# load_store_queue

==> load_store_queue/congestion.png <==
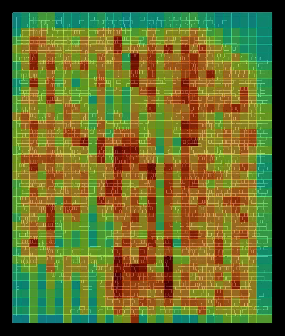

==> src/rtl/load_store_queue.sv <==
// In-order load/store reservation queue feeding the memory functional unit.
// Holds LW/SW ops until their operands resolve off the CDB, then issues the oldest one.
module load_store_queue #(
  parameter int         DEPTH    = 4,
  parameter logic [3:0] TAG_BASE = 4'd8,
  parameter int         ROB_W    = 4
) (
  input  logic             clk_i,
  input  logic             reset_i,
  input  logic             flush_i,
  input  logic             dispatch_valid_i,
  input  logic [3:0]       dispatch_op_i,
  input  logic [31:0]      dispatch_vj_i,
  input  logic [3:0]       dispatch_qj_i,
  input  logic [31:0]      dispatch_vk_i,
  input  logic [3:0]       dispatch_qk_i,
  input  logic [31:0]      dispatch_imm_i,
  input  logic [ROB_W-1:0] dispatch_dest_i,
  output logic             full_o,
  output logic [3:0]       dispatch_tag_o,
  input  logic             cdb_valid_i,
  input  logic [3:0]       cdb_tag_i,
  input  logic [31:0]      cdb_data_i,
  output logic             execute_valid_o,
  output logic [3:0]       execute_op_o,
  output logic [31:0]      vj_o,
  output logic [31:0]      vk_o,
  output logic [31:0]      address_o,
  output logic [ROB_W-1:0] dest_o,
  output logic [3:0]       rs_tag_o,
  input  logic             fu_busy_i
);

  localparam int         PTR_W = (DEPTH > 1) ? $clog2(DEPTH) : 1;
  localparam int         CNT_W = PTR_W + 1;
  localparam logic [3:0] OP_LW = 4'b0111;
  localparam logic [3:0] OP_SW = 4'b1000;

  typedef struct packed {
    logic             valid;
    logic [3:0]       op;
    logic [31:0]      vj;
    logic [3:0]       qj;
    logic [31:0]      vk;
    logic [3:0]       qk;
    logic [31:0]      imm;
    logic [ROB_W-1:0] dest;
  } entry_t;

  entry_t           q [DEPTH];
  entry_t           head_e;
  entry_t           new_e;
  logic [PTR_W-1:0] head;
  logic [PTR_W-1:0] tail;
  logic [CNT_W-1:0] count;
  logic             legal_op;
  logic             dispatch_ok;
  logic             issue;

  // A nonzero tag on the bus resolves any operand waiting on that producer.
  function automatic logic cdb_match(input logic [3:0] tag);
    return cdb_valid_i && (cdb_tag_i != 4'd0) && (tag == cdb_tag_i);
  endfunction

  assign head_e      = q[head];
  assign full_o      = (count == CNT_W'(DEPTH));
  assign legal_op    = (dispatch_op_i == OP_LW) || (dispatch_op_i == OP_SW);
  assign dispatch_ok = dispatch_valid_i && !full_o && !flush_i && legal_op;

  assign dispatch_tag_o  = dispatch_ok ? (TAG_BASE + 4'(tail)) : 4'd0;
  assign execute_valid_o = head_e.valid && (head_e.qj == 4'd0) && (head_e.qk == 4'd0) && !fu_busy_i;
  assign issue           = execute_valid_o;
  assign execute_op_o    = head_e.op;
  assign vj_o            = head_e.vj;
  assign vk_o            = head_e.vk;
  assign address_o       = head_e.imm;
  assign dest_o          = head_e.dest;
  assign rs_tag_o        = TAG_BASE + 4'(head);

  always_comb begin
    new_e       = '0;
    new_e.valid = 1'b1;
    new_e.op    = dispatch_op_i;
    new_e.vj    = dispatch_vj_i;
    new_e.qj    = dispatch_qj_i;
    new_e.vk    = dispatch_vk_i;
    new_e.qk    = (dispatch_op_i == OP_LW) ? 4'd0 : dispatch_qk_i;
    new_e.imm   = dispatch_imm_i;
    new_e.dest  = dispatch_dest_i;
    // Catch a producer that broadcasts in the very cycle its consumer dispatches.
    if (cdb_match(new_e.qj)) begin
      new_e.vj = cdb_data_i;
      new_e.qj = 4'd0;
    end
    if (cdb_match(new_e.qk)) begin
      new_e.vk = cdb_data_i;
      new_e.qk = 4'd0;
    end
  end

  // NOTE: all state, including the entry array, updates with non-blocking assignments so every
  // reader in this edge sees pre-edge values; the array is reset too because the packet outputs
  // are defined as zero out of reset.
  always_ff @(posedge clk_i or posedge reset_i) begin
    if (reset_i) begin
      for (int i = 0; i < DEPTH; i++) q[i] <= '0;
      head  <= '0;
      tail  <= '0;
      count <= '0;
    end else if (flush_i) begin
      for (int i = 0; i < DEPTH; i++) q[i].valid <= 1'b0;
      head  <= '0;
      tail  <= '0;
      count <= '0;
    end else begin
      for (int i = 0; i < DEPTH; i++) begin
        if (q[i].valid) begin
          if (cdb_match(q[i].qj)) begin
            q[i].vj <= cdb_data_i;
            q[i].qj <= 4'd0;
          end
          if (cdb_match(q[i].qk)) begin
            q[i].vk <= cdb_data_i;
            q[i].qk <= 4'd0;
          end
        end
      end
      // The tail slot is never valid while dispatch is allowed, so it cannot collide with snoop or issue.
      if (issue) begin
        q[head].valid <= 1'b0;
        head          <= head + PTR_W'(1);
      end
      if (dispatch_ok) begin
        q[tail] <= new_e;
        tail    <= tail + PTR_W'(1);
      end
      if (dispatch_ok && !issue)      count <= count + CNT_W'(1);
      else if (!dispatch_ok && issue) count <= count - CNT_W'(1);
    end
  end

endmodule

==> config.mk <==
export PLATFORM = sky130hd
export DESIGN_NAME = load_store_queue
export DESIGN_NICKNAME = d
export VERILOG_FILES = /design/src/rtl/load_store_queue.sv
export SDC_FILE = /design/constraint.sdc
export NUM_CORES = 2
export LEC_CHECK = 0
export CAP_MARGIN = 15
export CORE_ASPECT_RATIO = 1.2
export CORE_MARGIN = 3
export CORE_UTILIZATION = 45
export DETAILED_ROUTE_END_ITERATION = 8
export PLACE_DENSITY = 0.66
export SETUP_SLACK_MARGIN = 0.05
export SYNTH_ARGS = -nofsm -noshare
export SYNTH_HDL_FRONTEND = slang
export SYNTH_SLANG_ARGS = --single-unit
==> constraint.sdc <==
create_clock -name clk_i -period 25.1 [get_ports clk_i]
set_input_delay 7.53 -clock clk_i [delete_from_list [all_inputs] [get_ports clk_i]]
set_output_delay 7.53 -clock clk_i [all_outputs]
set_load 0.02 [all_outputs]
# mv_bit_window_flat

[config.mk]
export PLATFORM = sky130hd
export DESIGN_NAME = mv_bit_window_flat
export DESIGN_NICKNAME = d
export VERILOG_FILES = /design/src/rtl/mpeg_bs_pkg.sv /design/src/rtl/mv_bit_window_if.sv /design/src/rtl/mv_bit_window.sv /design/src/flat_wrapper.sv
export SDC_FILE = /design/constraint.sdc
export NUM_CORES = 1
export LEC_CHECK = 0
export CAP_MARGIN = 20
export CORE_MARGIN = 1
export CORE_UTILIZATION = 40
export CTS_BUF_LIST = sky130_fd_sc_hd__clkbuf_8
export DETAILED_ROUTE_END_ITERATION = 10
export GPL_ROUTABILITY_DRIVEN = 1
export PLACE_DENSITY = 0.58
export SETUP_SLACK_MARGIN = 0.2
export SYNTH_ARGS = -nofsm -noshare
export SYNTH_HDL_FRONTEND = slang
export SYNTH_SLANG_ARGS = --single-unit
[constraint.sdc]
create_clock -name clk -period 3.5 [get_ports clk]
set_input_delay 0.7 -clock clk [delete_from_list [all_inputs] [get_ports clk]]
set_output_delay 0.7 -clock clk [all_outputs]
set_load 0.02 [all_outputs]
[src/rtl/mpeg_bs_pkg.sv]
// Shared bitstream constants for the MPEG motion-vector path.
// The decoder and the window buffer both import this package so their widths stay in step.
package mpeg_bs_pkg;

  localparam int MV_WIN_W      = 11;
  localparam int MV_SHIFT_W    = 5;
  localparam int STREAM_WORD_W = 32;
  localparam int BS_BUF_W      = 64;
  localparam int BS_LVL_W      = 7;

  typedef logic [BS_LVL_W-1:0] level_t;

endpackage

[src/rtl/mv_bit_window_if.sv]
// Stream-in and window-out handshake between the fetcher, the window buffer and get_motion_code.
// The master modport is the fetcher/decoder side; the slave modport is the buffer.
interface mv_bit_window_if
  import mpeg_bs_pkg::*;
#(
  parameter int WORD_W  = STREAM_WORD_W,
  parameter int WIN_W   = MV_WIN_W,
  parameter int SHIFT_W = MV_SHIFT_W
);

  logic [WORD_W-1:0]  in_data;
  logic               in_valid;
  logic               in_ready;
  logic [WIN_W-1:0]   win;
  logic               win_valid;
  logic               consume_valid;
  logic [SHIFT_W-1:0] consume_bits;

  modport master (
    output in_data, in_valid, consume_valid, consume_bits,
    input  in_ready, win, win_valid
  );

  modport slave (
    input  in_data, in_valid, consume_valid, consume_bits,
    output in_ready, win, win_valid
  );

endinterface

[src/rtl/mv_bit_window.sv]
// Left-aligned bit store that feeds get_motion_code its next WIN_W unread bits and
// retires the decoder's outshift every cycle, while appending 32-bit stream words behind them.
module mv_bit_window
  import mpeg_bs_pkg::*;
#(
  parameter int WORD_W  = STREAM_WORD_W,
  parameter int BUF_W   = BS_BUF_W,
  parameter int WIN_W   = MV_WIN_W,
  parameter int SHIFT_W = MV_SHIFT_W,
  parameter int LVL_W   = BS_LVL_W
) (
  input  logic                clk,
  input  logic                rst,
  input  logic                flush,
  mv_bit_window_if.slave      bus,
  output logic [LVL_W-1:0]    level,
  output logic [31:0]         bits_consumed,
  output logic                err
);

  logic [BUF_W-1:0] store_r;
  logic [LVL_W-1:0] level_r;
  logic [31:0]      consumed_r;
  logic             err_r;

  logic             in_ready_s;
  logic             win_valid_s;
  logic             consume_ok_s;
  logic             consume_bad_s;
  logic             load_ok_s;
  logic [BUF_W-1:0] store_tmp_s;
  logic [LVL_W-1:0] level_tmp_s;
  logic [BUF_W-1:0] word_al_s;
  logic [BUF_W-1:0] store_nxt_s;
  logic [LVL_W-1:0] level_nxt_s;

  // in_ready looks only at the current level, so a same-cycle consume never widens admission.
  assign in_ready_s    = (level_r <= LVL_W'(BUF_W - WORD_W));
  assign win_valid_s   = (level_r >= LVL_W'(WIN_W));
  assign consume_ok_s  = bus.consume_valid && win_valid_s &&
                         (bus.consume_bits >= SHIFT_W'(1)) &&
                         (bus.consume_bits <= SHIFT_W'(WIN_W));
  assign consume_bad_s = bus.consume_valid && !consume_ok_s;
  assign load_ok_s     = bus.in_valid && in_ready_s;

  assign bus.in_ready  = in_ready_s;
  assign bus.win_valid = win_valid_s;
  assign bus.win       = store_r[BUF_W-1 -: WIN_W];
  assign level         = level_r;
  assign bits_consumed = consumed_r;
  assign err           = err_r;

  // Retire first, then append the new word directly behind whatever bits remain.
  always_comb begin
    store_tmp_s = store_r;
    level_tmp_s = level_r;
    store_nxt_s = store_r;
    level_nxt_s = level_r;
    if (consume_ok_s) begin
      store_tmp_s = store_r << bus.consume_bits;
      level_tmp_s = level_r - LVL_W'(bus.consume_bits);
    end else begin
      store_tmp_s = store_r;
      level_tmp_s = level_r;
    end
    // Left-aligned word shifted right by the retained level == in_data << (BUF_W-WORD_W-level).
    word_al_s = {bus.in_data, {(BUF_W - WORD_W){1'b0}}} >> level_tmp_s;
    if (load_ok_s) begin
      store_nxt_s = store_tmp_s | word_al_s;
      level_nxt_s = level_tmp_s + LVL_W'(WORD_W);
    end else begin
      store_nxt_s = store_tmp_s;
      level_nxt_s = level_tmp_s;
    end
  end

  // State update; flush clears the bits but keeps the running count and the sticky error.
  always_ff @(posedge clk or negedge rst) begin
    if (!rst) begin
      store_r    <= {BUF_W{1'b0}};
      level_r    <= {LVL_W{1'b0}};
      consumed_r <= 32'd0;
      err_r      <= 1'b0;
    end else if (flush) begin
      store_r    <= {BUF_W{1'b0}};
      level_r    <= {LVL_W{1'b0}};
    end else begin
      store_r    <= store_nxt_s;
      level_r    <= level_nxt_s;
      if (consume_ok_s) begin
        consumed_r <= consumed_r + 32'(bus.consume_bits);
      end
      if (consume_bad_s) begin
        err_r <= 1'b1;
      end
    end
  end

endmodule

[src/flat_wrapper.sv]
// flat-port wrapper written by rule: the top's interface ports become plain ports
module mv_bit_window_flat import mpeg_bs_pkg::*;
#(
  parameter int WORD_W  = STREAM_WORD_W,
  parameter int BUF_W   = BS_BUF_W,
  parameter int WIN_W   = MV_WIN_W,
  parameter int SHIFT_W = MV_SHIFT_W,
  parameter int LVL_W   = BS_LVL_W
)
  (clk, rst, flush, level, bits_consumed, err, bus_in_data, bus_in_valid, bus_consume_valid, bus_consume_bits, bus_in_ready, bus_win, bus_win_valid);
  mv_bit_window_if #(.WORD_W(WORD_W), .WIN_W(WIN_W), .SHIFT_W(SHIFT_W)) bus_i ();
  input  logic clk;
  input  logic rst;
  input  logic flush;
  output logic [LVL_W-1:0] level;
  output logic [31:0] bits_consumed;
  output logic err;
  input wire logic [$bits(bus_i.in_data)-1:0] bus_in_data;
  input wire logic [$bits(bus_i.in_valid)-1:0] bus_in_valid;
  input wire logic [$bits(bus_i.consume_valid)-1:0] bus_consume_valid;
  input wire logic [$bits(bus_i.consume_bits)-1:0] bus_consume_bits;
  output wire logic [$bits(bus_i.in_ready)-1:0] bus_in_ready;
  output wire logic [$bits(bus_i.win)-1:0] bus_win;
  output wire logic [$bits(bus_i.win_valid)-1:0] bus_win_valid;
  assign bus_i.in_data = bus_in_data;
  assign bus_i.in_valid = bus_in_valid;
  assign bus_i.consume_valid = bus_consume_valid;
  assign bus_i.consume_bits = bus_consume_bits;
  assign bus_in_ready = bus_i.in_ready;
  assign bus_win = bus_i.win;
  assign bus_win_valid = bus_i.win_valid;
  mv_bit_window #(.WORD_W(WORD_W), .BUF_W(BUF_W), .WIN_W(WIN_W), .SHIFT_W(SHIFT_W), .LVL_W(LVL_W)) u_core (.clk(clk), .rst(rst), .flush(flush), .bus(bus_i), .level(level), .bits_consumed(bits_consumed), .err(err));
endmodule
# cache_lru_tree

--- config.mk ---
export PLATFORM = sky130hd
export DESIGN_NAME = cache_lru_tree
export DESIGN_NICKNAME = d
export VERILOG_FILES = /design/src/rtl/cache_lru_tree.sv
export SDC_FILE = /design/constraint.sdc
export NUM_CORES = 1
export LEC_CHECK = 0
export CAP_MARGIN = 20
export CORE_MARGIN = 2
export CORE_UTILIZATION = 35
export DETAILED_ROUTE_END_ITERATION = 7
export SKIP_CTS_REPAIR_TIMING = 1
export SYNTH_ARGS = -nofsm -noshare
export SYNTH_HDL_FRONTEND = slang
export SYNTH_SLANG_ARGS = --single-unit
--- constraint.sdc ---
create_clock -name clk -period 4.75 [get_ports clk]
set_clock_uncertainty 0.15 [all_clocks]
set_input_delay 0.95 -clock clk [delete_from_list [all_inputs] [get_ports clk]]
set_output_delay 0.95 -clock clk [all_outputs]
set_load 0.1 [all_outputs]
--- src/rtl/cache_lru_tree.sv ---
// -----------------------------------------------------------------------------
// cache_lru_tree
//
// Tree pseudo-LRU replacement tracker for a set-associative cache. Each set
// holds NUM_WAYS-1 heap-ordered tree bits (node 1 is the root, the children of
// node n are 2n and 2n+1, and the leaves are the ways in ascending order). A
// bit of 0 points the LRU side at the lower half; a bit of 1 points it at the
// upper half. Fills get the victim one cycle after the request and mark it
// MRU. Access hits mark the reported way MRU one cycle after the lookup.
//
// Ports
//   clk                in   clock, all state updates on the rising edge
//   reset              in   asynchronous active-low reset
//   fill_en            in   fill requested for fill_set
//   fill_set           in   set being filled
//   fill_way           out  victim way for the fill issued the previous cycle
//   access_en          in   pipeline lookup of access_set
//   access_set         in   set being accessed
//   access_update_en   in   previous access hit, mark access_update_way MRU
//   access_update_way  in   way that hit
// -----------------------------------------------------------------------------
module cache_lru_tree #(
  parameter int NUM_SETS = 64,
  parameter int NUM_WAYS = 4,
  localparam int SET_INDEX_WIDTH = $clog2(NUM_SETS),
  localparam int WAY_INDEX_WIDTH = (NUM_WAYS > 1) ? $clog2(NUM_WAYS) : 1
) (
  input  logic                       clk,
  input  logic                       reset,
  input  logic                       fill_en,
  input  logic [SET_INDEX_WIDTH-1:0] fill_set,
  output logic [WAY_INDEX_WIDTH-1:0] fill_way,
  input  logic                       access_en,
  input  logic [SET_INDEX_WIDTH-1:0] access_set,
  input  logic                       access_update_en,
  input  logic [WAY_INDEX_WIDTH-1:0] access_update_way
);

  // Tree depth and storage width; a 1-way cache keeps a single unused bit so
  // the storage never has zero width.
  localparam int LVL    = (NUM_WAYS > 1) ? $clog2(NUM_WAYS) : 0;
  localparam int TREE_W = (NUM_WAYS > 1) ? NUM_WAYS - 1 : 1;

  // Node n is stored at bit n-1.
  function automatic logic [WAY_INDEX_WIDTH-1:0] victim_of(input logic [TREE_W-1:0] bits);
    int               node;
    logic [TREE_W-1:0] sh;
    node = 1;
    for (int l = 0; l < LVL; l++) begin
      sh   = bits >> (node - 1);
      node = 2 * node + int'(sh[0]);
    end
    return WAY_INDEX_WIDTH'(node - NUM_WAYS);
  endfunction

  // Every node on the path to way w is made to point at the other subtree.
  function automatic logic [TREE_W-1:0] touch_of(input logic [TREE_W-1:0]          bits,
                                                  input logic [WAY_INDEX_WIDTH-1:0] w);
    logic [TREE_W-1:0] r;
    logic [TREE_W-1:0] mask;
    int                leaf;
    int                node;
    int                dir;
    r    = bits;
    leaf = int'(w) + NUM_WAYS;
    node = 1;
    for (int l = 0; l < LVL; l++) begin
      dir  = (leaf >> (LVL - 1 - l)) & 1;
      mask = TREE_W'(1) << (node - 1);
      if (dir != 0) r = r & ~mask;
      else          r = r | mask;
      node = 2 * node + dir;
    end
    return r;
  endfunction

  logic [TREE_W-1:0]          tree_q [NUM_SETS];

  logic                       fill_vld_p1;
  logic [SET_INDEX_WIDTH-1:0] fill_set_p1;
  logic [TREE_W-1:0]          fill_bits_p1;
  logic [SET_INDEX_WIDTH-1:0] acc_set_p1;

  logic                       wr_en;
  logic [SET_INDEX_WIDTH-1:0] wr_set;
  logic [TREE_W-1:0]          wr_bits;
  logic [TREE_W-1:0]          fill_rd;

  // ---- stage p1: victim out, tree write-back ----
  assign fill_way = victim_of(fill_bits_p1);

  // A pending fill touch always wins the single write port. The access touch
  // is applied to the set's current bits so that a late update after an
  // intervening fill to the same set does not undo that fill's touch.
  always_comb begin
    wr_en   = 1'b0;
    wr_set  = fill_set_p1;
    wr_bits = touch_of(fill_bits_p1, victim_of(fill_bits_p1));
    if (fill_vld_p1) begin
      wr_en = 1'b1;
    end else if (access_update_en) begin
      wr_en   = 1'b1;
      wr_set  = acc_set_p1;
      wr_bits = touch_of(tree_q[acc_set_p1], access_update_way);
    end
  end

  // ---- stage p0: set read with write bypass ----
  always_comb begin
    fill_rd = tree_q[fill_set];
    if (wr_en && (wr_set == fill_set)) fill_rd = wr_bits;
  end

  always_ff @(posedge clk or negedge reset) begin
    if (!reset) begin
      fill_vld_p1  <= 1'b0;
      fill_set_p1  <= '0;
      fill_bits_p1 <= '0;
      acc_set_p1   <= '0;
    end else begin
      fill_vld_p1 <= fill_en;
      if (fill_en) begin
        fill_set_p1  <= fill_set;
        fill_bits_p1 <= fill_rd;
      end
      if (access_en) acc_set_p1 <= access_set;
    end
  end

  always_ff @(posedge clk or negedge reset) begin
    if (!reset) begin
      for (int s = 0; s < NUM_SETS; s++) tree_q[s] <= '0;
    end else if (wr_en) begin
      tree_q[wr_set] <= wr_bits;
    end
  end

endmodule

# weight_ram_ctrl_flat

==> src/rtl/weight_ram_ctrl_if.sv <==
// rtl/weight_ram_ctrl_if.sv - command, weight stream and RAM port bundle for weight_ram_ctrl
interface weight_ram_ctrl_if;
    logic       init_start;
    logic       rd_start;
    logic [7:0] rd_base;
    logic [7:0] rd_len;
    logic       busy;
    logic       init_done;
    logic       err;
    logic       w_valid;
    logic [9:0] w_data;
    logic       w_last;
    logic [7:0] ram_addr;
    logic       ram_we;
    logic [9:0] ram_d;
    logic [9:0] ram_q;

    modport master (
        input  init_start, rd_start, rd_base, rd_len, ram_q,
        output busy, init_done, err, w_valid, w_data, w_last, ram_addr, ram_we, ram_d
    );

    modport slave (
        output init_start, rd_start, rd_base, rd_len, ram_q,
        input  busy, init_done, err, w_valid, w_data, w_last, ram_addr, ram_we, ram_d
    );
endinterface

==> src/rtl/weight_ram_ctrl.sv <==
// rtl/weight_ram_ctrl.sv - weight RAM initiator: LFSR random fill and pipelined burst reads
module weight_ram_ctrl #(
    parameter int          NUM_WEIGHTS = 165,
    parameter logic [15:0] LFSR_SEED   = 16'hACE1,
    parameter int          INIT_SHIFT  = 2
) (
    input  logic              Clock,
    input  logic              Rst,
    weight_ram_ctrl_if.master bus
);
    typedef enum logic [1:0] {IDLE, INIT, READ, DRAIN} state_t;

    localparam logic [7:0] LAST_ADDR = 8'(NUM_WEIGHTS - 1);
    localparam logic [8:0] NUM_W9    = 9'(NUM_WEIGHTS);

    state_t      state_q;
    logic [15:0] lfsr_q, lfsr_d;
    logic [9:0]  rand_w_d;
    logic [8:0]  rd_end_d;
    logic        rd_ok_d;
    logic [7:0]  end_q;
    logic        drain_q;
    logic        pend_q, pend_last_q;
    logic        busy_q, init_done_q, err_q;
    logic        w_valid_q, w_last_q;
    logic [9:0]  w_data_q;
    logic [7:0]  ram_addr_q;
    logic        ram_we_q;
    logic [9:0]  ram_d_q;

    always_comb begin
        lfsr_d   = {lfsr_q[0] ^ lfsr_q[2] ^ lfsr_q[3] ^ lfsr_q[5], lfsr_q[15:1]};
        rand_w_d = $signed(lfsr_q[9:0]) >>> INIT_SHIFT;
        // 9-bit sum so base+len can never wrap past the end of the RAM
        rd_end_d = {1'b0, bus.rd_base} + {1'b0, bus.rd_len};
        rd_ok_d  = (bus.rd_len != 8'd0) && (rd_end_d <= NUM_W9);
    end

    always_ff @(posedge Clock or negedge Rst) begin
        if (!Rst) begin
            state_q     <= IDLE;
            lfsr_q      <= LFSR_SEED;
            end_q       <= '0;
            drain_q     <= 1'b0;
            pend_q      <= 1'b0;
            pend_last_q <= 1'b0;
            busy_q      <= 1'b0;
            init_done_q <= 1'b0;
            err_q       <= 1'b0;
            w_valid_q   <= 1'b0;
            w_last_q    <= 1'b0;
            w_data_q    <= '0;
            ram_addr_q  <= '0;
            ram_we_q    <= 1'b0;
            ram_d_q     <= '0;
        end else begin
            err_q <= 1'b0;
            // pend marks the cycle ram_q carries data for an address issued the cycle before
            pend_q      <= (state_q == READ);
            pend_last_q <= (state_q == READ) && (ram_addr_q == end_q);
            w_valid_q   <= pend_q;
            w_last_q    <= pend_last_q;
            if (pend_q) begin
                w_data_q <= bus.ram_q;
            end
            case (state_q)
                IDLE: begin
                    if (bus.init_start) begin
                        state_q     <= INIT;
                        busy_q      <= 1'b1;
                        init_done_q <= 1'b0;
                        ram_we_q    <= 1'b1;
                        ram_addr_q  <= '0;
                        ram_d_q     <= rand_w_d;
                        lfsr_q      <= lfsr_d;
                    end else if (bus.rd_start) begin
                        if (rd_ok_d) begin
                            state_q    <= READ;
                            busy_q     <= 1'b1;
                            ram_addr_q <= bus.rd_base;
                            end_q      <= 8'(rd_end_d - 9'd1);
                        end else begin
                            err_q <= 1'b1;
                        end
                    end
                end
                INIT: begin
                    if (ram_addr_q == LAST_ADDR) begin
                        state_q     <= IDLE;
                        busy_q      <= 1'b0;
                        ram_we_q    <= 1'b0;
                        init_done_q <= 1'b1;
                    end else begin
                        ram_addr_q <= ram_addr_q + 8'd1;
                        ram_d_q    <= rand_w_d;
                        lfsr_q     <= lfsr_d;
                    end
                end
                READ: begin
                    if (ram_addr_q == end_q) begin
                        state_q <= DRAIN;
                        drain_q <= 1'b0;
                    end else begin
                        ram_addr_q <= ram_addr_q + 8'd1;
                    end
                end
                DRAIN: begin
                    if (drain_q) begin
                        state_q <= IDLE;
                        busy_q  <= 1'b0;
                    end else begin
                        drain_q <= 1'b1;
                    end
                end
                default: begin
                    state_q <= IDLE;
                    busy_q  <= 1'b0;
                end
            endcase
        end
    end

    assign bus.busy      = busy_q;
    assign bus.init_done = init_done_q;
    assign bus.err       = err_q;
    assign bus.w_valid   = w_valid_q;
    assign bus.w_data    = w_data_q;
    assign bus.w_last    = w_last_q;
    assign bus.ram_addr  = ram_addr_q;
    assign bus.ram_we    = ram_we_q;
    assign bus.ram_d     = ram_d_q;
endmodule

==> src/flat_wrapper.sv <==
// flat-port wrapper written by rule: the top's interface ports become plain ports
module weight_ram_ctrl_flat 
#(
    parameter int          NUM_WEIGHTS = 165,
    parameter logic [15:0] LFSR_SEED   = 16'hACE1,
    parameter int          INIT_SHIFT  = 2
)
  (Clock, Rst, bus_init_start, bus_rd_start, bus_rd_base, bus_rd_len, bus_ram_q, bus_busy, bus_init_done, bus_err, bus_w_valid, bus_w_data, bus_w_last, bus_ram_addr, bus_ram_we, bus_ram_d);
  weight_ram_ctrl_if bus_i ();
  input  logic Clock;
  input  logic Rst;
  input wire logic [$bits(bus_i.init_start)-1:0] bus_init_start;
  input wire logic [$bits(bus_i.rd_start)-1:0] bus_rd_start;
  input wire logic [$bits(bus_i.rd_base)-1:0] bus_rd_base;
  input wire logic [$bits(bus_i.rd_len)-1:0] bus_rd_len;
  input wire logic [$bits(bus_i.ram_q)-1:0] bus_ram_q;
  output wire logic [$bits(bus_i.busy)-1:0] bus_busy;
  output wire logic [$bits(bus_i.init_done)-1:0] bus_init_done;
  output wire logic [$bits(bus_i.err)-1:0] bus_err;
  output wire logic [$bits(bus_i.w_valid)-1:0] bus_w_valid;
  output wire logic [$bits(bus_i.w_data)-1:0] bus_w_data;
  output wire logic [$bits(bus_i.w_last)-1:0] bus_w_last;
  output wire logic [$bits(bus_i.ram_addr)-1:0] bus_ram_addr;
  output wire logic [$bits(bus_i.ram_we)-1:0] bus_ram_we;
  output wire logic [$bits(bus_i.ram_d)-1:0] bus_ram_d;
  assign bus_i.init_start = bus_init_start;
  assign bus_i.rd_start = bus_rd_start;
  assign bus_i.rd_base = bus_rd_base;
  assign bus_i.rd_len = bus_rd_len;
  assign bus_i.ram_q = bus_ram_q;
  assign bus_busy = bus_i.busy;
  assign bus_init_done = bus_i.init_done;
  assign bus_err = bus_i.err;
  assign bus_w_valid = bus_i.w_valid;
  assign bus_w_data = bus_i.w_data;
  assign bus_w_last = bus_i.w_last;
  assign bus_ram_addr = bus_i.ram_addr;
  assign bus_ram_we = bus_i.ram_we;
  assign bus_ram_d = bus_i.ram_d;
  weight_ram_ctrl #(.NUM_WEIGHTS(NUM_WEIGHTS), .LFSR_SEED(LFSR_SEED), .INIT_SHIFT(INIT_SHIFT)) u_core (.Clock(Clock), .Rst(Rst), .bus(bus_i));
endmodule
==> config.mk <==
export PLATFORM = sky130hd
export DESIGN_NAME = weight_ram_ctrl_flat
export DESIGN_NICKNAME = d
export VERILOG_FILES = /design/src/rtl/weight_ram_ctrl_if.sv /design/src/rtl/weight_ram_ctrl.sv /design/src/flat_wrapper.sv
export SDC_FILE = /design/constraint.sdc
export NUM_CORES = 1
export LEC_CHECK = 0
export CAP_MARGIN = 0
export CORE_ASPECT_RATIO = 1.4
export CORE_UTILIZATION = 56
export DETAILED_ROUTE_END_ITERATION = 16
export MAX_ROUTING_LAYER = met4
export PLACE_DENSITY = 0.9
export SKIP_CTS_REPAIR_TIMING = 1
export SLEW_MARGIN = 20
export SYNTH_ARGS = -nofsm -noshare
export SYNTH_HDL_FRONTEND = slang
export SYNTH_SLANG_ARGS = --single-unit
export TNS_END_PERCENT = 5
==> constraint.sdc <==
create_clock -name Clock -period 6.4 [get_ports Clock]
set_clock_uncertainty 0.05 [all_clocks]
set_input_delay 1.28 -clock Clock [delete_from_list [all_inputs] [get_ports Clock]]
set_output_delay 1.28 -clock Clock [all_outputs]
set_load 0.02 [all_outputs]

==> screenshots <==
Where the registers sit.
picture 1
Scale: 3 px per µm. Other sequential cells in the stronger grey, the rest of the logic in the fainter grey.
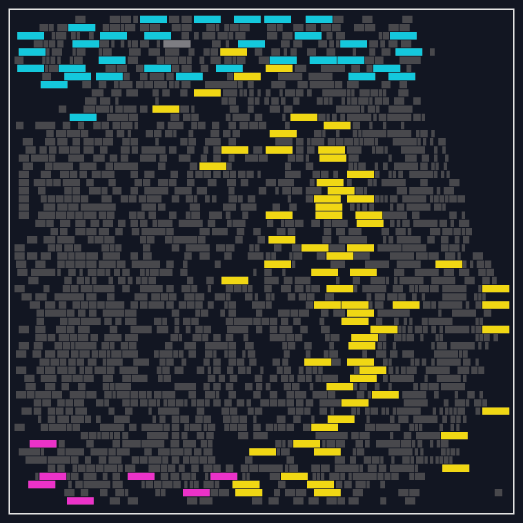
picture 2
Scale: 2 px per µm. Other sequential cells in the stronger grey, the rest of the logic in the fainter grey.
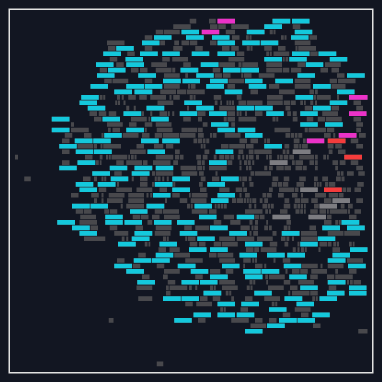
picture 3
Scale: 2 px per µm. Other sequential cells in the stronger grey, the rest of the logic in the fainter grey.
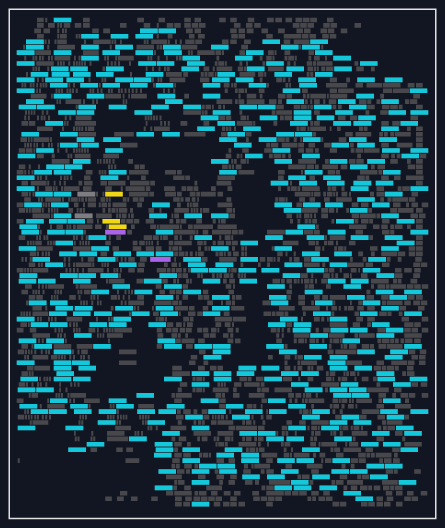
picture 4
Scale: 4 px per µm. Other sequential cells in the stronger grey, the rest of the logic in the fainter grey.
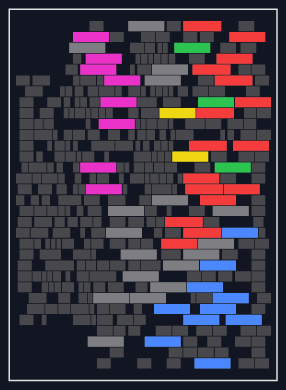
- smallest die: picture 4
- fewest sequential cells: picture 4
| picture | from |
|---|---|
| picture 2 | cache_lru_tree |
| picture 1 | mv_bit_window_flat |
| picture 4 | weight_ram_ctrl_flat |
| picture 3 | load_store_queue |

==> weight_ram_ctrl_flat/logic_types.png <==
Scale: 4 px per µm.
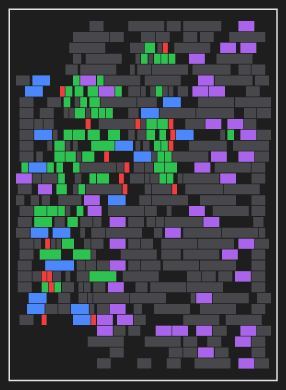
family	colour	cells
inverters	red	18
multiplexers	purple	42
adder and majority cells	blue	17
inverting AOI/OAI gates	green	62

==> run summary, weight_ram_ctrl_flat <==
Met2 GRT Util - 0.444
Clk slew on worst S/H paths - 0.10 ns
Root Driver - clkbuf_8
M3 GR Usage - 0.0283
Post-placement cell area - 0.00390 mm²
Crit path to - u_core.bus.ram_addr[0]
Maximum vdd drop - 256 µV
H-tree depth - 2
Net Sw Frac - 0.406
Layout cells sized above 1 - 0.177
Signal buffers - 65
CTS Buf Count - 5
Vias in the first global route - 2,548
Dominant class by area - combinational gates
Critical path buffers and inverters - 2
Comb gate area - 0.00169 mm²
Reg area - 0.00141 mm²
Critical path's slowest cell - clkdlybuf4s50_1
Max-Cap Viols - 0
Status - complete, no violations
Slew Limit Headroom - 0.552
Clock Power - 191 µW
Die Ht - 92.4 µm
Pre-CTS setup slack - 1.94 ns
Via count - 2,501
Main logic family after synthesis - multiplexers
R2r startpoint - u_core.bus.ram_addr[0]
Global-route wire length before repair - 11,400 µm
Clk tree area frac - 0.0223
Seq_cells - 56
Final hold slack - 0.316 ns
Final design instance area without fill - 0.00399 mm²
Top routing layer in use - met4
Clock insertion delay at the later pin of the skew report - 0.30 ns
Ranking of synthesized cells by instance count - dfrtp_1 (48), mux2_2 (37), a21oi_1 (22)
Routed WL per cell - 16.1 µm
CTS Sinks - 56
Worst r2r dst - u_core.bus.ram_addr[0]
Pwr/cell area - 499 mW/mm²
Period utilization - 0.649
Most numerous logic cells after layout - clkdlybuf4s50_1 (62), dfrtp_1 (48), mux2_2 (37)
Met1 track demand over resource - 0.260
Post-route DRC violation count - 0
Total wire length - 6910 µm
DP Cell Count - 421
# clk buffers - 6
Hold path cells - 0
Crit Path Class - in -> reg
Signal buf overhead - 0.161
==> cache_lru_tree/layer_met2.png <==
Scale: 1.5 px per µm.
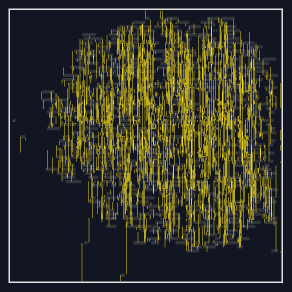
longest straight run	56.6 µm
main direction	vertical
nets with wire on the layer	780
share of all routed wire	47%
wire length on this layer	13,900 µm
total wire length: 29,500 µm
met2 GRT Util: 0.295
via count: 7,202

==> run summary, cache_lru_tree <==
Mux frac, synth - 0.360
Worst hold start - tree_q[15]
Initial antenna violation count - 2
Syn_area_per_cell - 13.3 µm²
Seq_cells - 208
Flip-flops with a built-in enable - 0
Aggregate global-route resource usage - 0.184
Main logic family after synthesis - multiplexers
Clock Power - 1850 µW
Yosys reg bits - 208
Most used logic cell in the final layout - dfrtp_1
Hold path cells - 1
Stages on the worst setup path - 8
Synthesis area per yosys - 0.0110 mm²
Basic Gates by Area - 0.0824
Slew @ Worst Pin - 0.960 ns
GRT overflow - 0
Fill count - 2,900
Post-placement cell area - 0.0117 mm²
Top routing layer in use - met4
Reg area - 0.00521 mm²
Critical path peak fanout - 9
Worst path required time - 5.00 ns
Worst setup SP type - primary input
# clk buffers - 36
Syn Nets - 843
Final design instance area without fill - 0.0125 mm²
Count leader, synth - dfrtp_1
Register share after synthesis - 0.475
Max Clk Rate - 272 MHz
Met1 Routed Length - 12,900 µm
Worst r2r dst - tree_q[127]
Yosys warns - 0
Status - complete, no violations
Post-Syn Area - 0.0110 mm²
Number of logged tool warnings - 26
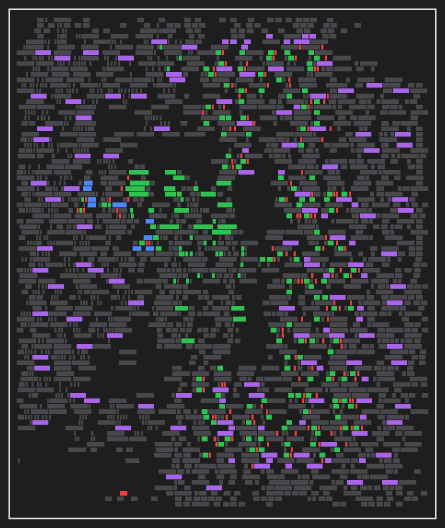
(load_store_queue/logic_types.png)
Scale: 2 px per µm.
family	colour	cells
inverters	red	140
inverting AOI/OAI gates	green	183
multiplexers	purple	136
adder and majority cells	blue	9
most used logic cell in the final layout: nand2_1
final instance count without filler cells: 2,997
combinational share of cell area: 0.369

==> load_store_queue/detail.png <==
Window x 86 to 126, y 158 to 198 µm. Cells in grey, sequential cells in the stronger grey; small squares are vias.
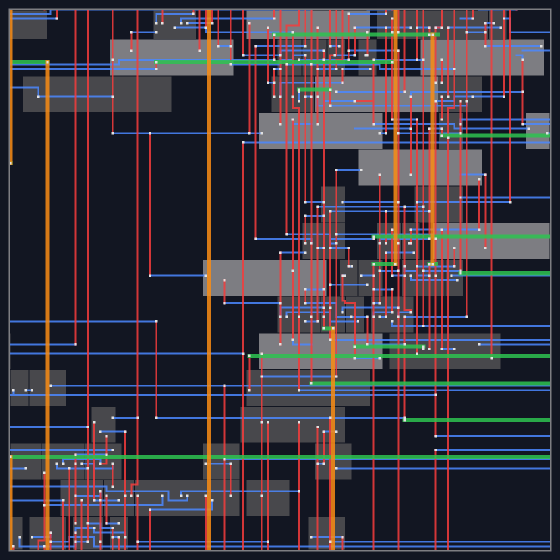
layer	colour
metal 3	green
metal 2	red
metal 4	orange
metal 1	blue
most frequent	dfrtp_1 (9), nor3_1 (8)
netlist names of flops here include	q (9)
cells with their middle in the window	53
sequential cells in the window	9

Notes on load_store_queue/congestion.png above:
aggregate global-route resource usage: 0.281
met1 track demand over resource: 0.364
final core utilization: 0.555
met2 GRT Util: 0.459

==> run summary, load_store_queue <==
Status - complete, no violations
CP Launch Point - dispatch_op_i[0]
Yosys reg bits - 459
Via count - 18,600
Max Clk Rate - 55.8 MHz
Top power group - registers
Most numerous logic cells after layout - nand2_1 (496), dfrtp_1 (457), clkdlybuf4s50_1 (263)
Clock insertion delay at the later pin of the skew report - 0.61 ns
Final setup vio count - 0
Stages on the worst setup path - 5
Adder share - 0.00521
Syn Inst Count - 2,147
Post-placement cell area - 0.0261 mm²
Signal buf overhead - 0.106
Reg area - 0.0115 mm²
DP Cell Count - 2,895
Layout cells sized above 1 - 0.162
Commonest flop - dfrtp_1
Total sequential power - 855 µW
Max FFs per register - 452
Worst reg2reg path depth - 9
Clk tree area frac - 0.0650
Flip-flops with a built-in enable - 0
Tmin final - 17.94 ns
H-tree depth - 2
Yosys warns - 0
Final hold slack - 0.467 ns
Post-Syn Area - 0.0230 mm²
NetSw - 568 µW
Setup_tns - 0 ns
Crit Path Class - in -> out
M3 GR Usage - 0.0646
CP Capture Type - output pin
Cell repeated most along the worst path - clkdlybuf4s50_1
Mux frac, synth - 0.116
Core region area - 0.0504 mm²
Pre-CTS setup slack - 7.14 ns
Top cells, area - dfrtp_1 (50%), mux4_2 (10%), nand2_1 (8.1%)
Main logic family after synthesis - simple AND/OR/NAND/NOR gates
==> mv_bit_window_flat/detail.png <==
Window x 64 to 104, y 97 to 137 µm. Cells in grey, sequential cells in the stronger grey; small squares are vias.
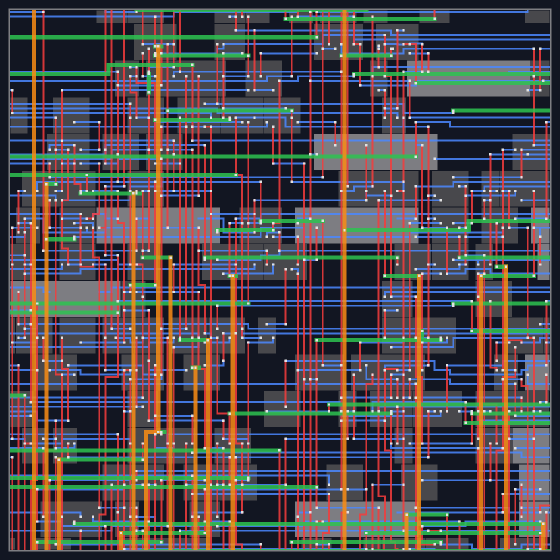
layer	colour
metal 3	green
metal 1	blue
metal 4	orange
metal 2	red
sequential cells in the window	6
netlist names of flops here include	u_core.store_r (6)
cells with their middle in the window	82
most frequent	buf_4 (12), a211oi_1 (8), dfrtp_1 (6)

==> run summary, mv_bit_window_flat <==
Port Buffers - 94
Yosys warns - 0
PnR worst setup slack - 0.174 ns
Fin Clk Skew - 0.0106 ns
Cell Rows - 60
Nonclk inv count - 19
Tmin final - 3.33 ns
# clk buffers - 9
Final Power - 6810 µW
Status - complete, no violations
Die area - 0.0281 mm²
FF-to-FF setup slack - 0.28 ns
Total sequential power - 1640 µW
Core region area - 0.0270 mm²
Buffers from clock root to sink, at most - 2
Final core utilization - 0.574
Slew @ Worst Pin - 0.821 ns
Main logic family after synthesis - AND-OR/OR-AND gates
First DRT Iteration DRCs - 1,712
Yosys cell count - 1,255
R2r startpoint - u_core.level[0]
Die Ht - 168 µm
Post-CTS Hold Buffers - 0
Flop share of the area - 0.168
TAP cells - 341
Commonest flop - dfrtp_1
Final hold vios - 0
Starting density of the core - 0.407
Yosys reg bits - 104
Signal buffers - 438
Vias in the first global route - 12,000
CP top delay family - buffers and inverters
Basic Gates by Area - 0.156
Worst reg2reg path depth - 14
Cell repeated most along the worst path - buf_4
Ant diodes - 0
Layout cells sized above 1 - 0.360
Final setup vio count - 0
Via count - 12,700
Top routing layer in use - met4
Global-route wire length before repair - 74,300 µm
Syn Inst Count - 1,255
GRT busiest layer - met2
NetSw - 2960 µW

# fdma_rd_arbiter_4ch

==> fdma_rd_arbiter_4ch/congestion.png <==
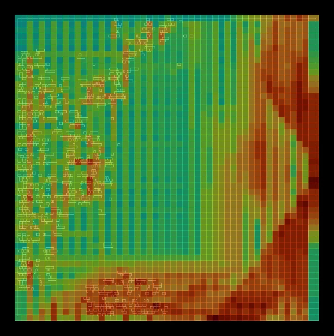

File: config.mk
export PLATFORM = sky130hd
export DESIGN_NAME = fdma_rd_arbiter_4ch
export DESIGN_NICKNAME = d
export VERILOG_FILES = /design/src/rtl/fdma_rd_arbiter_4ch.sv
export SDC_FILE = /design/constraint.sdc
export NUM_CORES = 1
export LEC_CHECK = 0
export CAP_MARGIN = 20
export CELL_PAD_IN_SITES_DETAIL_PLACEMENT = 0
export CELL_PAD_IN_SITES_GLOBAL_PLACEMENT = 2
export CORE_AREA = 3 3 347 349
export CTS_CLUSTER_DIAMETER = 30
export DETAILED_ROUTE_END_ITERATION = 16
export DIE_AREA = 0 0 350 352
export PLACE_DENSITY = 0.49
export REMOVE_ABC_BUFFERS = 1
export SYNTH_ARGS = -nofsm -noshare
export SYNTH_HDL_FRONTEND = slang
export SYNTH_SLANG_ARGS = --single-unit
export TNS_END_PERCENT = 30
File: constraint.sdc
create_clock -name ui_clk -period 8.9 [get_ports ui_clk]
set_input_delay 2.225 -clock ui_clk [delete_from_list [all_inputs] [get_ports ui_clk]]
set_output_delay 2.225 -clock ui_clk [all_outputs]
set_load 0.1 [all_outputs]
File: src/rtl/fdma_rd_arbiter_4ch.sv
// Round-robin arbiter sharing one FDMA read port among four video read buffers.
// Routes read beats to the granted channel only; flags lost requests and beat-count mismatches.
module fdma_rd_arbiter_4ch #(
    parameter int AXI_DATA_WIDTH = 128,
    parameter int AXI_ADDR_WIDTH = 32,
    parameter int REQ_TIMEOUT    = 1024
) (
    input  logic                      ui_clk,
    input  logic                      ui_rstn,

    input  logic [AXI_ADDR_WIDTH-1:0] fdma_raddr_1,
    input  logic                      fdma_rareq_1,
    input  logic [15:0]               fdma_rsize_1,
    output logic                      fdma_rbusy_1,
    output logic [AXI_DATA_WIDTH-1:0] fdma_rdata_1,
    output logic                      fdma_rvalid_1,

    input  logic [AXI_ADDR_WIDTH-1:0] fdma_raddr_2,
    input  logic                      fdma_rareq_2,
    input  logic [15:0]               fdma_rsize_2,
    output logic                      fdma_rbusy_2,
    output logic [AXI_DATA_WIDTH-1:0] fdma_rdata_2,
    output logic                      fdma_rvalid_2,

    input  logic [AXI_ADDR_WIDTH-1:0] fdma_raddr_3,
    input  logic                      fdma_rareq_3,
    input  logic [15:0]               fdma_rsize_3,
    output logic                      fdma_rbusy_3,
    output logic [AXI_DATA_WIDTH-1:0] fdma_rdata_3,
    output logic                      fdma_rvalid_3,

    input  logic [AXI_ADDR_WIDTH-1:0] fdma_raddr_4,
    input  logic                      fdma_rareq_4,
    input  logic [15:0]               fdma_rsize_4,
    output logic                      fdma_rbusy_4,
    output logic [AXI_DATA_WIDTH-1:0] fdma_rdata_4,
    output logic                      fdma_rvalid_4,

    output logic [AXI_ADDR_WIDTH-1:0] fdma_raddr,
    output logic                      fdma_rareq,
    output logic [15:0]               fdma_rsize,
    input  logic                      fdma_rbusy,
    input  logic [AXI_DATA_WIDTH-1:0] fdma_rdata,
    input  logic                      fdma_rvalid,

    output logic [1:0]                grant_id,
    output logic [3:0]                rd_err
);

    localparam int TW = (REQ_TIMEOUT > 2) ? $clog2(REQ_TIMEOUT) : 1;
    localparam logic [TW-1:0] TMO_LAST = TW'(REQ_TIMEOUT - 1);

    typedef enum logic [1:0] {
        S_IDLE = 2'd0,
        S_REQ  = 2'd1,
        S_XFER = 2'd2
    } state_t;

    state_t                    r_state;
    state_t                    w_state_nxt;
    logic [1:0]                r_rr_ptr;
    logic [1:0]                r_gid;
    logic [3:0]                r_busy_ch;
    logic [3:0]                r_err;
    logic [AXI_ADDR_WIDTH-1:0] r_raddr;
    logic [15:0]               r_rsize;
    logic                      r_rareq;
    logic [16:0]               r_beat_cnt;
    logic [TW-1:0]             r_tmo_cnt;

    logic [3:0]                w_req;
    logic                      w_found;
    logic [1:0]                w_sel;
    logic [AXI_ADDR_WIDTH-1:0] w_sel_addr;
    logic [15:0]               w_sel_size;
    logic [16:0]               w_beat_nxt;
    logic                      w_size_err;
    logic                      w_tmo_hit;
    logic                      w_active;

    assign w_req = {fdma_rareq_4, fdma_rareq_3, fdma_rareq_2, fdma_rareq_1};

    // Search starts just after the last granted channel so every requester gets a turn.
    always_comb begin
        w_found = 1'b0;
        w_sel   = '0;
        for (int unsigned i = 1; i <= 4; i++) begin
            if (!w_found && w_req[r_rr_ptr + 2'(i)]) begin
                w_found = 1'b1;
                w_sel   = r_rr_ptr + 2'(i);
            end
        end
    end

    always_comb begin
        w_sel_addr = fdma_raddr_1;
        w_sel_size = fdma_rsize_1;
        case (w_sel)
            2'd1: begin w_sel_addr = fdma_raddr_2; w_sel_size = fdma_rsize_2; end
            2'd2: begin w_sel_addr = fdma_raddr_3; w_sel_size = fdma_rsize_3; end
            2'd3: begin w_sel_addr = fdma_raddr_4; w_sel_size = fdma_rsize_4; end
            default: ;
        endcase
    end

    assign w_beat_nxt = (fdma_rvalid && (r_beat_cnt != '1)) ? r_beat_cnt + 17'd1 : r_beat_cnt;
    assign w_size_err = (w_beat_nxt != {1'b0, r_rsize});
    assign w_tmo_hit  = (r_tmo_cnt == TMO_LAST);

    always_ff @(posedge ui_clk or negedge ui_rstn) begin
        if (!ui_rstn) begin
            r_state <= S_IDLE;
        end else begin
            r_state <= w_state_nxt;
        end
    end

    always_comb begin
        w_state_nxt = r_state;
        case (r_state)
            S_IDLE: begin
                if (w_found) w_state_nxt = S_REQ;
            end
            S_REQ: begin
                if (fdma_rbusy)     w_state_nxt = S_XFER;
                else if (w_tmo_hit) w_state_nxt = S_IDLE;
            end
            S_XFER: begin
                if (!fdma_rbusy) w_state_nxt = S_IDLE;
            end
            default: w_state_nxt = S_IDLE;
        endcase
    end

    always_ff @(posedge ui_clk or negedge ui_rstn) begin
        if (!ui_rstn) begin
            r_rr_ptr   <= 2'd3;
            r_gid      <= '0;
            r_busy_ch  <= '0;
            r_err      <= '0;
            r_raddr    <= '0;
            r_rsize    <= '0;
            r_rareq    <= 1'b0;
            r_beat_cnt <= '0;
            r_tmo_cnt  <= '0;
        end else begin
            case (r_state)
                S_IDLE: begin
                    if (w_found) begin
                        r_raddr    <= w_sel_addr;
                        r_rsize    <= w_sel_size;
                        r_rareq    <= 1'b1;
                        r_busy_ch  <= 4'b0001 << w_sel;
                        r_gid      <= w_sel;
                        r_rr_ptr   <= w_sel;
                        r_beat_cnt <= '0;
                        r_tmo_cnt  <= '0;
                    end
                end
                S_REQ: begin
                    r_beat_cnt <= w_beat_nxt;
                    if (fdma_rbusy) begin
                        r_rareq <= 1'b0;
                    end else if (w_tmo_hit) begin
                        r_rareq       <= 1'b0;
                        r_busy_ch     <= '0;
                        r_err[r_gid]  <= 1'b1;
                    end else begin
                        r_tmo_cnt <= r_tmo_cnt + TW'(1);
                    end
                end
                S_XFER: begin
                    r_beat_cnt <= w_beat_nxt;
                    if (!fdma_rbusy) begin
                        r_busy_ch <= '0;
                        if (w_size_err) r_err[r_gid] <= 1'b1;
                    end
                end
                default: begin
                    r_rareq   <= 1'b0;
                    r_busy_ch <= '0;
                end
            endcase
        end
    end

    assign w_active = (r_state != S_IDLE);

    assign fdma_raddr = r_raddr;
    assign fdma_rsize = r_rsize;
    assign fdma_rareq = r_rareq;
    assign grant_id   = r_gid;
    assign rd_err     = r_err;

    assign fdma_rbusy_1 = r_busy_ch[0];
    assign fdma_rbusy_2 = r_busy_ch[1];
    assign fdma_rbusy_3 = r_busy_ch[2];
    assign fdma_rbusy_4 = r_busy_ch[3];

    assign fdma_rvalid_1 = fdma_rvalid & w_active & (r_gid == 2'd0);
    assign fdma_rvalid_2 = fdma_rvalid & w_active & (r_gid == 2'd1);
    assign fdma_rvalid_3 = fdma_rvalid & w_active & (r_gid == 2'd2);
    assign fdma_rvalid_4 = fdma_rvalid & w_active & (r_gid == 2'd3);

    assign fdma_rdata_1 = fdma_rdata;
    assign fdma_rdata_2 = fdma_rdata;
    assign fdma_rdata_3 = fdma_rdata;
    assign fdma_rdata_4 = fdma_rdata;

endmodule

# apb_slave_mem

<file path="src/rtl/apb_slave_mem.sv">
// APB slave with a small word-addressed register memory and a fixed number of wait states.
// Address, direction and write data are captured at setup and held for the whole transfer.
module apb_slave_mem #(
  parameter int unsigned ADDR_WIDTH  = 8,
  parameter int unsigned DATA_WIDTH  = 32,
  parameter int unsigned DEPTH       = 16,
  parameter int unsigned WAIT_STATES = 1
) (
  input  logic                  pclk,
  input  logic                  preset_n,
  input  logic                  pselx,
  input  logic                  penable,
  input  logic                  pwrite,
  input  logic [ADDR_WIDTH-1:0] paddr,
  input  logic [DATA_WIDTH-1:0] pwdata,
  output logic                  pready,
  output logic                  pslverr,
  output logic [DATA_WIDTH-1:0] prdata
);

  localparam int unsigned IDX_W  = ADDR_WIDTH - 2;
  localparam int unsigned MEM_AW = (DEPTH > 1) ? $clog2(DEPTH) : 1;

  localparam logic IDLE   = 1'b0;
  localparam logic ACCESS = 1'b1;

  logic                  state_q, state_d;
  logic [3:0]            cnt_q, cnt_d;
  logic [ADDR_WIDTH-1:0] addr_q, addr_d;
  logic                  write_q, write_d;
  logic [DATA_WIDTH-1:0] wdata_q, wdata_d;
  logic [DATA_WIDTH-1:0] mem_q [DEPTH];

  logic [IDX_W-1:0]      idx;
  logic [MEM_AW-1:0]     mem_idx;
  logic                  err;
  logic                  complete;
  logic                  mem_we;

  assign idx      = addr_q[ADDR_WIDTH-1:2];
  assign mem_idx  = idx[MEM_AW-1:0];
  assign err      = (32'(idx) >= DEPTH) || (addr_q[1:0] != 2'b00);
  assign pready   = (state_q == ACCESS) && (cnt_q == 4'd0);
  assign complete = pready && pselx && penable;
  assign mem_we   = complete && write_q && !err;
  assign pslverr  = pready && err;
  // mem_idx may be out of range when err is set; the mux keeps that value off the bus.
  assign prdata   = (pready && !write_q && !err) ? mem_q[mem_idx] : '0;

  always_comb begin
    state_d = state_q;
    cnt_d   = cnt_q;
    addr_d  = addr_q;
    write_d = write_q;
    wdata_d = wdata_q;
    case (state_q)
      IDLE: begin
        if (pselx && !penable) begin
          state_d = ACCESS;
          cnt_d   = 4'(WAIT_STATES);
          addr_d  = paddr;
          write_d = pwrite;
          wdata_d = pwdata;
        end
      end
      ACCESS: begin
        if (!pselx) begin
          // Master withdrew the select: abandon the transfer without touching memory.
          state_d = IDLE;
          cnt_d   = 4'd0;
        end else if (penable) begin
          if (cnt_q != 4'd0) begin
            cnt_d = cnt_q - 4'd1;
          end else begin
            state_d = IDLE;
          end
        end
      end
      default: state_d = IDLE;
    endcase
  end

  always_ff @(posedge pclk or negedge preset_n) begin
    if (!preset_n) begin
      state_q <= IDLE;
      cnt_q   <= 4'd0;
      addr_q  <= '0;
      write_q <= 1'b0;
      wdata_q <= '0;
    end else begin
      state_q <= state_d;
      cnt_q   <= cnt_d;
      addr_q  <= addr_d;
      write_q <= write_d;
      wdata_q <= wdata_d;
    end
  end

  always_ff @(posedge pclk or negedge preset_n) begin
    if (!preset_n) begin
      for (int i = 0; i < int'(DEPTH); i++) begin
        mem_q[i] <= '0;
      end
    end else if (mem_we) begin
      mem_q[mem_idx] <= wdata_q;
    end
  end

endmodule

</file>
<file path="config.mk">
export PLATFORM = sky130hd
export DESIGN_NAME = apb_slave_mem
export DESIGN_NICKNAME = d
export VERILOG_FILES = /design/src/rtl/apb_slave_mem.sv
export SDC_FILE = /design/constraint.sdc
export NUM_CORES = 1
export LEC_CHECK = 0
export CAP_MARGIN = 20
export CORE_UTILIZATION = 30
export DETAILED_ROUTE_END_ITERATION = 16
export GPL_TIMING_DRIVEN = 0
export PLACE_DENSITY = 0.41
export SLEW_MARGIN = 5
export SYNTH_ARGS = -nofsm -noshare
export SYNTH_HDL_FRONTEND = slang
export SYNTH_SLANG_ARGS = --single-unit
</file>
<file path="constraint.sdc">
create_clock -name pclk -period 9.6 [get_ports pclk]
set_input_delay 2.88 -clock pclk [delete_from_list [all_inputs] [get_ports pclk]]
set_output_delay 2.88 -clock pclk [all_outputs]
set_load 0.05 [all_outputs]
</file>
# sync_fifo

<file path="src/rtl/sync_fifo.sv">
// Synchronous FIFO with a registered word count, registered status flags and an
// optional first-word-fall-through read port (FWFT_MODE=1).
module sync_fifo #(
    parameter int DATA_WIDTH   = 8,
    parameter int FIFO_DEPTH   = 16,
    parameter bit FWFT_MODE    = 1'b0,
    parameter int AFULL_LEVEL  = FIFO_DEPTH - 2,
    parameter int AEMPTY_LEVEL = 2,
    localparam int ADDR_WIDTH  = $clog2(FIFO_DEPTH),
    localparam int CNT_WIDTH   = ADDR_WIDTH + 1
) (
    input  logic                  clk_i,
    input  logic                  rst_i,
    input  logic                  wr_en_i,
    input  logic [DATA_WIDTH-1:0] wr_data_i,
    input  logic                  rd_en_i,
    output logic [DATA_WIDTH-1:0] rd_data_o,
    output logic                  full_o,
    output logic                  empty_o,
    output logic                  almost_full_o,
    output logic                  almost_empty_o,
    output logic [CNT_WIDTH-1:0]  data_cnt_o,
    output logic                  overflow_o,
    output logic                  underflow_o
);

    (* ram_style = "block" *)
    logic [DATA_WIDTH-1:0] r_mem [FIFO_DEPTH];

    logic [ADDR_WIDTH-1:0] r_wr_ptr;
    logic [ADDR_WIDTH-1:0] r_rd_ptr;
    logic [CNT_WIDTH-1:0]  r_cnt;
    logic [DATA_WIDTH-1:0] r_rd_data;
    logic                  r_valid;
    logic                  r_overflow;
    logic                  r_underflow;

    logic w_full;
    logic w_empty;
    logic w_wr_acc;
    logic w_rd_acc;
    logic w_load;

    always_comb begin
        w_full   = (r_cnt == CNT_WIDTH'(FIFO_DEPTH));
        w_wr_acc = wr_en_i && !w_full;
        if (FWFT_MODE) begin
            w_empty  = !r_valid;
            w_rd_acc = rd_en_i && r_valid;
            // r_cnt counts the presented word too, so memory holds r_cnt - r_valid words;
            // refill the output register whenever it is free or being popped.
            w_load   = (r_cnt != CNT_WIDTH'(r_valid)) && (!r_valid || w_rd_acc);
        end else begin
            w_empty  = (r_cnt == '0);
            w_rd_acc = rd_en_i && !w_empty;
            w_load   = w_rd_acc;
        end
    end

    always_ff @(posedge clk_i) begin
        if (w_wr_acc) begin
            r_mem[r_wr_ptr] <= wr_data_i;
        end
    end

    always_ff @(posedge clk_i or posedge rst_i) begin
        if (rst_i) begin
            r_wr_ptr    <= '0;
            r_rd_ptr    <= '0;
            r_cnt       <= '0;
            r_rd_data   <= '0;
            r_valid     <= 1'b0;
            r_overflow  <= 1'b0;
            r_underflow <= 1'b0;
        end else begin
            r_overflow  <= wr_en_i && w_full;
            r_underflow <= rd_en_i && w_empty;

            if (w_wr_acc) begin
                r_wr_ptr <= r_wr_ptr + ADDR_WIDTH'(1);
            end

            if (w_load) begin
                r_rd_data <= r_mem[r_rd_ptr];
                r_rd_ptr  <= r_rd_ptr + ADDR_WIDTH'(1);
            end

            if (w_load) begin
                r_valid <= 1'b1;
            end else if (w_rd_acc) begin
                r_valid <= 1'b0;
            end

            case ({w_wr_acc, w_rd_acc})
                2'b10:   r_cnt <= r_cnt + CNT_WIDTH'(1);
                2'b01:   r_cnt <= r_cnt - CNT_WIDTH'(1);
                default: r_cnt <= r_cnt;
            endcase
        end
    end

    assign rd_data_o      = r_rd_data;
    assign full_o         = w_full;
    assign empty_o        = w_empty;
    assign almost_full_o  = (r_cnt >= CNT_WIDTH'(AFULL_LEVEL));
    assign almost_empty_o = (r_cnt <= CNT_WIDTH'(AEMPTY_LEVEL));
    assign data_cnt_o     = r_cnt;
    assign overflow_o     = r_overflow;
    assign underflow_o    = r_underflow;

endmodule

</file>
<file path="config.mk">
export PLATFORM = sky130hd
export DESIGN_NAME = sync_fifo
export DESIGN_NICKNAME = d
export VERILOG_FILES = /design/src/rtl/sync_fifo.sv
export SDC_FILE = /design/constraint.sdc
export NUM_CORES = 1
export LEC_CHECK = 0
export CAP_MARGIN = 20
export CORE_UTILIZATION = 45
export CTS_CLUSTER_DIAMETER = 30
export CTS_CLUSTER_SIZE = 40
export DETAILED_ROUTE_END_ITERATION = 10
export PLACE_DENSITY = 0.63
export SYNTH_ARGS = -nofsm -noshare
export SYNTH_HDL_FRONTEND = slang
export SYNTH_SLANG_ARGS = --single-unit
</file>
<file path="constraint.sdc">
create_clock -name clk_i -period 4.3 [get_ports clk_i]
set_input_delay 0.86 -clock clk_i [delete_from_list [all_inputs] [get_ports clk_i]]
set_output_delay 0.86 -clock clk_i [all_outputs]
set_load 0.03 [all_outputs]
</file>
# sipo_deserializer

[src/rtl/sipo_deserializer.sv]
// ---------------------------------------------------------------------------
// sipo_deserializer
//
// Serial-in / parallel-out deserializer. Collects DATA_WIDTH serial bits
// (LSB first) into a word and presents it on a valid/ready output port. It
// directly consumes the bit-0-first stream of the team's parallel-in
// serial-out stage.
//
// Ports
//   clk        : single clock, all state updates on the rising edge
//   resetn     : asynchronous active-low reset (release synchronized upstream)
//   din        : serial data bit, LSB first
//   din_valid  : din is sampled only when this is 1
//   din_first  : current bit is bit 0 of a new word (qualified by din_valid)
//   dout       : assembled parallel word
//   dout_valid : dout holds an unconsumed word
//   dout_ready : consumer accepts dout when dout_valid && dout_ready
//   overflow   : sticky, a completed word was dropped (cleared only by reset)
// ---------------------------------------------------------------------------
module sipo_deserializer #(
    parameter int unsigned DATA_WIDTH = 16
) (
    input  logic                  clk,
    input  logic                  resetn,
    input  logic                  din,
    input  logic                  din_valid,
    input  logic                  din_first,
    output logic [DATA_WIDTH-1:0] dout,
    output logic                  dout_valid,
    input  logic                  dout_ready,
    output logic                  overflow
);

    localparam int unsigned          CNT_W    = $clog2(DATA_WIDTH);
    localparam logic [CNT_W-1:0]     CNT_LAST = CNT_W'(DATA_WIDTH - 1);
    localparam logic [CNT_W-1:0]     CNT_ONE  = CNT_W'(1);
    localparam logic [CNT_W-1:0]     CNT_ZERO = CNT_W'(0);
    localparam logic [DATA_WIDTH-1:0] WORD_ZERO = {DATA_WIDTH{1'b0}};

    logic [CNT_W-1:0]      cnt_q,   cnt_d;
    logic [DATA_WIDTH-1:0] shift_q, shift_d;
    logic [DATA_WIDTH-1:0] dout_q,  dout_d;
    logic                  dout_valid_q, dout_valid_d;
    logic                  overflow_q,   overflow_d;

    logic                  complete_s;
    logic                  handshake_s;

    // A word completes on an accepted bit at the last count, unless that bit
    // restarts framing with din_first (restart wins, nothing completes).
    assign complete_s  = din_valid && !din_first && (cnt_q == CNT_LAST);
    assign handshake_s = dout_valid_q && dout_ready;

    // Bit counter next state: restart, wrap on completion, or advance.
    always_comb begin
        cnt_d = cnt_q;
        if (din_valid) begin
            if (din_first) begin
                cnt_d = CNT_ONE;
            end else if (complete_s) begin
                cnt_d = CNT_ZERO;
            end else begin
                cnt_d = cnt_q + CNT_ONE;
            end
        end else begin
            cnt_d = cnt_q;
        end
    end

    // Assembly register next state: bits enter at the MSB and shift right so
    // the first bit of a word ends up at bit 0 after DATA_WIDTH shifts.
    always_comb begin
        shift_d = shift_q;
        if (din_valid) begin
            if (din_first) begin
                shift_d = {din, {(DATA_WIDTH-1){1'b0}}};
            end else begin
                shift_d = {din, shift_q[DATA_WIDTH-1:1]};
            end
        end else begin
            shift_d = shift_q;
        end
    end

    // Output register next state: load on completion if the slot is free or
    // being drained this edge, otherwise drop the word and flag overflow.
    always_comb begin
        dout_d       = dout_q;
        dout_valid_d = dout_valid_q;
        overflow_d   = overflow_q;
        if (complete_s) begin
            if (!dout_valid_q || dout_ready) begin
                dout_d       = shift_d;
                dout_valid_d = 1'b1;
            end else begin
                overflow_d   = 1'b1;
            end
        end else if (handshake_s) begin
            dout_valid_d = 1'b0;
        end else begin
            dout_valid_d = dout_valid_q;
        end
    end

    // Bit counter register.
    always_ff @(posedge clk or negedge resetn) begin
        if (!resetn) begin
            cnt_q <= CNT_ZERO;
        end else begin
            cnt_q <= cnt_d;
        end
    end

    // Assembly shift register.
    always_ff @(posedge clk or negedge resetn) begin
        if (!resetn) begin
            shift_q <= WORD_ZERO;
        end else begin
            shift_q <= shift_d;
        end
    end

    // Output word, valid flag and sticky overflow flag.
    always_ff @(posedge clk or negedge resetn) begin
        if (!resetn) begin
            dout_q       <= WORD_ZERO;
            dout_valid_q <= 1'b0;
            overflow_q   <= 1'b0;
        end else begin
            dout_q       <= dout_d;
            dout_valid_q <= dout_valid_d;
            overflow_q   <= overflow_d;
        end
    end

    assign dout       = dout_q;
    assign dout_valid = dout_valid_q;
    assign overflow   = overflow_q;

endmodule
[config.mk]
export PLATFORM = sky130hd
export DESIGN_NAME = sipo_deserializer
export DESIGN_NICKNAME = d
export VERILOG_FILES = /design/src/rtl/sipo_deserializer.sv
export SDC_FILE = /design/constraint.sdc
export NUM_CORES = 1
export LEC_CHECK = 0
export ABC_CLOCK_PERIOD_IN_PS = 1950
export CAP_MARGIN = 20
export CORE_MARGIN = 2
export CORE_UTILIZATION = 52
export DETAILED_ROUTE_END_ITERATION = 8
export PLACE_DENSITY = 0.81
export SYNTH_ARGS = -nofsm -noshare
export SYNTH_HDL_FRONTEND = slang
export SYNTH_SLANG_ARGS = --single-unit
export TNS_END_PERCENT = 100
[constraint.sdc]
create_clock -name clk -period 1.95 [get_ports clk]
set_input_delay 0.195 -clock clk [delete_from_list [all_inputs] [get_ports clk]]
set_output_delay 0.195 -clock clk [all_outputs]
set_load 0.02 [all_outputs]
# rand_hex_display

--- config.mk ---
export PLATFORM = sky130hd
export DESIGN_NAME = rand_hex_display
export DESIGN_NICKNAME = d
export VERILOG_FILES = /design/src/rtl/rand_disp_pkg.sv /design/src/rtl/seg7_decoder.sv /design/src/rtl/rand_hex_display.sv
export SDC_FILE = /design/constraint.sdc
export NUM_CORES = 1
export LEC_CHECK = 0
export ABC_AREA = 1
export CORE_MARGIN = 1
export CORE_UTILIZATION = 30
export CTS_BUF_LIST = sky130_fd_sc_hd__clkbuf_4 sky130_fd_sc_hd__clkbuf_8
export CTS_CLUSTER_DIAMETER = 120
export CTS_CLUSTER_SIZE = 30
export DETAILED_ROUTE_END_ITERATION = 8
export HOLD_SLACK_MARGIN = 0.02
export PLACE_DENSITY = 0.5
export REMOVE_ABC_BUFFERS = 1
export SLEW_MARGIN = 5
export SYNTH_ARGS = -nofsm -noshare
export SYNTH_HDL_FRONTEND = slang
export SYNTH_SLANG_ARGS = --single-unit
--- constraint.sdc ---
create_clock -name i_clk -period 2.1 [get_ports i_clk]
set_input_delay 0.315 -clock i_clk [delete_from_list [all_inputs] [get_ports i_clk]]
set_output_delay 0.315 -clock i_clk [all_outputs]
set_load 0.02 [all_outputs]
--- src/rtl/rand_disp_pkg.sv ---
// Shared types and constants for the random-number display stage.
// Holds the FSM encoding, segment patterns and the double-dabble step.
package rand_disp_pkg;

    typedef enum logic [1:0] {
        IDLE,
        LOAD,
        CONV,
        DONE
    } state_t;

    localparam logic [6:0] SEG_BLANK = 7'h7F;
    localparam logic [6:0] SEG_DASH  = 7'b0111111;

    // Active-low patterns for digits 0..9, bit0=a .. bit6=g
    localparam logic [6:0] SEG_DIGIT [0:9] = '{
        7'h40, 7'h79, 7'h24, 7'h30, 7'h19,
        7'h12, 7'h02, 7'h78, 7'h00, 7'h10
    };

    // One double-dabble step on {tens, ones, bin}: adjust nibbles, shift left.
    // The tens nibble can overflow for values >= 100; those are shown as dashes.
    function automatic logic [14:0] dd_step(input logic [14:0] s);
        logic [14:0] t;
        t = s;
        if (t[14:11] >= 4'd5) t[14:11] = t[14:11] + 4'd3;
        if (t[10:7] >= 4'd5) t[10:7] = t[10:7] + 4'd3;
        return {t[13:0], 1'b0};
    endfunction

endpackage

--- src/rtl/seg7_decoder.sv ---
// BCD digit to active-low seven-segment pattern.
// Codes above 9 map to a blank digit.
module seg7_decoder
    import rand_disp_pkg::*;
(
    input  logic [3:0] bcd_i,
    output logic [6:0] seg_o
);

    // Table lookup with a blank fallback for non-decimal codes
    always_comb begin
        seg_o = SEG_BLANK;
        if (bcd_i <= 4'd9) seg_o = SEG_DIGIT[bcd_i];
    end

endmodule

--- src/rtl/rand_hex_display.sv ---
// Shows the generator result as two decimal digits on 7-seg displays
// and flags when the input has stopped changing.
module rand_hex_display
    import rand_disp_pkg::*;
#(
    parameter int unsigned SETTLE_CYCLES = 25_000_000,
    parameter bit          BLANK_ZERO    = 1'b1
) (
    input  logic       i_clk,
    input  logic       i_rst,
    input  logic [6:0] i_value,
    output logic [6:0] o_hex_tens,
    output logic [6:0] o_hex_ones,
    output logic       o_busy,
    output logic       o_settled
);

    localparam int CW = $clog2(SETTLE_CYCLES + 1);
    localparam logic [CW-1:0] SETTLE_MAX = CW'(SETTLE_CYCLES);

    state_t        state_q;
    logic [6:0]    r_in_q;
    logic [6:0]    r_prev_q;
    logic [6:0]    r_last_q;
    logic [14:0]   shift_q;
    logic [14:0]   shift_d;
    logic [2:0]    step_q;
    logic [6:0]    hex_tens_q;
    logic [6:0]    hex_ones_q;
    logic [6:0]    tens_d;
    logic [6:0]    ones_d;
    logic [6:0]    tens_seg;
    logic [6:0]    ones_seg;
    logic          busy_q;
    logic [CW-1:0] cnt_q;
    logic          settled_q;

    assign shift_d = dd_step(shift_q);

    seg7_decoder u_dec_tens (
        .bcd_i (shift_q[14:11]),
        .seg_o (tens_seg)
    );

    seg7_decoder u_dec_ones (
        .bcd_i (shift_q[10:7]),
        .seg_o (ones_seg)
    );

    // Final digit patterns: overflow dashes, zero blanking, leading blank
    always_comb begin
        tens_d = tens_seg;
        ones_d = ones_seg;
        if (r_last_q >= 7'd100) begin
            tens_d = SEG_DASH;
            ones_d = SEG_DASH;
        end else if (BLANK_ZERO && r_last_q == 7'd0) begin
            tens_d = SEG_BLANK;
            ones_d = SEG_BLANK;
        end else if (r_last_q <= 7'd9) begin
            tens_d = SEG_BLANK;
        end
    end

    // Input sampler; previous sample feeds the settle detector
    always_ff @(posedge i_clk) begin
        if (i_rst) begin
            r_in_q   <= '0;
            r_prev_q <= '0;
        end else begin
            r_in_q   <= i_value;
            r_prev_q <= r_in_q;
        end
    end

    // Settle counter: restarts on any change, saturates at the limit
    always_ff @(posedge i_clk) begin
        if (i_rst) begin
            cnt_q     <= '0;
            settled_q <= 1'b0;
        end else begin
            if (r_in_q != r_prev_q) begin
                cnt_q <= '0;
            end else if (cnt_q != SETTLE_MAX) begin
                cnt_q <= cnt_q + CW'(1);
            end
            settled_q <= (cnt_q == SETTLE_MAX);
        end
    end

    // Conversion FSM: load, seven dabble steps, then latch the digits
    always_ff @(posedge i_clk) begin
        if (i_rst) begin
            state_q    <= IDLE;
            r_last_q   <= '0;
            shift_q    <= '0;
            step_q     <= '0;
            busy_q     <= 1'b0;
            hex_tens_q <= SEG_BLANK;
            hex_ones_q <= SEG_BLANK;
        end else begin
            unique case (state_q)
                IDLE: begin
                    if (r_in_q != r_last_q) begin
                        r_last_q <= r_in_q;
                        shift_q  <= {8'd0, r_in_q};
                        step_q   <= '0;
                        busy_q   <= 1'b1;
                        state_q  <= LOAD;
                    end
                end
                LOAD: begin
                    shift_q <= shift_d;
                    step_q  <= 3'd1;
                    state_q <= CONV;
                end
                CONV: begin
                    shift_q <= shift_d;
                    step_q  <= step_q + 3'd1;
                    if (step_q == 3'd6) state_q <= DONE;
                end
                DONE: begin
                    hex_tens_q <= tens_d;
                    hex_ones_q <= ones_d;
                    busy_q     <= 1'b0;
                    state_q    <= IDLE;
                end
                default: state_q <= IDLE;
            endcase
        end
    end

    assign o_hex_tens = hex_tens_q;
    assign o_hex_ones = hex_ones_q;
    assign o_busy     = busy_q;
    assign o_settled  = settled_q;

endmodule

==> fdma_rd_arbiter_4ch/layer_met2.png <==
Scale: 1 px per µm.
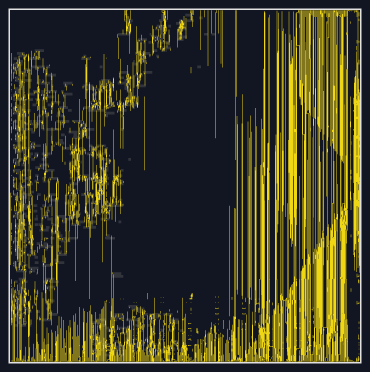
wire length on this layer	53.0 mm
share of all routed wire	43%
main direction	vertical
longest straight run	331 µm
nets with wire on the layer	1,036

Notes on fdma_rd_arbiter_4ch/congestion.png above:
GRT busiest layer: met2
met1 track demand over resource: 0.110
M3 GR Usage: 0.243
aggregate global-route resource usage: 0.191
met2 GRT Util: 0.294

==> run summary, fdma_rd_arbiter_4ch <==
CP Capture Type - output pin
Post-route DRC violation count - 0
Ranking of synthesized cells by instance count - buf_4 (514), nand2_1 (143), o21ai_0 (121)
Combinational share of cell area - 0.327
Post-Syn Area - 0.00981 mm²
Critical path's slowest cell - clkdlybuf4s50_1
Max Clk Rate - 151 MHz
First DRT Iteration DRCs - 534
Final hold vios - 0
Cell Rows - 126
PnR worst setup slack - 2.27 ns
Status - complete, no violations
Commonest flop - dfrtp_1
CP top delay family - buffers and inverters
Clk slew on worst S/H paths - 0.07 ns
Comb power frac - 0.680
Resize count post-CTS - 0
Yosys cell count - 1,217
Die Ht - 352 µm
Total wire length - 122,000 µm
Max FFs per register - 32
Main logic family after synthesis - buffers and inverters
Slew Limit Headroom - 0.288
Top routing layer in use - met5
Yosys warns - 0
Worst reg2reg path depth - 11
Synthesis area per yosys - 0.00981 mm²
DP Cell Count - 2,464
Router iterations before antenna repair - 4
Period utilization - 0.745
Final core utilization - 0.0910
Cell repeated most along the worst path - clkdlybuf4s50_1
CP Launch Point - fdma_rvalid
Root Driver - clkbuf_16
Post-placement cell area - 0.0104 mm²
Internal power - 1490 µW
Final slew viol count - 0
Worst setup SP type - primary input
DR WL met3 - 33,500 µm
Die X - 350 µm
Vias in the first global route - 7,475
Routed Antenna Nets - 0
Comb gate area - 0.00351 mm²
Final hold slack - 0.480 ns
Ports - 903
Crit path cell chain - clkdlybuf4s50_1 -> nand2_1 -> nor3b_1 -> clkdlybuf4s50_1
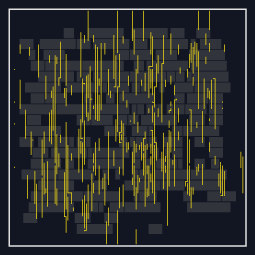
(sipo_deserializer/layer_met2.png)
Scale: 4 px per µm.
main direction	vertical
wire length on this layer	1,230 µm
share of all routed wire	47%
longest straight run	26.9 µm
nets with wire on the layer	139
via count: 958
total wire length: 2590 µm

==> run summary, sipo_deserializer <==
Pwr/cell area - 887 mW/mm²
Status - complete, no violations
Reg area - 951 µm²
Dominant class by area - registers
Basic Gates by Area - 0.0697
NetSw - 408 µW
Critical path's slowest cell - dfrtp_1
CP Capture Type - flop
Core region area - 0.00281 mm²
Clk slew on worst S/H paths - 0.11 ns
Ranking of synthesized cells by instance count - dfrtp_1 (38), inv_1 (17), o22ai_1 (13)
Comb power frac - 0.158
Main logic family after synthesis - multiplexers
Layout Nets - 156
Worst path required time - 2.18 ns
Slew @ Worst Pin - 0.812 ns
Final core utilization - 0.682
Post-CTS Hold Buffers - 1
Syn Inst Count - 118
Largest net degree at the start of global routing - 39
P_leak - 0.000864 µW
Mux frac, synth - 0.154
Post-synth top area cell - dfrtp_1
Die area - 0.00346 mm²
Routed WL per cell - 14.4 µm
Flop share of the area - 0.497
Period utilization - 0.872
Commonest flop - dfrtp_1
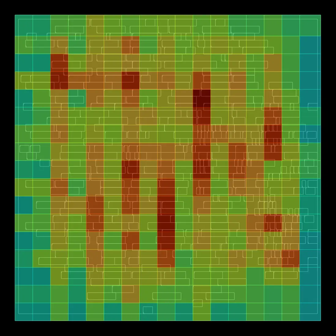
(sync_fifo/congestion.png)
Routed WL per cell: 20.0 µm
M3 GR Usage: 0.0507
final core utilization: 0.546
GRT busiest layer: met2

==> run summary, sync_fifo <==
Status - complete, no violations
Yosys reg bits - 151
Postcts setup bufs - 0
Pwr/cell area - 685 mW/mm²
PnR worst setup slack - 0.928 ns
FF-to-FF setup slack - 0.93 ns
Starting density of the core - 0.462
Die area - 0.0141 mm²
Met1 track demand over resource - 0.216
Comb gate area - 0.00157 mm²
Max FFs per register - 128
AND-OR/OR-AND Cells, Area Fraction - 0.0291
Count of multi-input gates - 155
Clock insertion delay at the later pin of the skew report - 0.41 ns
Top power group - registers
Yosys warns - 0
Worst reg2reg path depth - 10
Hold Path Class - reg -> reg
Buffers from clock root to sink, at most - 2
Internal power - 3470 µW
Most used logic cell in the final layout - edfxtp_1
Clock Power - 1520 µW
Synthesis area per yosys - 0.00611 mm²
Die X - 119 µm
DP Wirelength - 6990 µm
Number of logged tool warnings - 30
Sequential power share - 0.414
Clock network fraction of total power - 0.308
Comb power frac - 0.278
Period utilization - 0.784
Largest net degree at the start of global routing - 25
Register share after synthesis - 0.723
Final Power - 4950 µW
Max Clk Rate - 297 MHz
DP Cell Count - 526
Worst path required time - 4.60 ns
Post-placement cell area - 0.00658 mm²
CP Capture Type - flop
Fill count - 1,046
P_leak - 0.00248 µW
Post-Syn Area - 0.00611 mm²
R2r startpoint - data_cnt_o[1]
CP Launch Point - data_cnt_o[1]
Yosys xor share - 0.0129
Hold path cells - 2
CTS tree - yes
Avg Vias per Cell - 5.41
Critical path's slowest cell - or4_4
Layout cells sized above 1 - 0.196
Met1 Routed Length - 4760 µm
CTS Sinks - 151
Cell Rows - 42
Final slew viol count - 0
Final hold slack - 0.511 ns
WP data arrival - 3.68 ns
Core region area - 0.0132 mm²
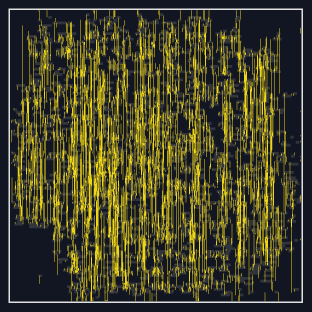
(apb_slave_mem/layer_met2.png)
Scale: 1 px per µm.
main direction	vertical
share of all routed wire	48%
nets with wire on the layer	1,672
longest straight run	117 µm
met2 GRT Util: 0.303
total wire length: 77,200 µm
via count: 14,200

==> run summary, apb_slave_mem <==
Worst path required time - 6.72 ns
Fill count - 7,834
Internal power - 4260 µW
Top routing layer in use - met4
Ant diodes - 1
Signal buf overhead - 0.0666
CP top delay family - buffers and inverters
Post-synth top area cell - dfrtp_1
# clk buffers - 106
Critical path's slowest cell - clkdlybuf4s50_1
Router iterations before antenna repair - 4
Final core utilization - 0.366
CTS Sinks - 558
NetSw - 1550 µW
Die Ht - 292 µm
Root Driver - clkbuf_16
TAP cells - 1,070
Adder share - 0.000497
Period utilization - 0.831
Hold path cells - 1
Post-synthesis async set-or-reset flop share - 1.00
Final hold vios - 0
Sequential power share - 0.428
Synthesis area per yosys - 0.0252 mm²
Flip-flops with a built-in enable - 0
Maximum vdd drop - 112 µV
Register share after synthesis - 0.555
Met2 Routed Length - 36,900 µm
Crit path to - prdata[0]
DP Cell Count - 2,725
Yosys xor share - 0.000348
P_leak - 0.0142 µW
CP Capture Type - output pin
Syn_area_per_cell - 16.3 µm²
Met1 Routed Length - 36,200 µm
Global-route wire length before repair - 114,000 µm
Postcts setup bufs - 0
Max FFs per register - 512
Final slew viol count - 0
Tmin final - 7.98 ns
Post-Syn Area - 0.0252 mm²
FF-to-FF setup slack - 5.78 ns
Post-route DRC violation count - 0
Worst hold start - mem_q[439]
Routed WL per cell - 27.1 µm
Layout Nets - 1,776
Clk slew on worst S/H paths - 0.06 ns
DP Wirelength - 51,900 µm
Gpl congestion - 0.760
Pwr/cell area - 192 mW/mm²
Net Sw Frac - 0.267
Critical path peak fanout - 10
Most numerous logic cells after layout - dfrtp_1 (558), mux2_2 (536), mux4_2 (126)
Layout cells sized above 1 - 0.493
Max stage delay on crit path - 0.92 ns
Nonclk inv count - 5
Commonest flop - dfrtp_1
Slew Limit Headroom - 0.243
Hold EP - mem_q[439]
Buffers from clock root to sink, at most - 3
CTS tree - yes
Yosys reg bits - 558
Basic Gates by Area - 0.0120
Pre-CTS setup slack - 2.26 ns
Status - complete, no violations
Crit Path Class - reg -> out
Clock insertion delay at the later pin of the skew report - 0.61 ns
Cell Rows - 105
AND-OR/OR-AND Cells, Area Fraction - 0.0154
Syn Nets - 1,588
==> rand_hex_display/logic_types.png <==
Scale: 4 px per µm.
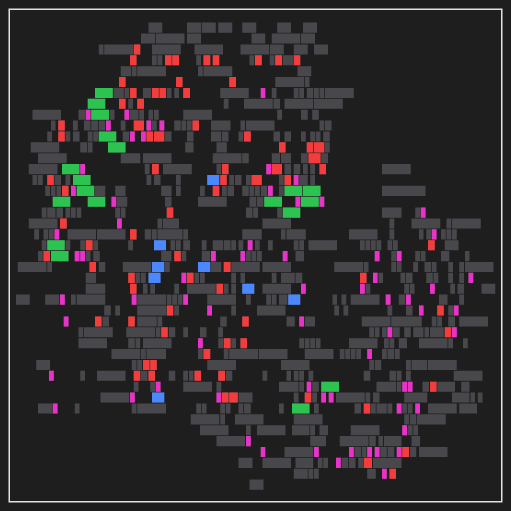
family	colour	cells
adder and majority cells	green	19
XOR/XNOR gates	blue	8
inverters	magenta	70
inverting AOI/OAI gates	red	77
combinational share of cell area: 0.469
final instance count without filler cells: 842
most used logic cell in the final layout: nand2_1

==> run summary, rand_hex_display <==
Worst setup SP type - flop
Routed WL per cell - 12.1 µm
Stages on the worst setup path - 9
FF-to-FF setup slack - 0.35 ns
Cell variety after synth - 39
Max stage delay on crit path - 0.42 ns
Max Clk Rate - 572 MHz
Buffers from clock root to sink, at most - 2
Syn_area_per_cell - 6.90 µm²
Register share after synthesis - 0.375
Worst path required time - 2.40 ns
Initial antenna violation count - 0
Status - complete, no violations
First DRT Iteration DRCs - 208
CP Launch Point - state_q[0]
Crit Path Class - reg -> reg
Period utilization - 0.832

# seg_disp_scheduler

==> seg_disp_scheduler/logic_types.png <==
Scale: 2 px per µm.
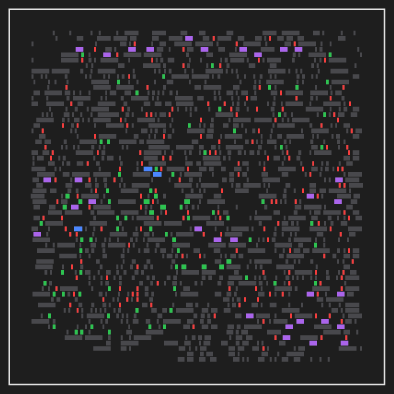

`src/rtl/seg_disp_scheduler.sv`:
```
// Seven-segment display scheduler: chooses among CPU DATA, debug PC and switches,
// and pushes the chosen value to the display driver only when it changes.
module seg_disp_scheduler #(
    parameter logic [31:0] BASE_ADDR  = 32'hFFFF_F010,
    parameter logic [31:0] DISP_ADDR  = 32'hFFFF_F000,
    parameter int unsigned ROT_PERIOD = 40_000_000,
    parameter int unsigned MIN_GAP    = 4
) (
    input  logic        clk,
    input  logic        rst_n,
    input  logic [31:0] addr,
    input  logic        we,
    input  logic [31:0] wdata,
    output logic [31:0] rdata,
    input  logic [31:0] dbg_pc,
    input  logic        dbg_halt,
    input  logic [23:0] sw,
    output logic        drv_we,
    output logic [31:0] drv_addr,
    output logic [31:0] drv_wdata,
    output logic [1:0]  cur_src
);

    localparam int RW = (ROT_PERIOD > 1) ? $clog2(ROT_PERIOD) : 1;
    localparam int GW = $clog2(MIN_GAP + 1);
    localparam logic [RW-1:0] ROT_LAST = RW'(ROT_PERIOD - 1);
    localparam logic [GW-1:0] GAP_LAST = GW'(MIN_GAP - 1);
    localparam logic [31:0] ADDR_CTRL   = BASE_ADDR + 32'd4;
    localparam logic [31:0] ADDR_STATUS = BASE_ADDR + 32'd8;
    localparam logic [1:0] MODE_ROTATE = 2'd1;
    localparam logic [1:0] MODE_FREEZE = 2'd2;

    typedef enum logic [1:0] {IDLE, PUSH, GAP} state_t;

    state_t        r_state, w_next_state;
    logic [31:0]   r_data;
    logic [6:0]    r_ctrl;
    logic [1:0]    r_cur_src, w_cur_src_d, w_rot_src;
    logic [RW-1:0] r_rot_cnt, w_rot_cnt_d;
    logic [GW-1:0] r_gap_cnt;
    logic [31:0]   r_last_pushed, r_drv_wdata, w_next_val;
    logic          w_wr_data, w_wr_ctrl, w_wrap, w_capture;
    logic [1:0]    w_mode, w_sel;
    logic [2:0]    w_mask;

    assign w_wr_data = we && (addr == BASE_ADDR);
    assign w_wr_ctrl = we && (addr == ADDR_CTRL);
    assign w_mode    = r_ctrl[1:0];
    assign w_sel     = r_ctrl[3:2];
    assign w_mask    = r_ctrl[6:4];
    assign w_wrap    = (r_rot_cnt == ROT_LAST);

    // Next enabled source after the current one in 0->1->2->0 order; stays if none other.
    always_comb begin
        // NOTE: every combinational output gets a default first so no latch is inferred.
        w_rot_src = r_cur_src;
        case (r_cur_src)
            2'd0:    if (w_mask[1]) w_rot_src = 2'd1; else if (w_mask[2]) w_rot_src = 2'd2;
            2'd1:    if (w_mask[2]) w_rot_src = 2'd2; else if (w_mask[0]) w_rot_src = 2'd0;
            default: if (w_mask[0]) w_rot_src = 2'd0; else if (w_mask[1]) w_rot_src = 2'd1;
        endcase
    end

    always_comb begin
        w_cur_src_d = r_cur_src;
        w_rot_cnt_d = r_rot_cnt;
        if (dbg_halt) begin
            w_cur_src_d = 2'd1;
        end else if (w_mode == MODE_ROTATE) begin
            w_rot_cnt_d = w_wrap ? '0 : r_rot_cnt + 1'b1;
            if (w_mask == 3'b000)
                w_cur_src_d = 2'd0;
            else if (w_wrap && !w_wr_ctrl)
                w_cur_src_d = w_rot_src;
        end else if (w_mode != MODE_FREEZE) begin
            w_cur_src_d = (w_sel == 2'd3) ? 2'd0 : w_sel;
        end
        // A CTRL write restarts the rotation period and suppresses a coincident advance.
        if (w_wr_ctrl)
            w_rot_cnt_d = '0;
    end

    always_comb begin
        case (r_cur_src)
            2'd0:    w_next_val = r_data;
            2'd1:    w_next_val = dbg_pc;
            default: w_next_val = {8'h00, sw};
        endcase
    end

    always_comb begin
        w_next_state = r_state;
        w_capture    = 1'b0;
        drv_we       = 1'b0;
        case (r_state)
            IDLE: if (w_mode != MODE_FREEZE && w_next_val != r_last_pushed) begin
                w_capture    = 1'b1;
                w_next_state = PUSH;
            end
            PUSH: begin
                drv_we       = 1'b1;
                w_next_state = GAP;
            end
            GAP:  if (r_gap_cnt == GAP_LAST) w_next_state = IDLE;
            default: w_next_state = IDLE;
        endcase
    end

    always_ff @(posedge clk or negedge rst_n) begin
        if (!rst_n)
            r_state <= IDLE;
        else
            // NOTE: sequential state uses non-blocking assignment so every flop samples pre-edge values.
            r_state <= w_next_state;
    end

    always_ff @(posedge clk or negedge rst_n) begin
        // NOTE: all registers, including last_pushed, clear on reset to match the driver's reset value.
        if (!rst_n) begin
            r_data        <= '0;
            r_ctrl        <= '0;
            r_cur_src     <= '0;
            r_rot_cnt     <= '0;
            r_gap_cnt     <= '0;
            r_last_pushed <= '0;
            r_drv_wdata   <= '0;
        end else begin
            if (w_wr_data) r_data <= wdata;
            if (w_wr_ctrl) r_ctrl <= wdata[6:0];
            r_cur_src <= w_cur_src_d;
            r_rot_cnt <= w_rot_cnt_d;
            r_gap_cnt <= (r_state == GAP) ? r_gap_cnt + 1'b1 : '0;
            if (w_capture) r_drv_wdata <= w_next_val;
            if (r_state == PUSH) r_last_pushed <= r_drv_wdata;
        end
    end

    always_comb begin
        case (addr)
            BASE_ADDR:   rdata = r_data;
            ADDR_CTRL:   rdata = {25'd0, r_ctrl};
            ADDR_STATUS: rdata = {28'd0, (r_state != IDLE), dbg_halt, r_cur_src};
            default:     rdata = '0;
        endcase
    end

    assign drv_addr  = DISP_ADDR;
    assign drv_wdata = r_drv_wdata;
    assign cur_src   = r_cur_src;

endmodule
```
`config.mk`:
```
export PLATFORM = sky130hd
export DESIGN_NAME = seg_disp_scheduler
export DESIGN_NICKNAME = d
export VERILOG_FILES = /design/src/rtl/seg_disp_scheduler.sv
export SDC_FILE = /design/constraint.sdc
export NUM_CORES = 1
export LEC_CHECK = 0
export ABC_AREA = 1
export CELL_PAD_IN_SITES_DETAIL_PLACEMENT = 1
export CELL_PAD_IN_SITES_GLOBAL_PLACEMENT = 2
export CORE_MARGIN = 10
export CORE_UTILIZATION = 29
export CTS_CLUSTER_SIZE = 8
export DETAILED_ROUTE_END_ITERATION = 8
export PLACE_DENSITY_LB_ADDON = 0.1
export SLEW_MARGIN = 30
export SYNTH_ARGS = -nofsm -noshare
export SYNTH_HDL_FRONTEND = slang
export SYNTH_SLANG_ARGS = --single-unit
```
`constraint.sdc`:
```
create_clock -name clk -period 3.5 [get_ports clk]
set_input_delay 0.35 -clock clk [delete_from_list [all_inputs] [get_ports clk]]
set_output_delay 0.35 -clock clk [all_outputs]
set_load 0.05 [all_outputs]
```
# apb_timer_slave

<file path="src/rtl/apb_timer_slave.sv">
// APB slave wrapping one 32-bit down-counting timer with prescaler, auto-reload and level interrupt.
// Optional macro APB_TIMER_PSLVERR_EN enables slave-error responses for unmapped offsets and COUNT writes.
`ifndef APB_AW
`define APB_AW 32
`endif
`ifndef APB_DW
`define APB_DW 32
`endif

module apb_timer_slave #(
  parameter int APB_AW      = `APB_AW,
  parameter int APB_DW      = `APB_DW,
  parameter int WAIT_STATES = 1
) (
  input  logic                clk_i,
  input  logic                reset_i,
  input  logic [APB_AW-1:0]   s_apb_paddr_i,
  input  logic                s_apb_pwrite_i,
  input  logic                s_apb_psel_i,
  input  logic                s_apb_penable_i,
  output logic                s_apb_pready_o,
  input  logic [APB_DW-1:0]   s_apb_pwdata_i,
  input  logic [APB_DW/8-1:0] s_apb_pstrb_i,
  output logic [APB_DW-1:0]   s_apb_rdata_o,
  output logic                s_apb_pslverr_o,
  output logic                irq_o
);

  typedef enum logic [1:0] {IDLE, SETUP, ACCESS} state_t;

  state_t      state_reg, state_next;
  logic [2:0]  wait_reg, wait_next;
  logic [2:0]  reg_sel;
  logic        pready, err, wr_en;
  logic        wr_ctrl, wr_load, wr_status, wr_prescale;

  logic [2:0]  ctrl_reg, ctrl_next;
  logic [31:0] load_reg, load_next, load_merged;
  logic [31:0] count_reg, count_next;
  logic [15:0] prescale_reg, prescale_next, prescale_merged;
  logic [15:0] pcnt_reg, pcnt_next;
  logic        status_reg, status_next;
  logic [31:0] rdata_reg, rdata_next;
  logic        tick, expire;
  logic        unused_paddr;

  assign reg_sel      = s_apb_paddr_i[4:2];
  assign unused_paddr = ^{s_apb_paddr_i[APB_AW-1:5], s_apb_paddr_i[1:0]};

  always_ff @(posedge clk_i or posedge reset_i) begin
    if (reset_i) begin
      state_reg <= IDLE;
      wait_reg  <= 3'd0;
    end else begin
      state_reg <= state_next;
      wait_reg  <= wait_next;
    end
  end

  // SETUP/ACCESS share handling: a fresh setup phase reloads the wait counter
  always_comb begin
    state_next = state_reg;
    wait_next  = wait_reg;
    case (state_reg)
      IDLE: begin
        if (s_apb_psel_i && !s_apb_penable_i) begin
          state_next = SETUP;
          wait_next  = 3'(WAIT_STATES);
        end
      end
      SETUP, ACCESS: begin
        if (!s_apb_psel_i) begin
          state_next = IDLE;
        end else if (!s_apb_penable_i) begin
          state_next = SETUP;
          wait_next  = 3'(WAIT_STATES);
        end else if (wait_reg != 3'd0) begin
          state_next = ACCESS;
          wait_next  = wait_reg - 3'd1;
        end else begin
          state_next = IDLE;
        end
      end
      default: state_next = IDLE;
    endcase
  end

  assign pready = s_apb_psel_i && s_apb_penable_i && (wait_reg == 3'd0)
                  && (state_reg == SETUP || state_reg == ACCESS);

`ifdef APB_TIMER_PSLVERR_EN
  assign err = (reg_sel > 3'd4) || (s_apb_pwrite_i && reg_sel == 3'd2);
`else
  assign err = 1'b0;
`endif

  assign wr_en       = pready && s_apb_pwrite_i && !err;
  assign wr_ctrl     = wr_en && reg_sel == 3'd0;
  assign wr_load     = wr_en && reg_sel == 3'd1;
  assign wr_status   = wr_en && reg_sel == 3'd3;
  assign wr_prescale = wr_en && reg_sel == 3'd4;

  genvar gi;
  generate
    for (gi = 0; gi < 4; gi++) begin : g_load_lane
      assign load_merged[gi*8 +: 8] = s_apb_pstrb_i[gi] ? s_apb_pwdata_i[gi*8 +: 8]
                                                        : load_reg[gi*8 +: 8];
    end
    for (gi = 0; gi < 2; gi++) begin : g_pre_lane
      assign prescale_merged[gi*8 +: 8] = s_apb_pstrb_i[gi] ? s_apb_pwdata_i[gi*8 +: 8]
                                                            : prescale_reg[gi*8 +: 8];
    end
  endgenerate

  assign tick   = ctrl_reg[0] && (pcnt_reg == prescale_reg);
  assign expire = tick && (count_reg == 32'd0);

  // bus writes are applied after the tick so they take priority
  always_comb begin
    ctrl_next     = ctrl_reg;
    load_next     = load_reg;
    count_next    = count_reg;
    prescale_next = prescale_reg;
    pcnt_next     = pcnt_reg;
    status_next   = status_reg;

    if (ctrl_reg[0])
      pcnt_next = tick ? 16'd0 : pcnt_reg + 16'd1;
    if (tick) begin
      if (!expire)
        count_next = count_reg - 32'd1;
      else if (ctrl_reg[1])
        count_next = load_reg;
      else
        ctrl_next[0] = 1'b0;
    end

    if (wr_ctrl && s_apb_pstrb_i[0])
      ctrl_next = s_apb_pwdata_i[2:0];
    if (wr_load) begin
      load_next  = load_merged;
      count_next = load_merged;
      pcnt_next  = 16'd0;
    end
    if (wr_prescale)
      prescale_next = prescale_merged;

    if (expire)
      status_next = 1'b1;
    else if (wr_status && s_apb_pstrb_i[0] && s_apb_pwdata_i[0])
      status_next = 1'b0;
  end

  always_comb begin
    rdata_next = 32'd0;
    case (reg_sel)
      3'd0: rdata_next = {29'd0, ctrl_reg};
      3'd1: rdata_next = load_reg;
      3'd2: rdata_next = count_reg;
      3'd3: rdata_next = {31'd0, status_reg};
      3'd4: rdata_next = {16'd0, prescale_reg};
      default: rdata_next = 32'd0;
    endcase
  end

  always_ff @(posedge clk_i or posedge reset_i) begin
    if (reset_i) begin
      ctrl_reg     <= 3'd0;
      load_reg     <= 32'd0;
      count_reg    <= 32'd0;
      prescale_reg <= 16'd0;
      pcnt_reg     <= 16'd0;
      status_reg   <= 1'b0;
      rdata_reg    <= 32'd0;
    end else begin
      ctrl_reg     <= ctrl_next;
      load_reg     <= load_next;
      count_reg    <= count_next;
      prescale_reg <= prescale_next;
      pcnt_reg     <= pcnt_next;
      status_reg   <= status_next;
      rdata_reg    <= rdata_next;
    end
  end

  assign s_apb_pready_o  = pready;
  assign s_apb_rdata_o   = (pready && !s_apb_pwrite_i) ? rdata_reg : '0;
  assign s_apb_pslverr_o = pready && err;
  assign irq_o           = status_reg && ctrl_reg[2];

endmodule

</file>
<file path="config.mk">
export PLATFORM = sky130hd
export DESIGN_NAME = apb_timer_slave
export DESIGN_NICKNAME = d
export VERILOG_FILES = /design/src/rtl/apb_timer_slave.sv
export SDC_FILE = /design/constraint.sdc
export NUM_CORES = 1
export LEC_CHECK = 0
export CAP_MARGIN = 40
export CORE_MARGIN = 3
export CORE_UTILIZATION = 50
export CTS_CLUSTER_SIZE = 10
export DETAILED_ROUTE_END_ITERATION = 16
export PLACE_DENSITY = 0.74
export SLEW_MARGIN = 0
export SYNTH_ARGS = -nofsm -noshare
export SYNTH_HDL_FRONTEND = slang
export SYNTH_SLANG_ARGS = --single-unit
</file>
<file path="constraint.sdc">
create_clock -name clk_i -period 6.3 [get_ports clk_i]
set_input_delay 0.63 -clock clk_i [delete_from_list [all_inputs] [get_ports clk_i]]
set_output_delay 0.63 -clock clk_i [all_outputs]
set_load 0.01 [all_outputs]
</file>
# quad_decoder_flat

[config.mk]
export PLATFORM = sky130hd
export DESIGN_NAME = quad_decoder_flat
export DESIGN_NICKNAME = d
export VERILOG_FILES = /design/src/rtl/quad_pkg.sv /design/src/rtl/quad_decoder_if.sv /design/src/rtl/quad_debounce.sv /design/src/rtl/quad_decoder.sv /design/src/flat_wrapper.sv
export SDC_FILE = /design/constraint.sdc
export NUM_CORES = 1
export LEC_CHECK = 0
export CORE_UTILIZATION = 25
export CTS_BUF_LIST = sky130_fd_sc_hd__clkbuf_4
export CTS_CLUSTER_DIAMETER = 30
export DETAILED_ROUTE_END_ITERATION = 10
export PLACE_DENSITY_LB_ADDON = 0.1
export SETUP_SLACK_MARGIN = 0.3
export SYNTH_ARGS = -nofsm -noshare
export SYNTH_HDL_FRONTEND = slang
export SYNTH_HIERARCHICAL = 1
export SYNTH_SLANG_ARGS = --single-unit
[constraint.sdc]
create_clock -name clk -period 2.44 [get_ports clk]
set_input_delay 0.244 -clock clk [delete_from_list [all_inputs] [get_ports clk]]
set_output_delay 0.244 -clock clk [all_outputs]
set_load 0.05 [all_outputs]
[src/rtl/quad_pkg.sv]
// Shared encodings and transition classification for the quadrature decoder.
// Phase pairs are {A,B}; DIR_UP marks forward motion.
package quad_pkg;

    localparam logic [1:0] PH_00 = 2'b00;
    localparam logic [1:0] PH_01 = 2'b01;
    localparam logic [1:0] PH_11 = 2'b11;
    localparam logic [1:0] PH_10 = 2'b10;

    localparam logic DIR_UP   = 1'b1;
    localparam logic DIR_DOWN = 1'b0;

    localparam int unsigned DEBOUNCE_DEFAULT = 32'd4;

    typedef enum logic [1:0] {
        TR_NONE    = 2'b00,
        TR_FWD     = 2'b01,
        TR_REV     = 2'b10,
        TR_ILLEGAL = 2'b11
    } trans_e;

    // Gray-code step classification: one bit changing is a step, two is illegal.
    function automatic trans_e classify(input logic [1:0] prev_pair, input logic [1:0] cur_pair);
        trans_e t;
        t = TR_NONE;
        case ({prev_pair, cur_pair})
            {PH_00, PH_01}, {PH_01, PH_11}, {PH_11, PH_10}, {PH_10, PH_00}: t = TR_FWD;
            {PH_00, PH_10}, {PH_10, PH_11}, {PH_11, PH_01}, {PH_01, PH_00}: t = TR_REV;
            {PH_00, PH_11}, {PH_11, PH_00}, {PH_01, PH_10}, {PH_10, PH_01}: t = TR_ILLEGAL;
            default: t = TR_NONE;
        endcase
        return t;
    endfunction

endpackage

[src/rtl/quad_decoder_if.sv]
// Encoder inputs, error clear and step/direction/error outputs of the decoder.
interface quad_decoder_if;
    logic enc_a;
    logic enc_b;
    logic err_clear;
    logic step;
    logic step_dir;
    logic error;

    modport master (output enc_a, output enc_b, output err_clear,
                    input step, input step_dir, input error);
    modport slave  (input enc_a, input enc_b, input err_clear,
                    output step, output step_dir, output error);
endinterface

[src/rtl/quad_debounce.sv]
// Two-flop synchronizer followed by a stable-count debounce filter for one channel.
// During reset the filtered value tracks the synchronized input so nothing is pending on release.
module quad_debounce
    import quad_pkg::*;
#(
    parameter int unsigned DEBOUNCE_CYCLES = DEBOUNCE_DEFAULT
) (
    input  logic clk,
    input  logic reset,
    input  logic din,
    output logic sync_out,
    output logic filt_out
);

    localparam logic [7:0] CNT_LAST = 8'(DEBOUNCE_CYCLES - 32'd1);

    logic       sync1_r;
    logic       sync2_r;
    logic       filt_r;
    logic [7:0] cnt_r;

    // Synchronizer flops sample continuously, reset or not.
    always_ff @(posedge clk) begin
        sync1_r <= din;
        sync2_r <= sync1_r;
    end

    // Accept a new level only after it differed from the filtered value long enough.
    always_ff @(posedge clk) begin
        if (reset) begin
            cnt_r  <= 8'd0;
            filt_r <= sync2_r;
        end else if (sync2_r == filt_r) begin
            cnt_r  <= 8'd0;
        end else if (cnt_r == CNT_LAST) begin
            cnt_r  <= 8'd0;
            filt_r <= sync2_r;
        end else begin
            cnt_r  <= cnt_r + 8'd1;
        end
    end

    assign sync_out = sync2_r;
    assign filt_out = filt_r;

endmodule

[src/rtl/quad_decoder.sv]
// Quadrature decoder: per-channel debounce, transition decode into a registered
// step pulse with direction, and a sticky illegal-transition flag.
module quad_decoder
    import quad_pkg::*;
#(
    parameter int unsigned DEBOUNCE_CYCLES = DEBOUNCE_DEFAULT
) (
    input  logic         clk,
    input  logic         reset,
    quad_decoder_if.slave bus
);

    logic       sync_a_s;
    logic       sync_b_s;
    logic       filt_a_s;
    logic       filt_b_s;
    logic [1:0] cur_pair_s;
    logic [1:0] prev_pair_r;
    trans_e     trans_s;

    logic       step_nxt_s;
    logic       dir_nxt_s;
    logic       err_nxt_s;
    logic       step_r;
    logic       step_dir_r;
    logic       error_r;

    quad_debounce #(.DEBOUNCE_CYCLES(DEBOUNCE_CYCLES)) u_deb_a (
        .clk      (clk),
        .reset    (reset),
        .din      (bus.enc_a),
        .sync_out (sync_a_s),
        .filt_out (filt_a_s)
    );

    quad_debounce #(.DEBOUNCE_CYCLES(DEBOUNCE_CYCLES)) u_deb_b (
        .clk      (clk),
        .reset    (reset),
        .din      (bus.enc_b),
        .sync_out (sync_b_s),
        .filt_out (filt_b_s)
    );

    assign cur_pair_s = {filt_a_s, filt_b_s};
    assign trans_s    = classify(prev_pair_r, cur_pair_s);

    // Next-state decode; an illegal jump sets error even if err_clear is high.
    always_comb begin
        step_nxt_s = 1'b0;
        dir_nxt_s  = step_dir_r;
        err_nxt_s  = error_r;
        case (trans_s)
            TR_FWD: begin
                step_nxt_s = 1'b1;
                dir_nxt_s  = DIR_UP;
            end
            TR_REV: begin
                step_nxt_s = 1'b1;
                dir_nxt_s  = DIR_DOWN;
            end
            default: begin
                step_nxt_s = 1'b0;
            end
        endcase
        if (trans_s == TR_ILLEGAL) begin
            err_nxt_s = 1'b1;
        end else if (bus.err_clear) begin
            err_nxt_s = 1'b0;
        end else begin
            err_nxt_s = error_r;
        end
    end

    // Output registers and reference pair; reset aligns the reference with the inputs.
    always_ff @(posedge clk) begin
        if (reset) begin
            step_r      <= 1'b0;
            step_dir_r  <= DIR_UP;
            error_r     <= 1'b0;
            prev_pair_r <= {sync_a_s, sync_b_s};
        end else begin
            step_r      <= step_nxt_s;
            step_dir_r  <= dir_nxt_s;
            error_r     <= err_nxt_s;
            prev_pair_r <= cur_pair_s;
        end
    end

    assign bus.step     = step_r;
    assign bus.step_dir = step_dir_r;
    assign bus.error    = error_r;

endmodule

[src/flat_wrapper.sv]
// flat-port wrapper written by rule: the top's interface ports become plain ports
module quad_decoder_flat import quad_pkg::*;
#(
    parameter int unsigned DEBOUNCE_CYCLES = DEBOUNCE_DEFAULT
)
  (clk, reset, bus_enc_a, bus_enc_b, bus_err_clear, bus_step, bus_step_dir, bus_error);
  quad_decoder_if bus_i ();
  input  logic clk;
  input  logic reset;
  input wire logic [$bits(bus_i.enc_a)-1:0] bus_enc_a;
  input wire logic [$bits(bus_i.enc_b)-1:0] bus_enc_b;
  input wire logic [$bits(bus_i.err_clear)-1:0] bus_err_clear;
  output wire logic [$bits(bus_i.step)-1:0] bus_step;
  output wire logic [$bits(bus_i.step_dir)-1:0] bus_step_dir;
  output wire logic [$bits(bus_i.error)-1:0] bus_error;
  assign bus_i.enc_a = bus_enc_a;
  assign bus_i.enc_b = bus_enc_b;
  assign bus_i.err_clear = bus_err_clear;
  assign bus_step = bus_i.step;
  assign bus_step_dir = bus_i.step_dir;
  assign bus_error = bus_i.error;
  quad_decoder #(.DEBOUNCE_CYCLES(DEBOUNCE_CYCLES)) u_core (.clk(clk), .reset(reset), .bus(bus_i));
endmodule

==> layout pictures side by side <==
Where the registers sit.
Plate I
Scale: 2 px per µm. Other sequential cells in the stronger grey, the rest of the logic in the fainter grey.
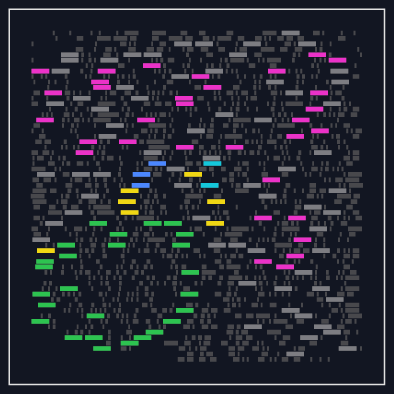
Plate II
Scale: 6 px per µm. Other sequential cells in the stronger grey, the rest of the logic in the fainter grey.
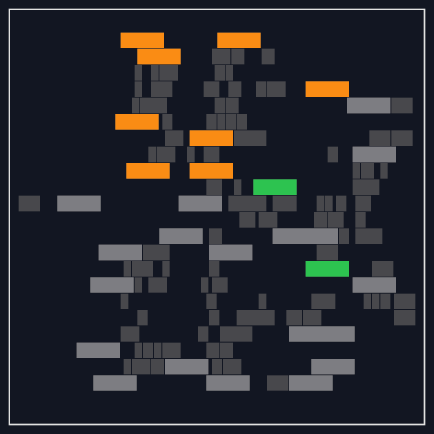
Plate III
Scale: 4 px per µm. Other sequential cells in the stronger grey, the rest of the logic in the fainter grey.
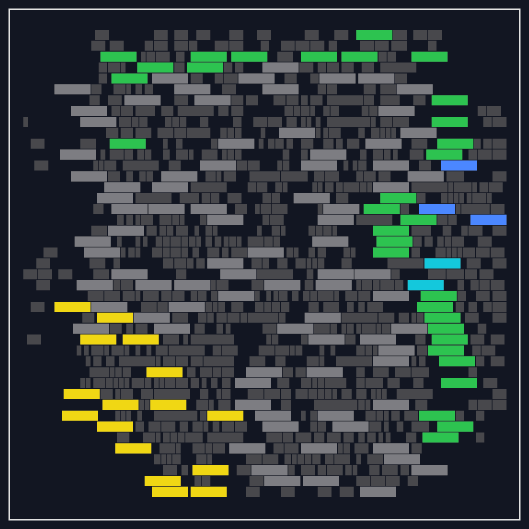
- smallest die: Plate II
Plate I: seg_disp_scheduler
Plate II: quad_decoder_flat
Plate III: apb_timer_slave

Key to Plate III:
name in the netlist	colour	placed flops
rdata_reg	green	32
state_reg	cyan	2
pcnt_reg	yellow	16
wait_reg	blue	3
not coloured	84

==> seg_disp_scheduler/congestion.png <==
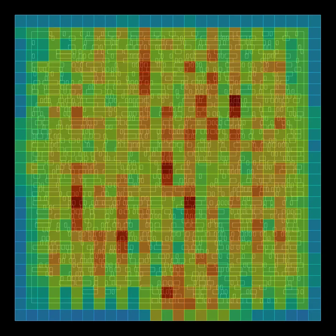
met2 GRT Util: 0.297
Routed WL per cell: 18.2 µm
met1 track demand over resource: 0.228
final core utilization: 0.408

About seg_disp_scheduler/logic_types.png:
family	colour	cells
adder and majority cells	blue	3
multiplexers	purple	31
inverters	red	178
inverting AOI/OAI gates	green	79
combinational share of cell area: 0.331
most used logic cell in the final layout: nand2_1

==> run summary, seg_disp_scheduler <==
Status - finished with violations
Failing checks - negative hold slack
Final hold vios - 7
Top power group - combinational cells
Final hold slack - -0.0259 ns
Die X - 187 µm
R2r startpoint - cur_src[1]
CTS Sinks - 136
Crit path to - drv_wdata[13]
Maximum vdd drop - 319 µV
Yosys xor share - 0.0141
Most numerous logic cells after layout - nand2_1 (344), inv_1 (176), clkdlybuf4s50_1 (157)
CTS tree - yes
Buffers from clock root to sink, at most - 2
Internal power - 3990 µW
CTS Buf Count - 17
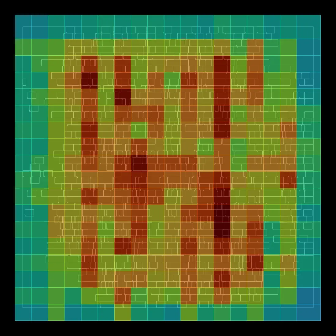
(apb_timer_slave/congestion.png)
aggregate global-route resource usage: 0.256
M3 GR Usage: 0.0535
met1 track demand over resource: 0.352
met2 GRT Util: 0.405
GRT busiest layer: met2

==> run summary, apb_timer_slave <==
Syn_area_per_cell - 9.87 µm²
Syn Nets - 824
Total sequential power - 977 µW
# clk buffers - 23
Crit path to - count_reg[18]
Tmin final - 3.47 ns
Max stage delay on crit path - 0.64 ns
Post-Syn Area - 0.00735 mm²
Internal power - 1750 µW
Combinational Power - 242 µW
Stages on the worst setup path - 9
Status - complete, no violations
Cell Rows - 43
Critical path's slowest cell - nor4_4
Flip-flops with a built-in enable - 0
First DRT Iteration DRCs - 831
CP Capture Type - flop
==> quad_decoder_flat/congestion.png <==
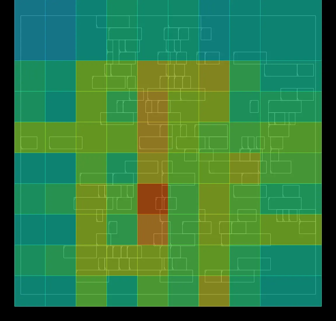
met1 track demand over resource: 0.115
GRT busiest layer: met2
M3 GR Usage: 0.0197
aggregate global-route resource usage: 0.0966
met2 GRT Util: 0.157

==> run summary, quad_decoder_flat <==
Combinational share of cell area - 0.425
WP data arrival - 1.47 ns
Ports - 8
Clk tree area frac - 0.0234
Clock Power - 205 µW
Stages on the worst setup path - 1
Worst reg2reg path depth - 5
Met2 Routed Length - 873 µm
Port Buffers - 7
CP top delay family - buffers and inverters
Count leader, synth - dfxtp_1
Main logic family after synthesis - simple AND/OR/NAND/NOR gates
Post-route DRC violation count - 0
Flop share of the area - 0.437
Global-route wire length before repair - 3330 µm
Post-synthesis async set-or-reset flop share - 0
NetSw - 195 µW
Slew @ Worst Pin - 0.490 ns
Layout Nets - 131
Resize count post-CTS - 0
Max stage delay on crit path - 0.80 ns
Final setup vio count - 0
Top power group - registers
Net Sw Frac - 0.252
Synthesis area per yosys - 0.00112 mm²
Router iterations before antenna repair - 4
Ant diodes - 0
Final slew viol count - 0
DP Cell Count - 167
Fill count - 469
Yosys cell count - 110
Number of logged tool warnings - 27
Final core utilization - 0.310
Seq_cells - 27
Postcts setup bufs - 0
Maximum vdd drop - 139 µV
Top routing layer in use - met4
Cell Rows - 23
Reg area - 561 µm²
Sequential power share - 0.617
Hold Path Class - in -> reg
TAP cells - 50
Die area - 0.00476 mm²
Total wire length - 1870 µm
Comb power frac - 0.119
Final hold slack - 0.343 ns
Worst setup SP type - flop
Basic Gates by Area - 0.199
Dominant class by area - registers
Flip-flops with a built-in enable - 2
Status - complete, no violations
Worst r2r dst - u_core/bus.step_dir
Critical path buffers and inverters - 1


==> layout pictures side by side <==
Track usage over the die.
shot_01.png
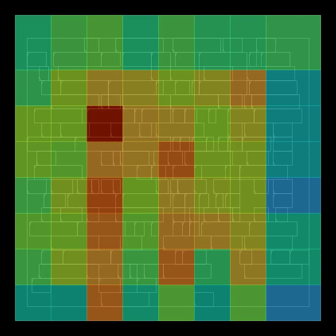
shot_02.png
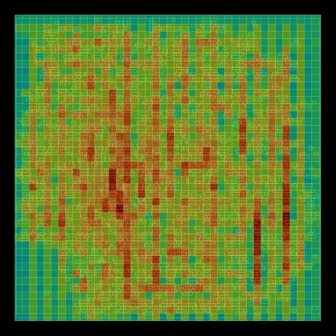
shot_03.png
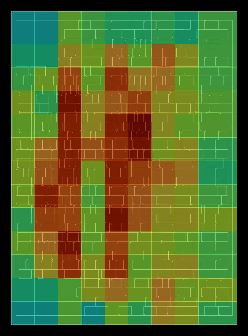
shot_04.png
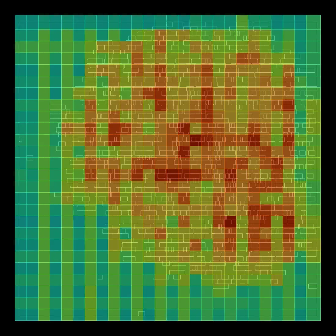
shot_05.png
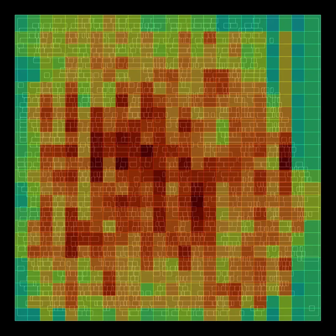
shot_06.png
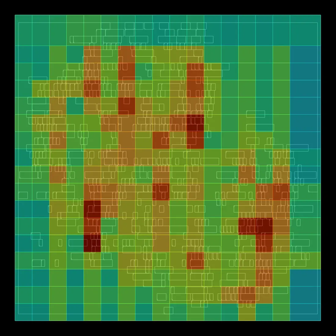
- shot_03.png = weight_ram_ctrl_flat
- shot_01.png = sipo_deserializer
- shot_02.png = apb_slave_mem
- shot_05.png = mv_bit_window_flat
- shot_04.png = cache_lru_tree
- shot_06.png = rand_hex_display


## Gallery

Metal 2.
image #1
Scale: 1.5 px per µm.
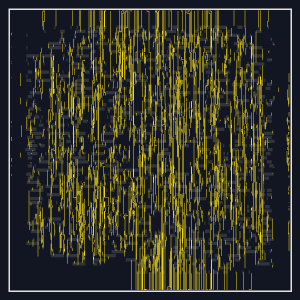
image #2
Scale: 1 px per µm.
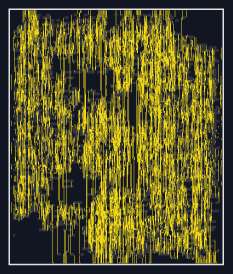
image #3
Scale: 2 px per µm.
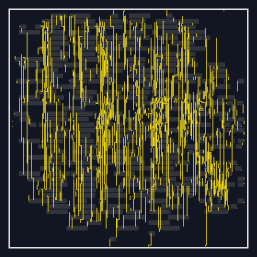
image #4
Scale: 1.5 px per µm.
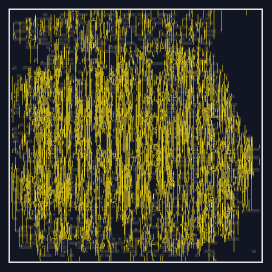
image #5
Scale: 2 px per µm.
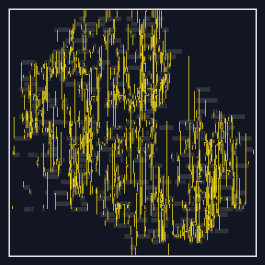
image #6
Scale: 4 px per µm.
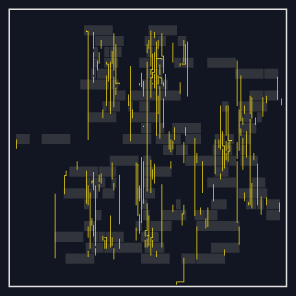
For quad_decoder_flat, see image #6.
For mv_bit_window_flat, see image #4.
For rand_hex_display, see image #5.
For sync_fifo, see image #3.
For load_store_queue, see image #2.
For seg_disp_scheduler, see image #1.

Key to image #5:
main direction	vertical
longest straight run	48.3 µm

Power and IR drop assume default switching activity.
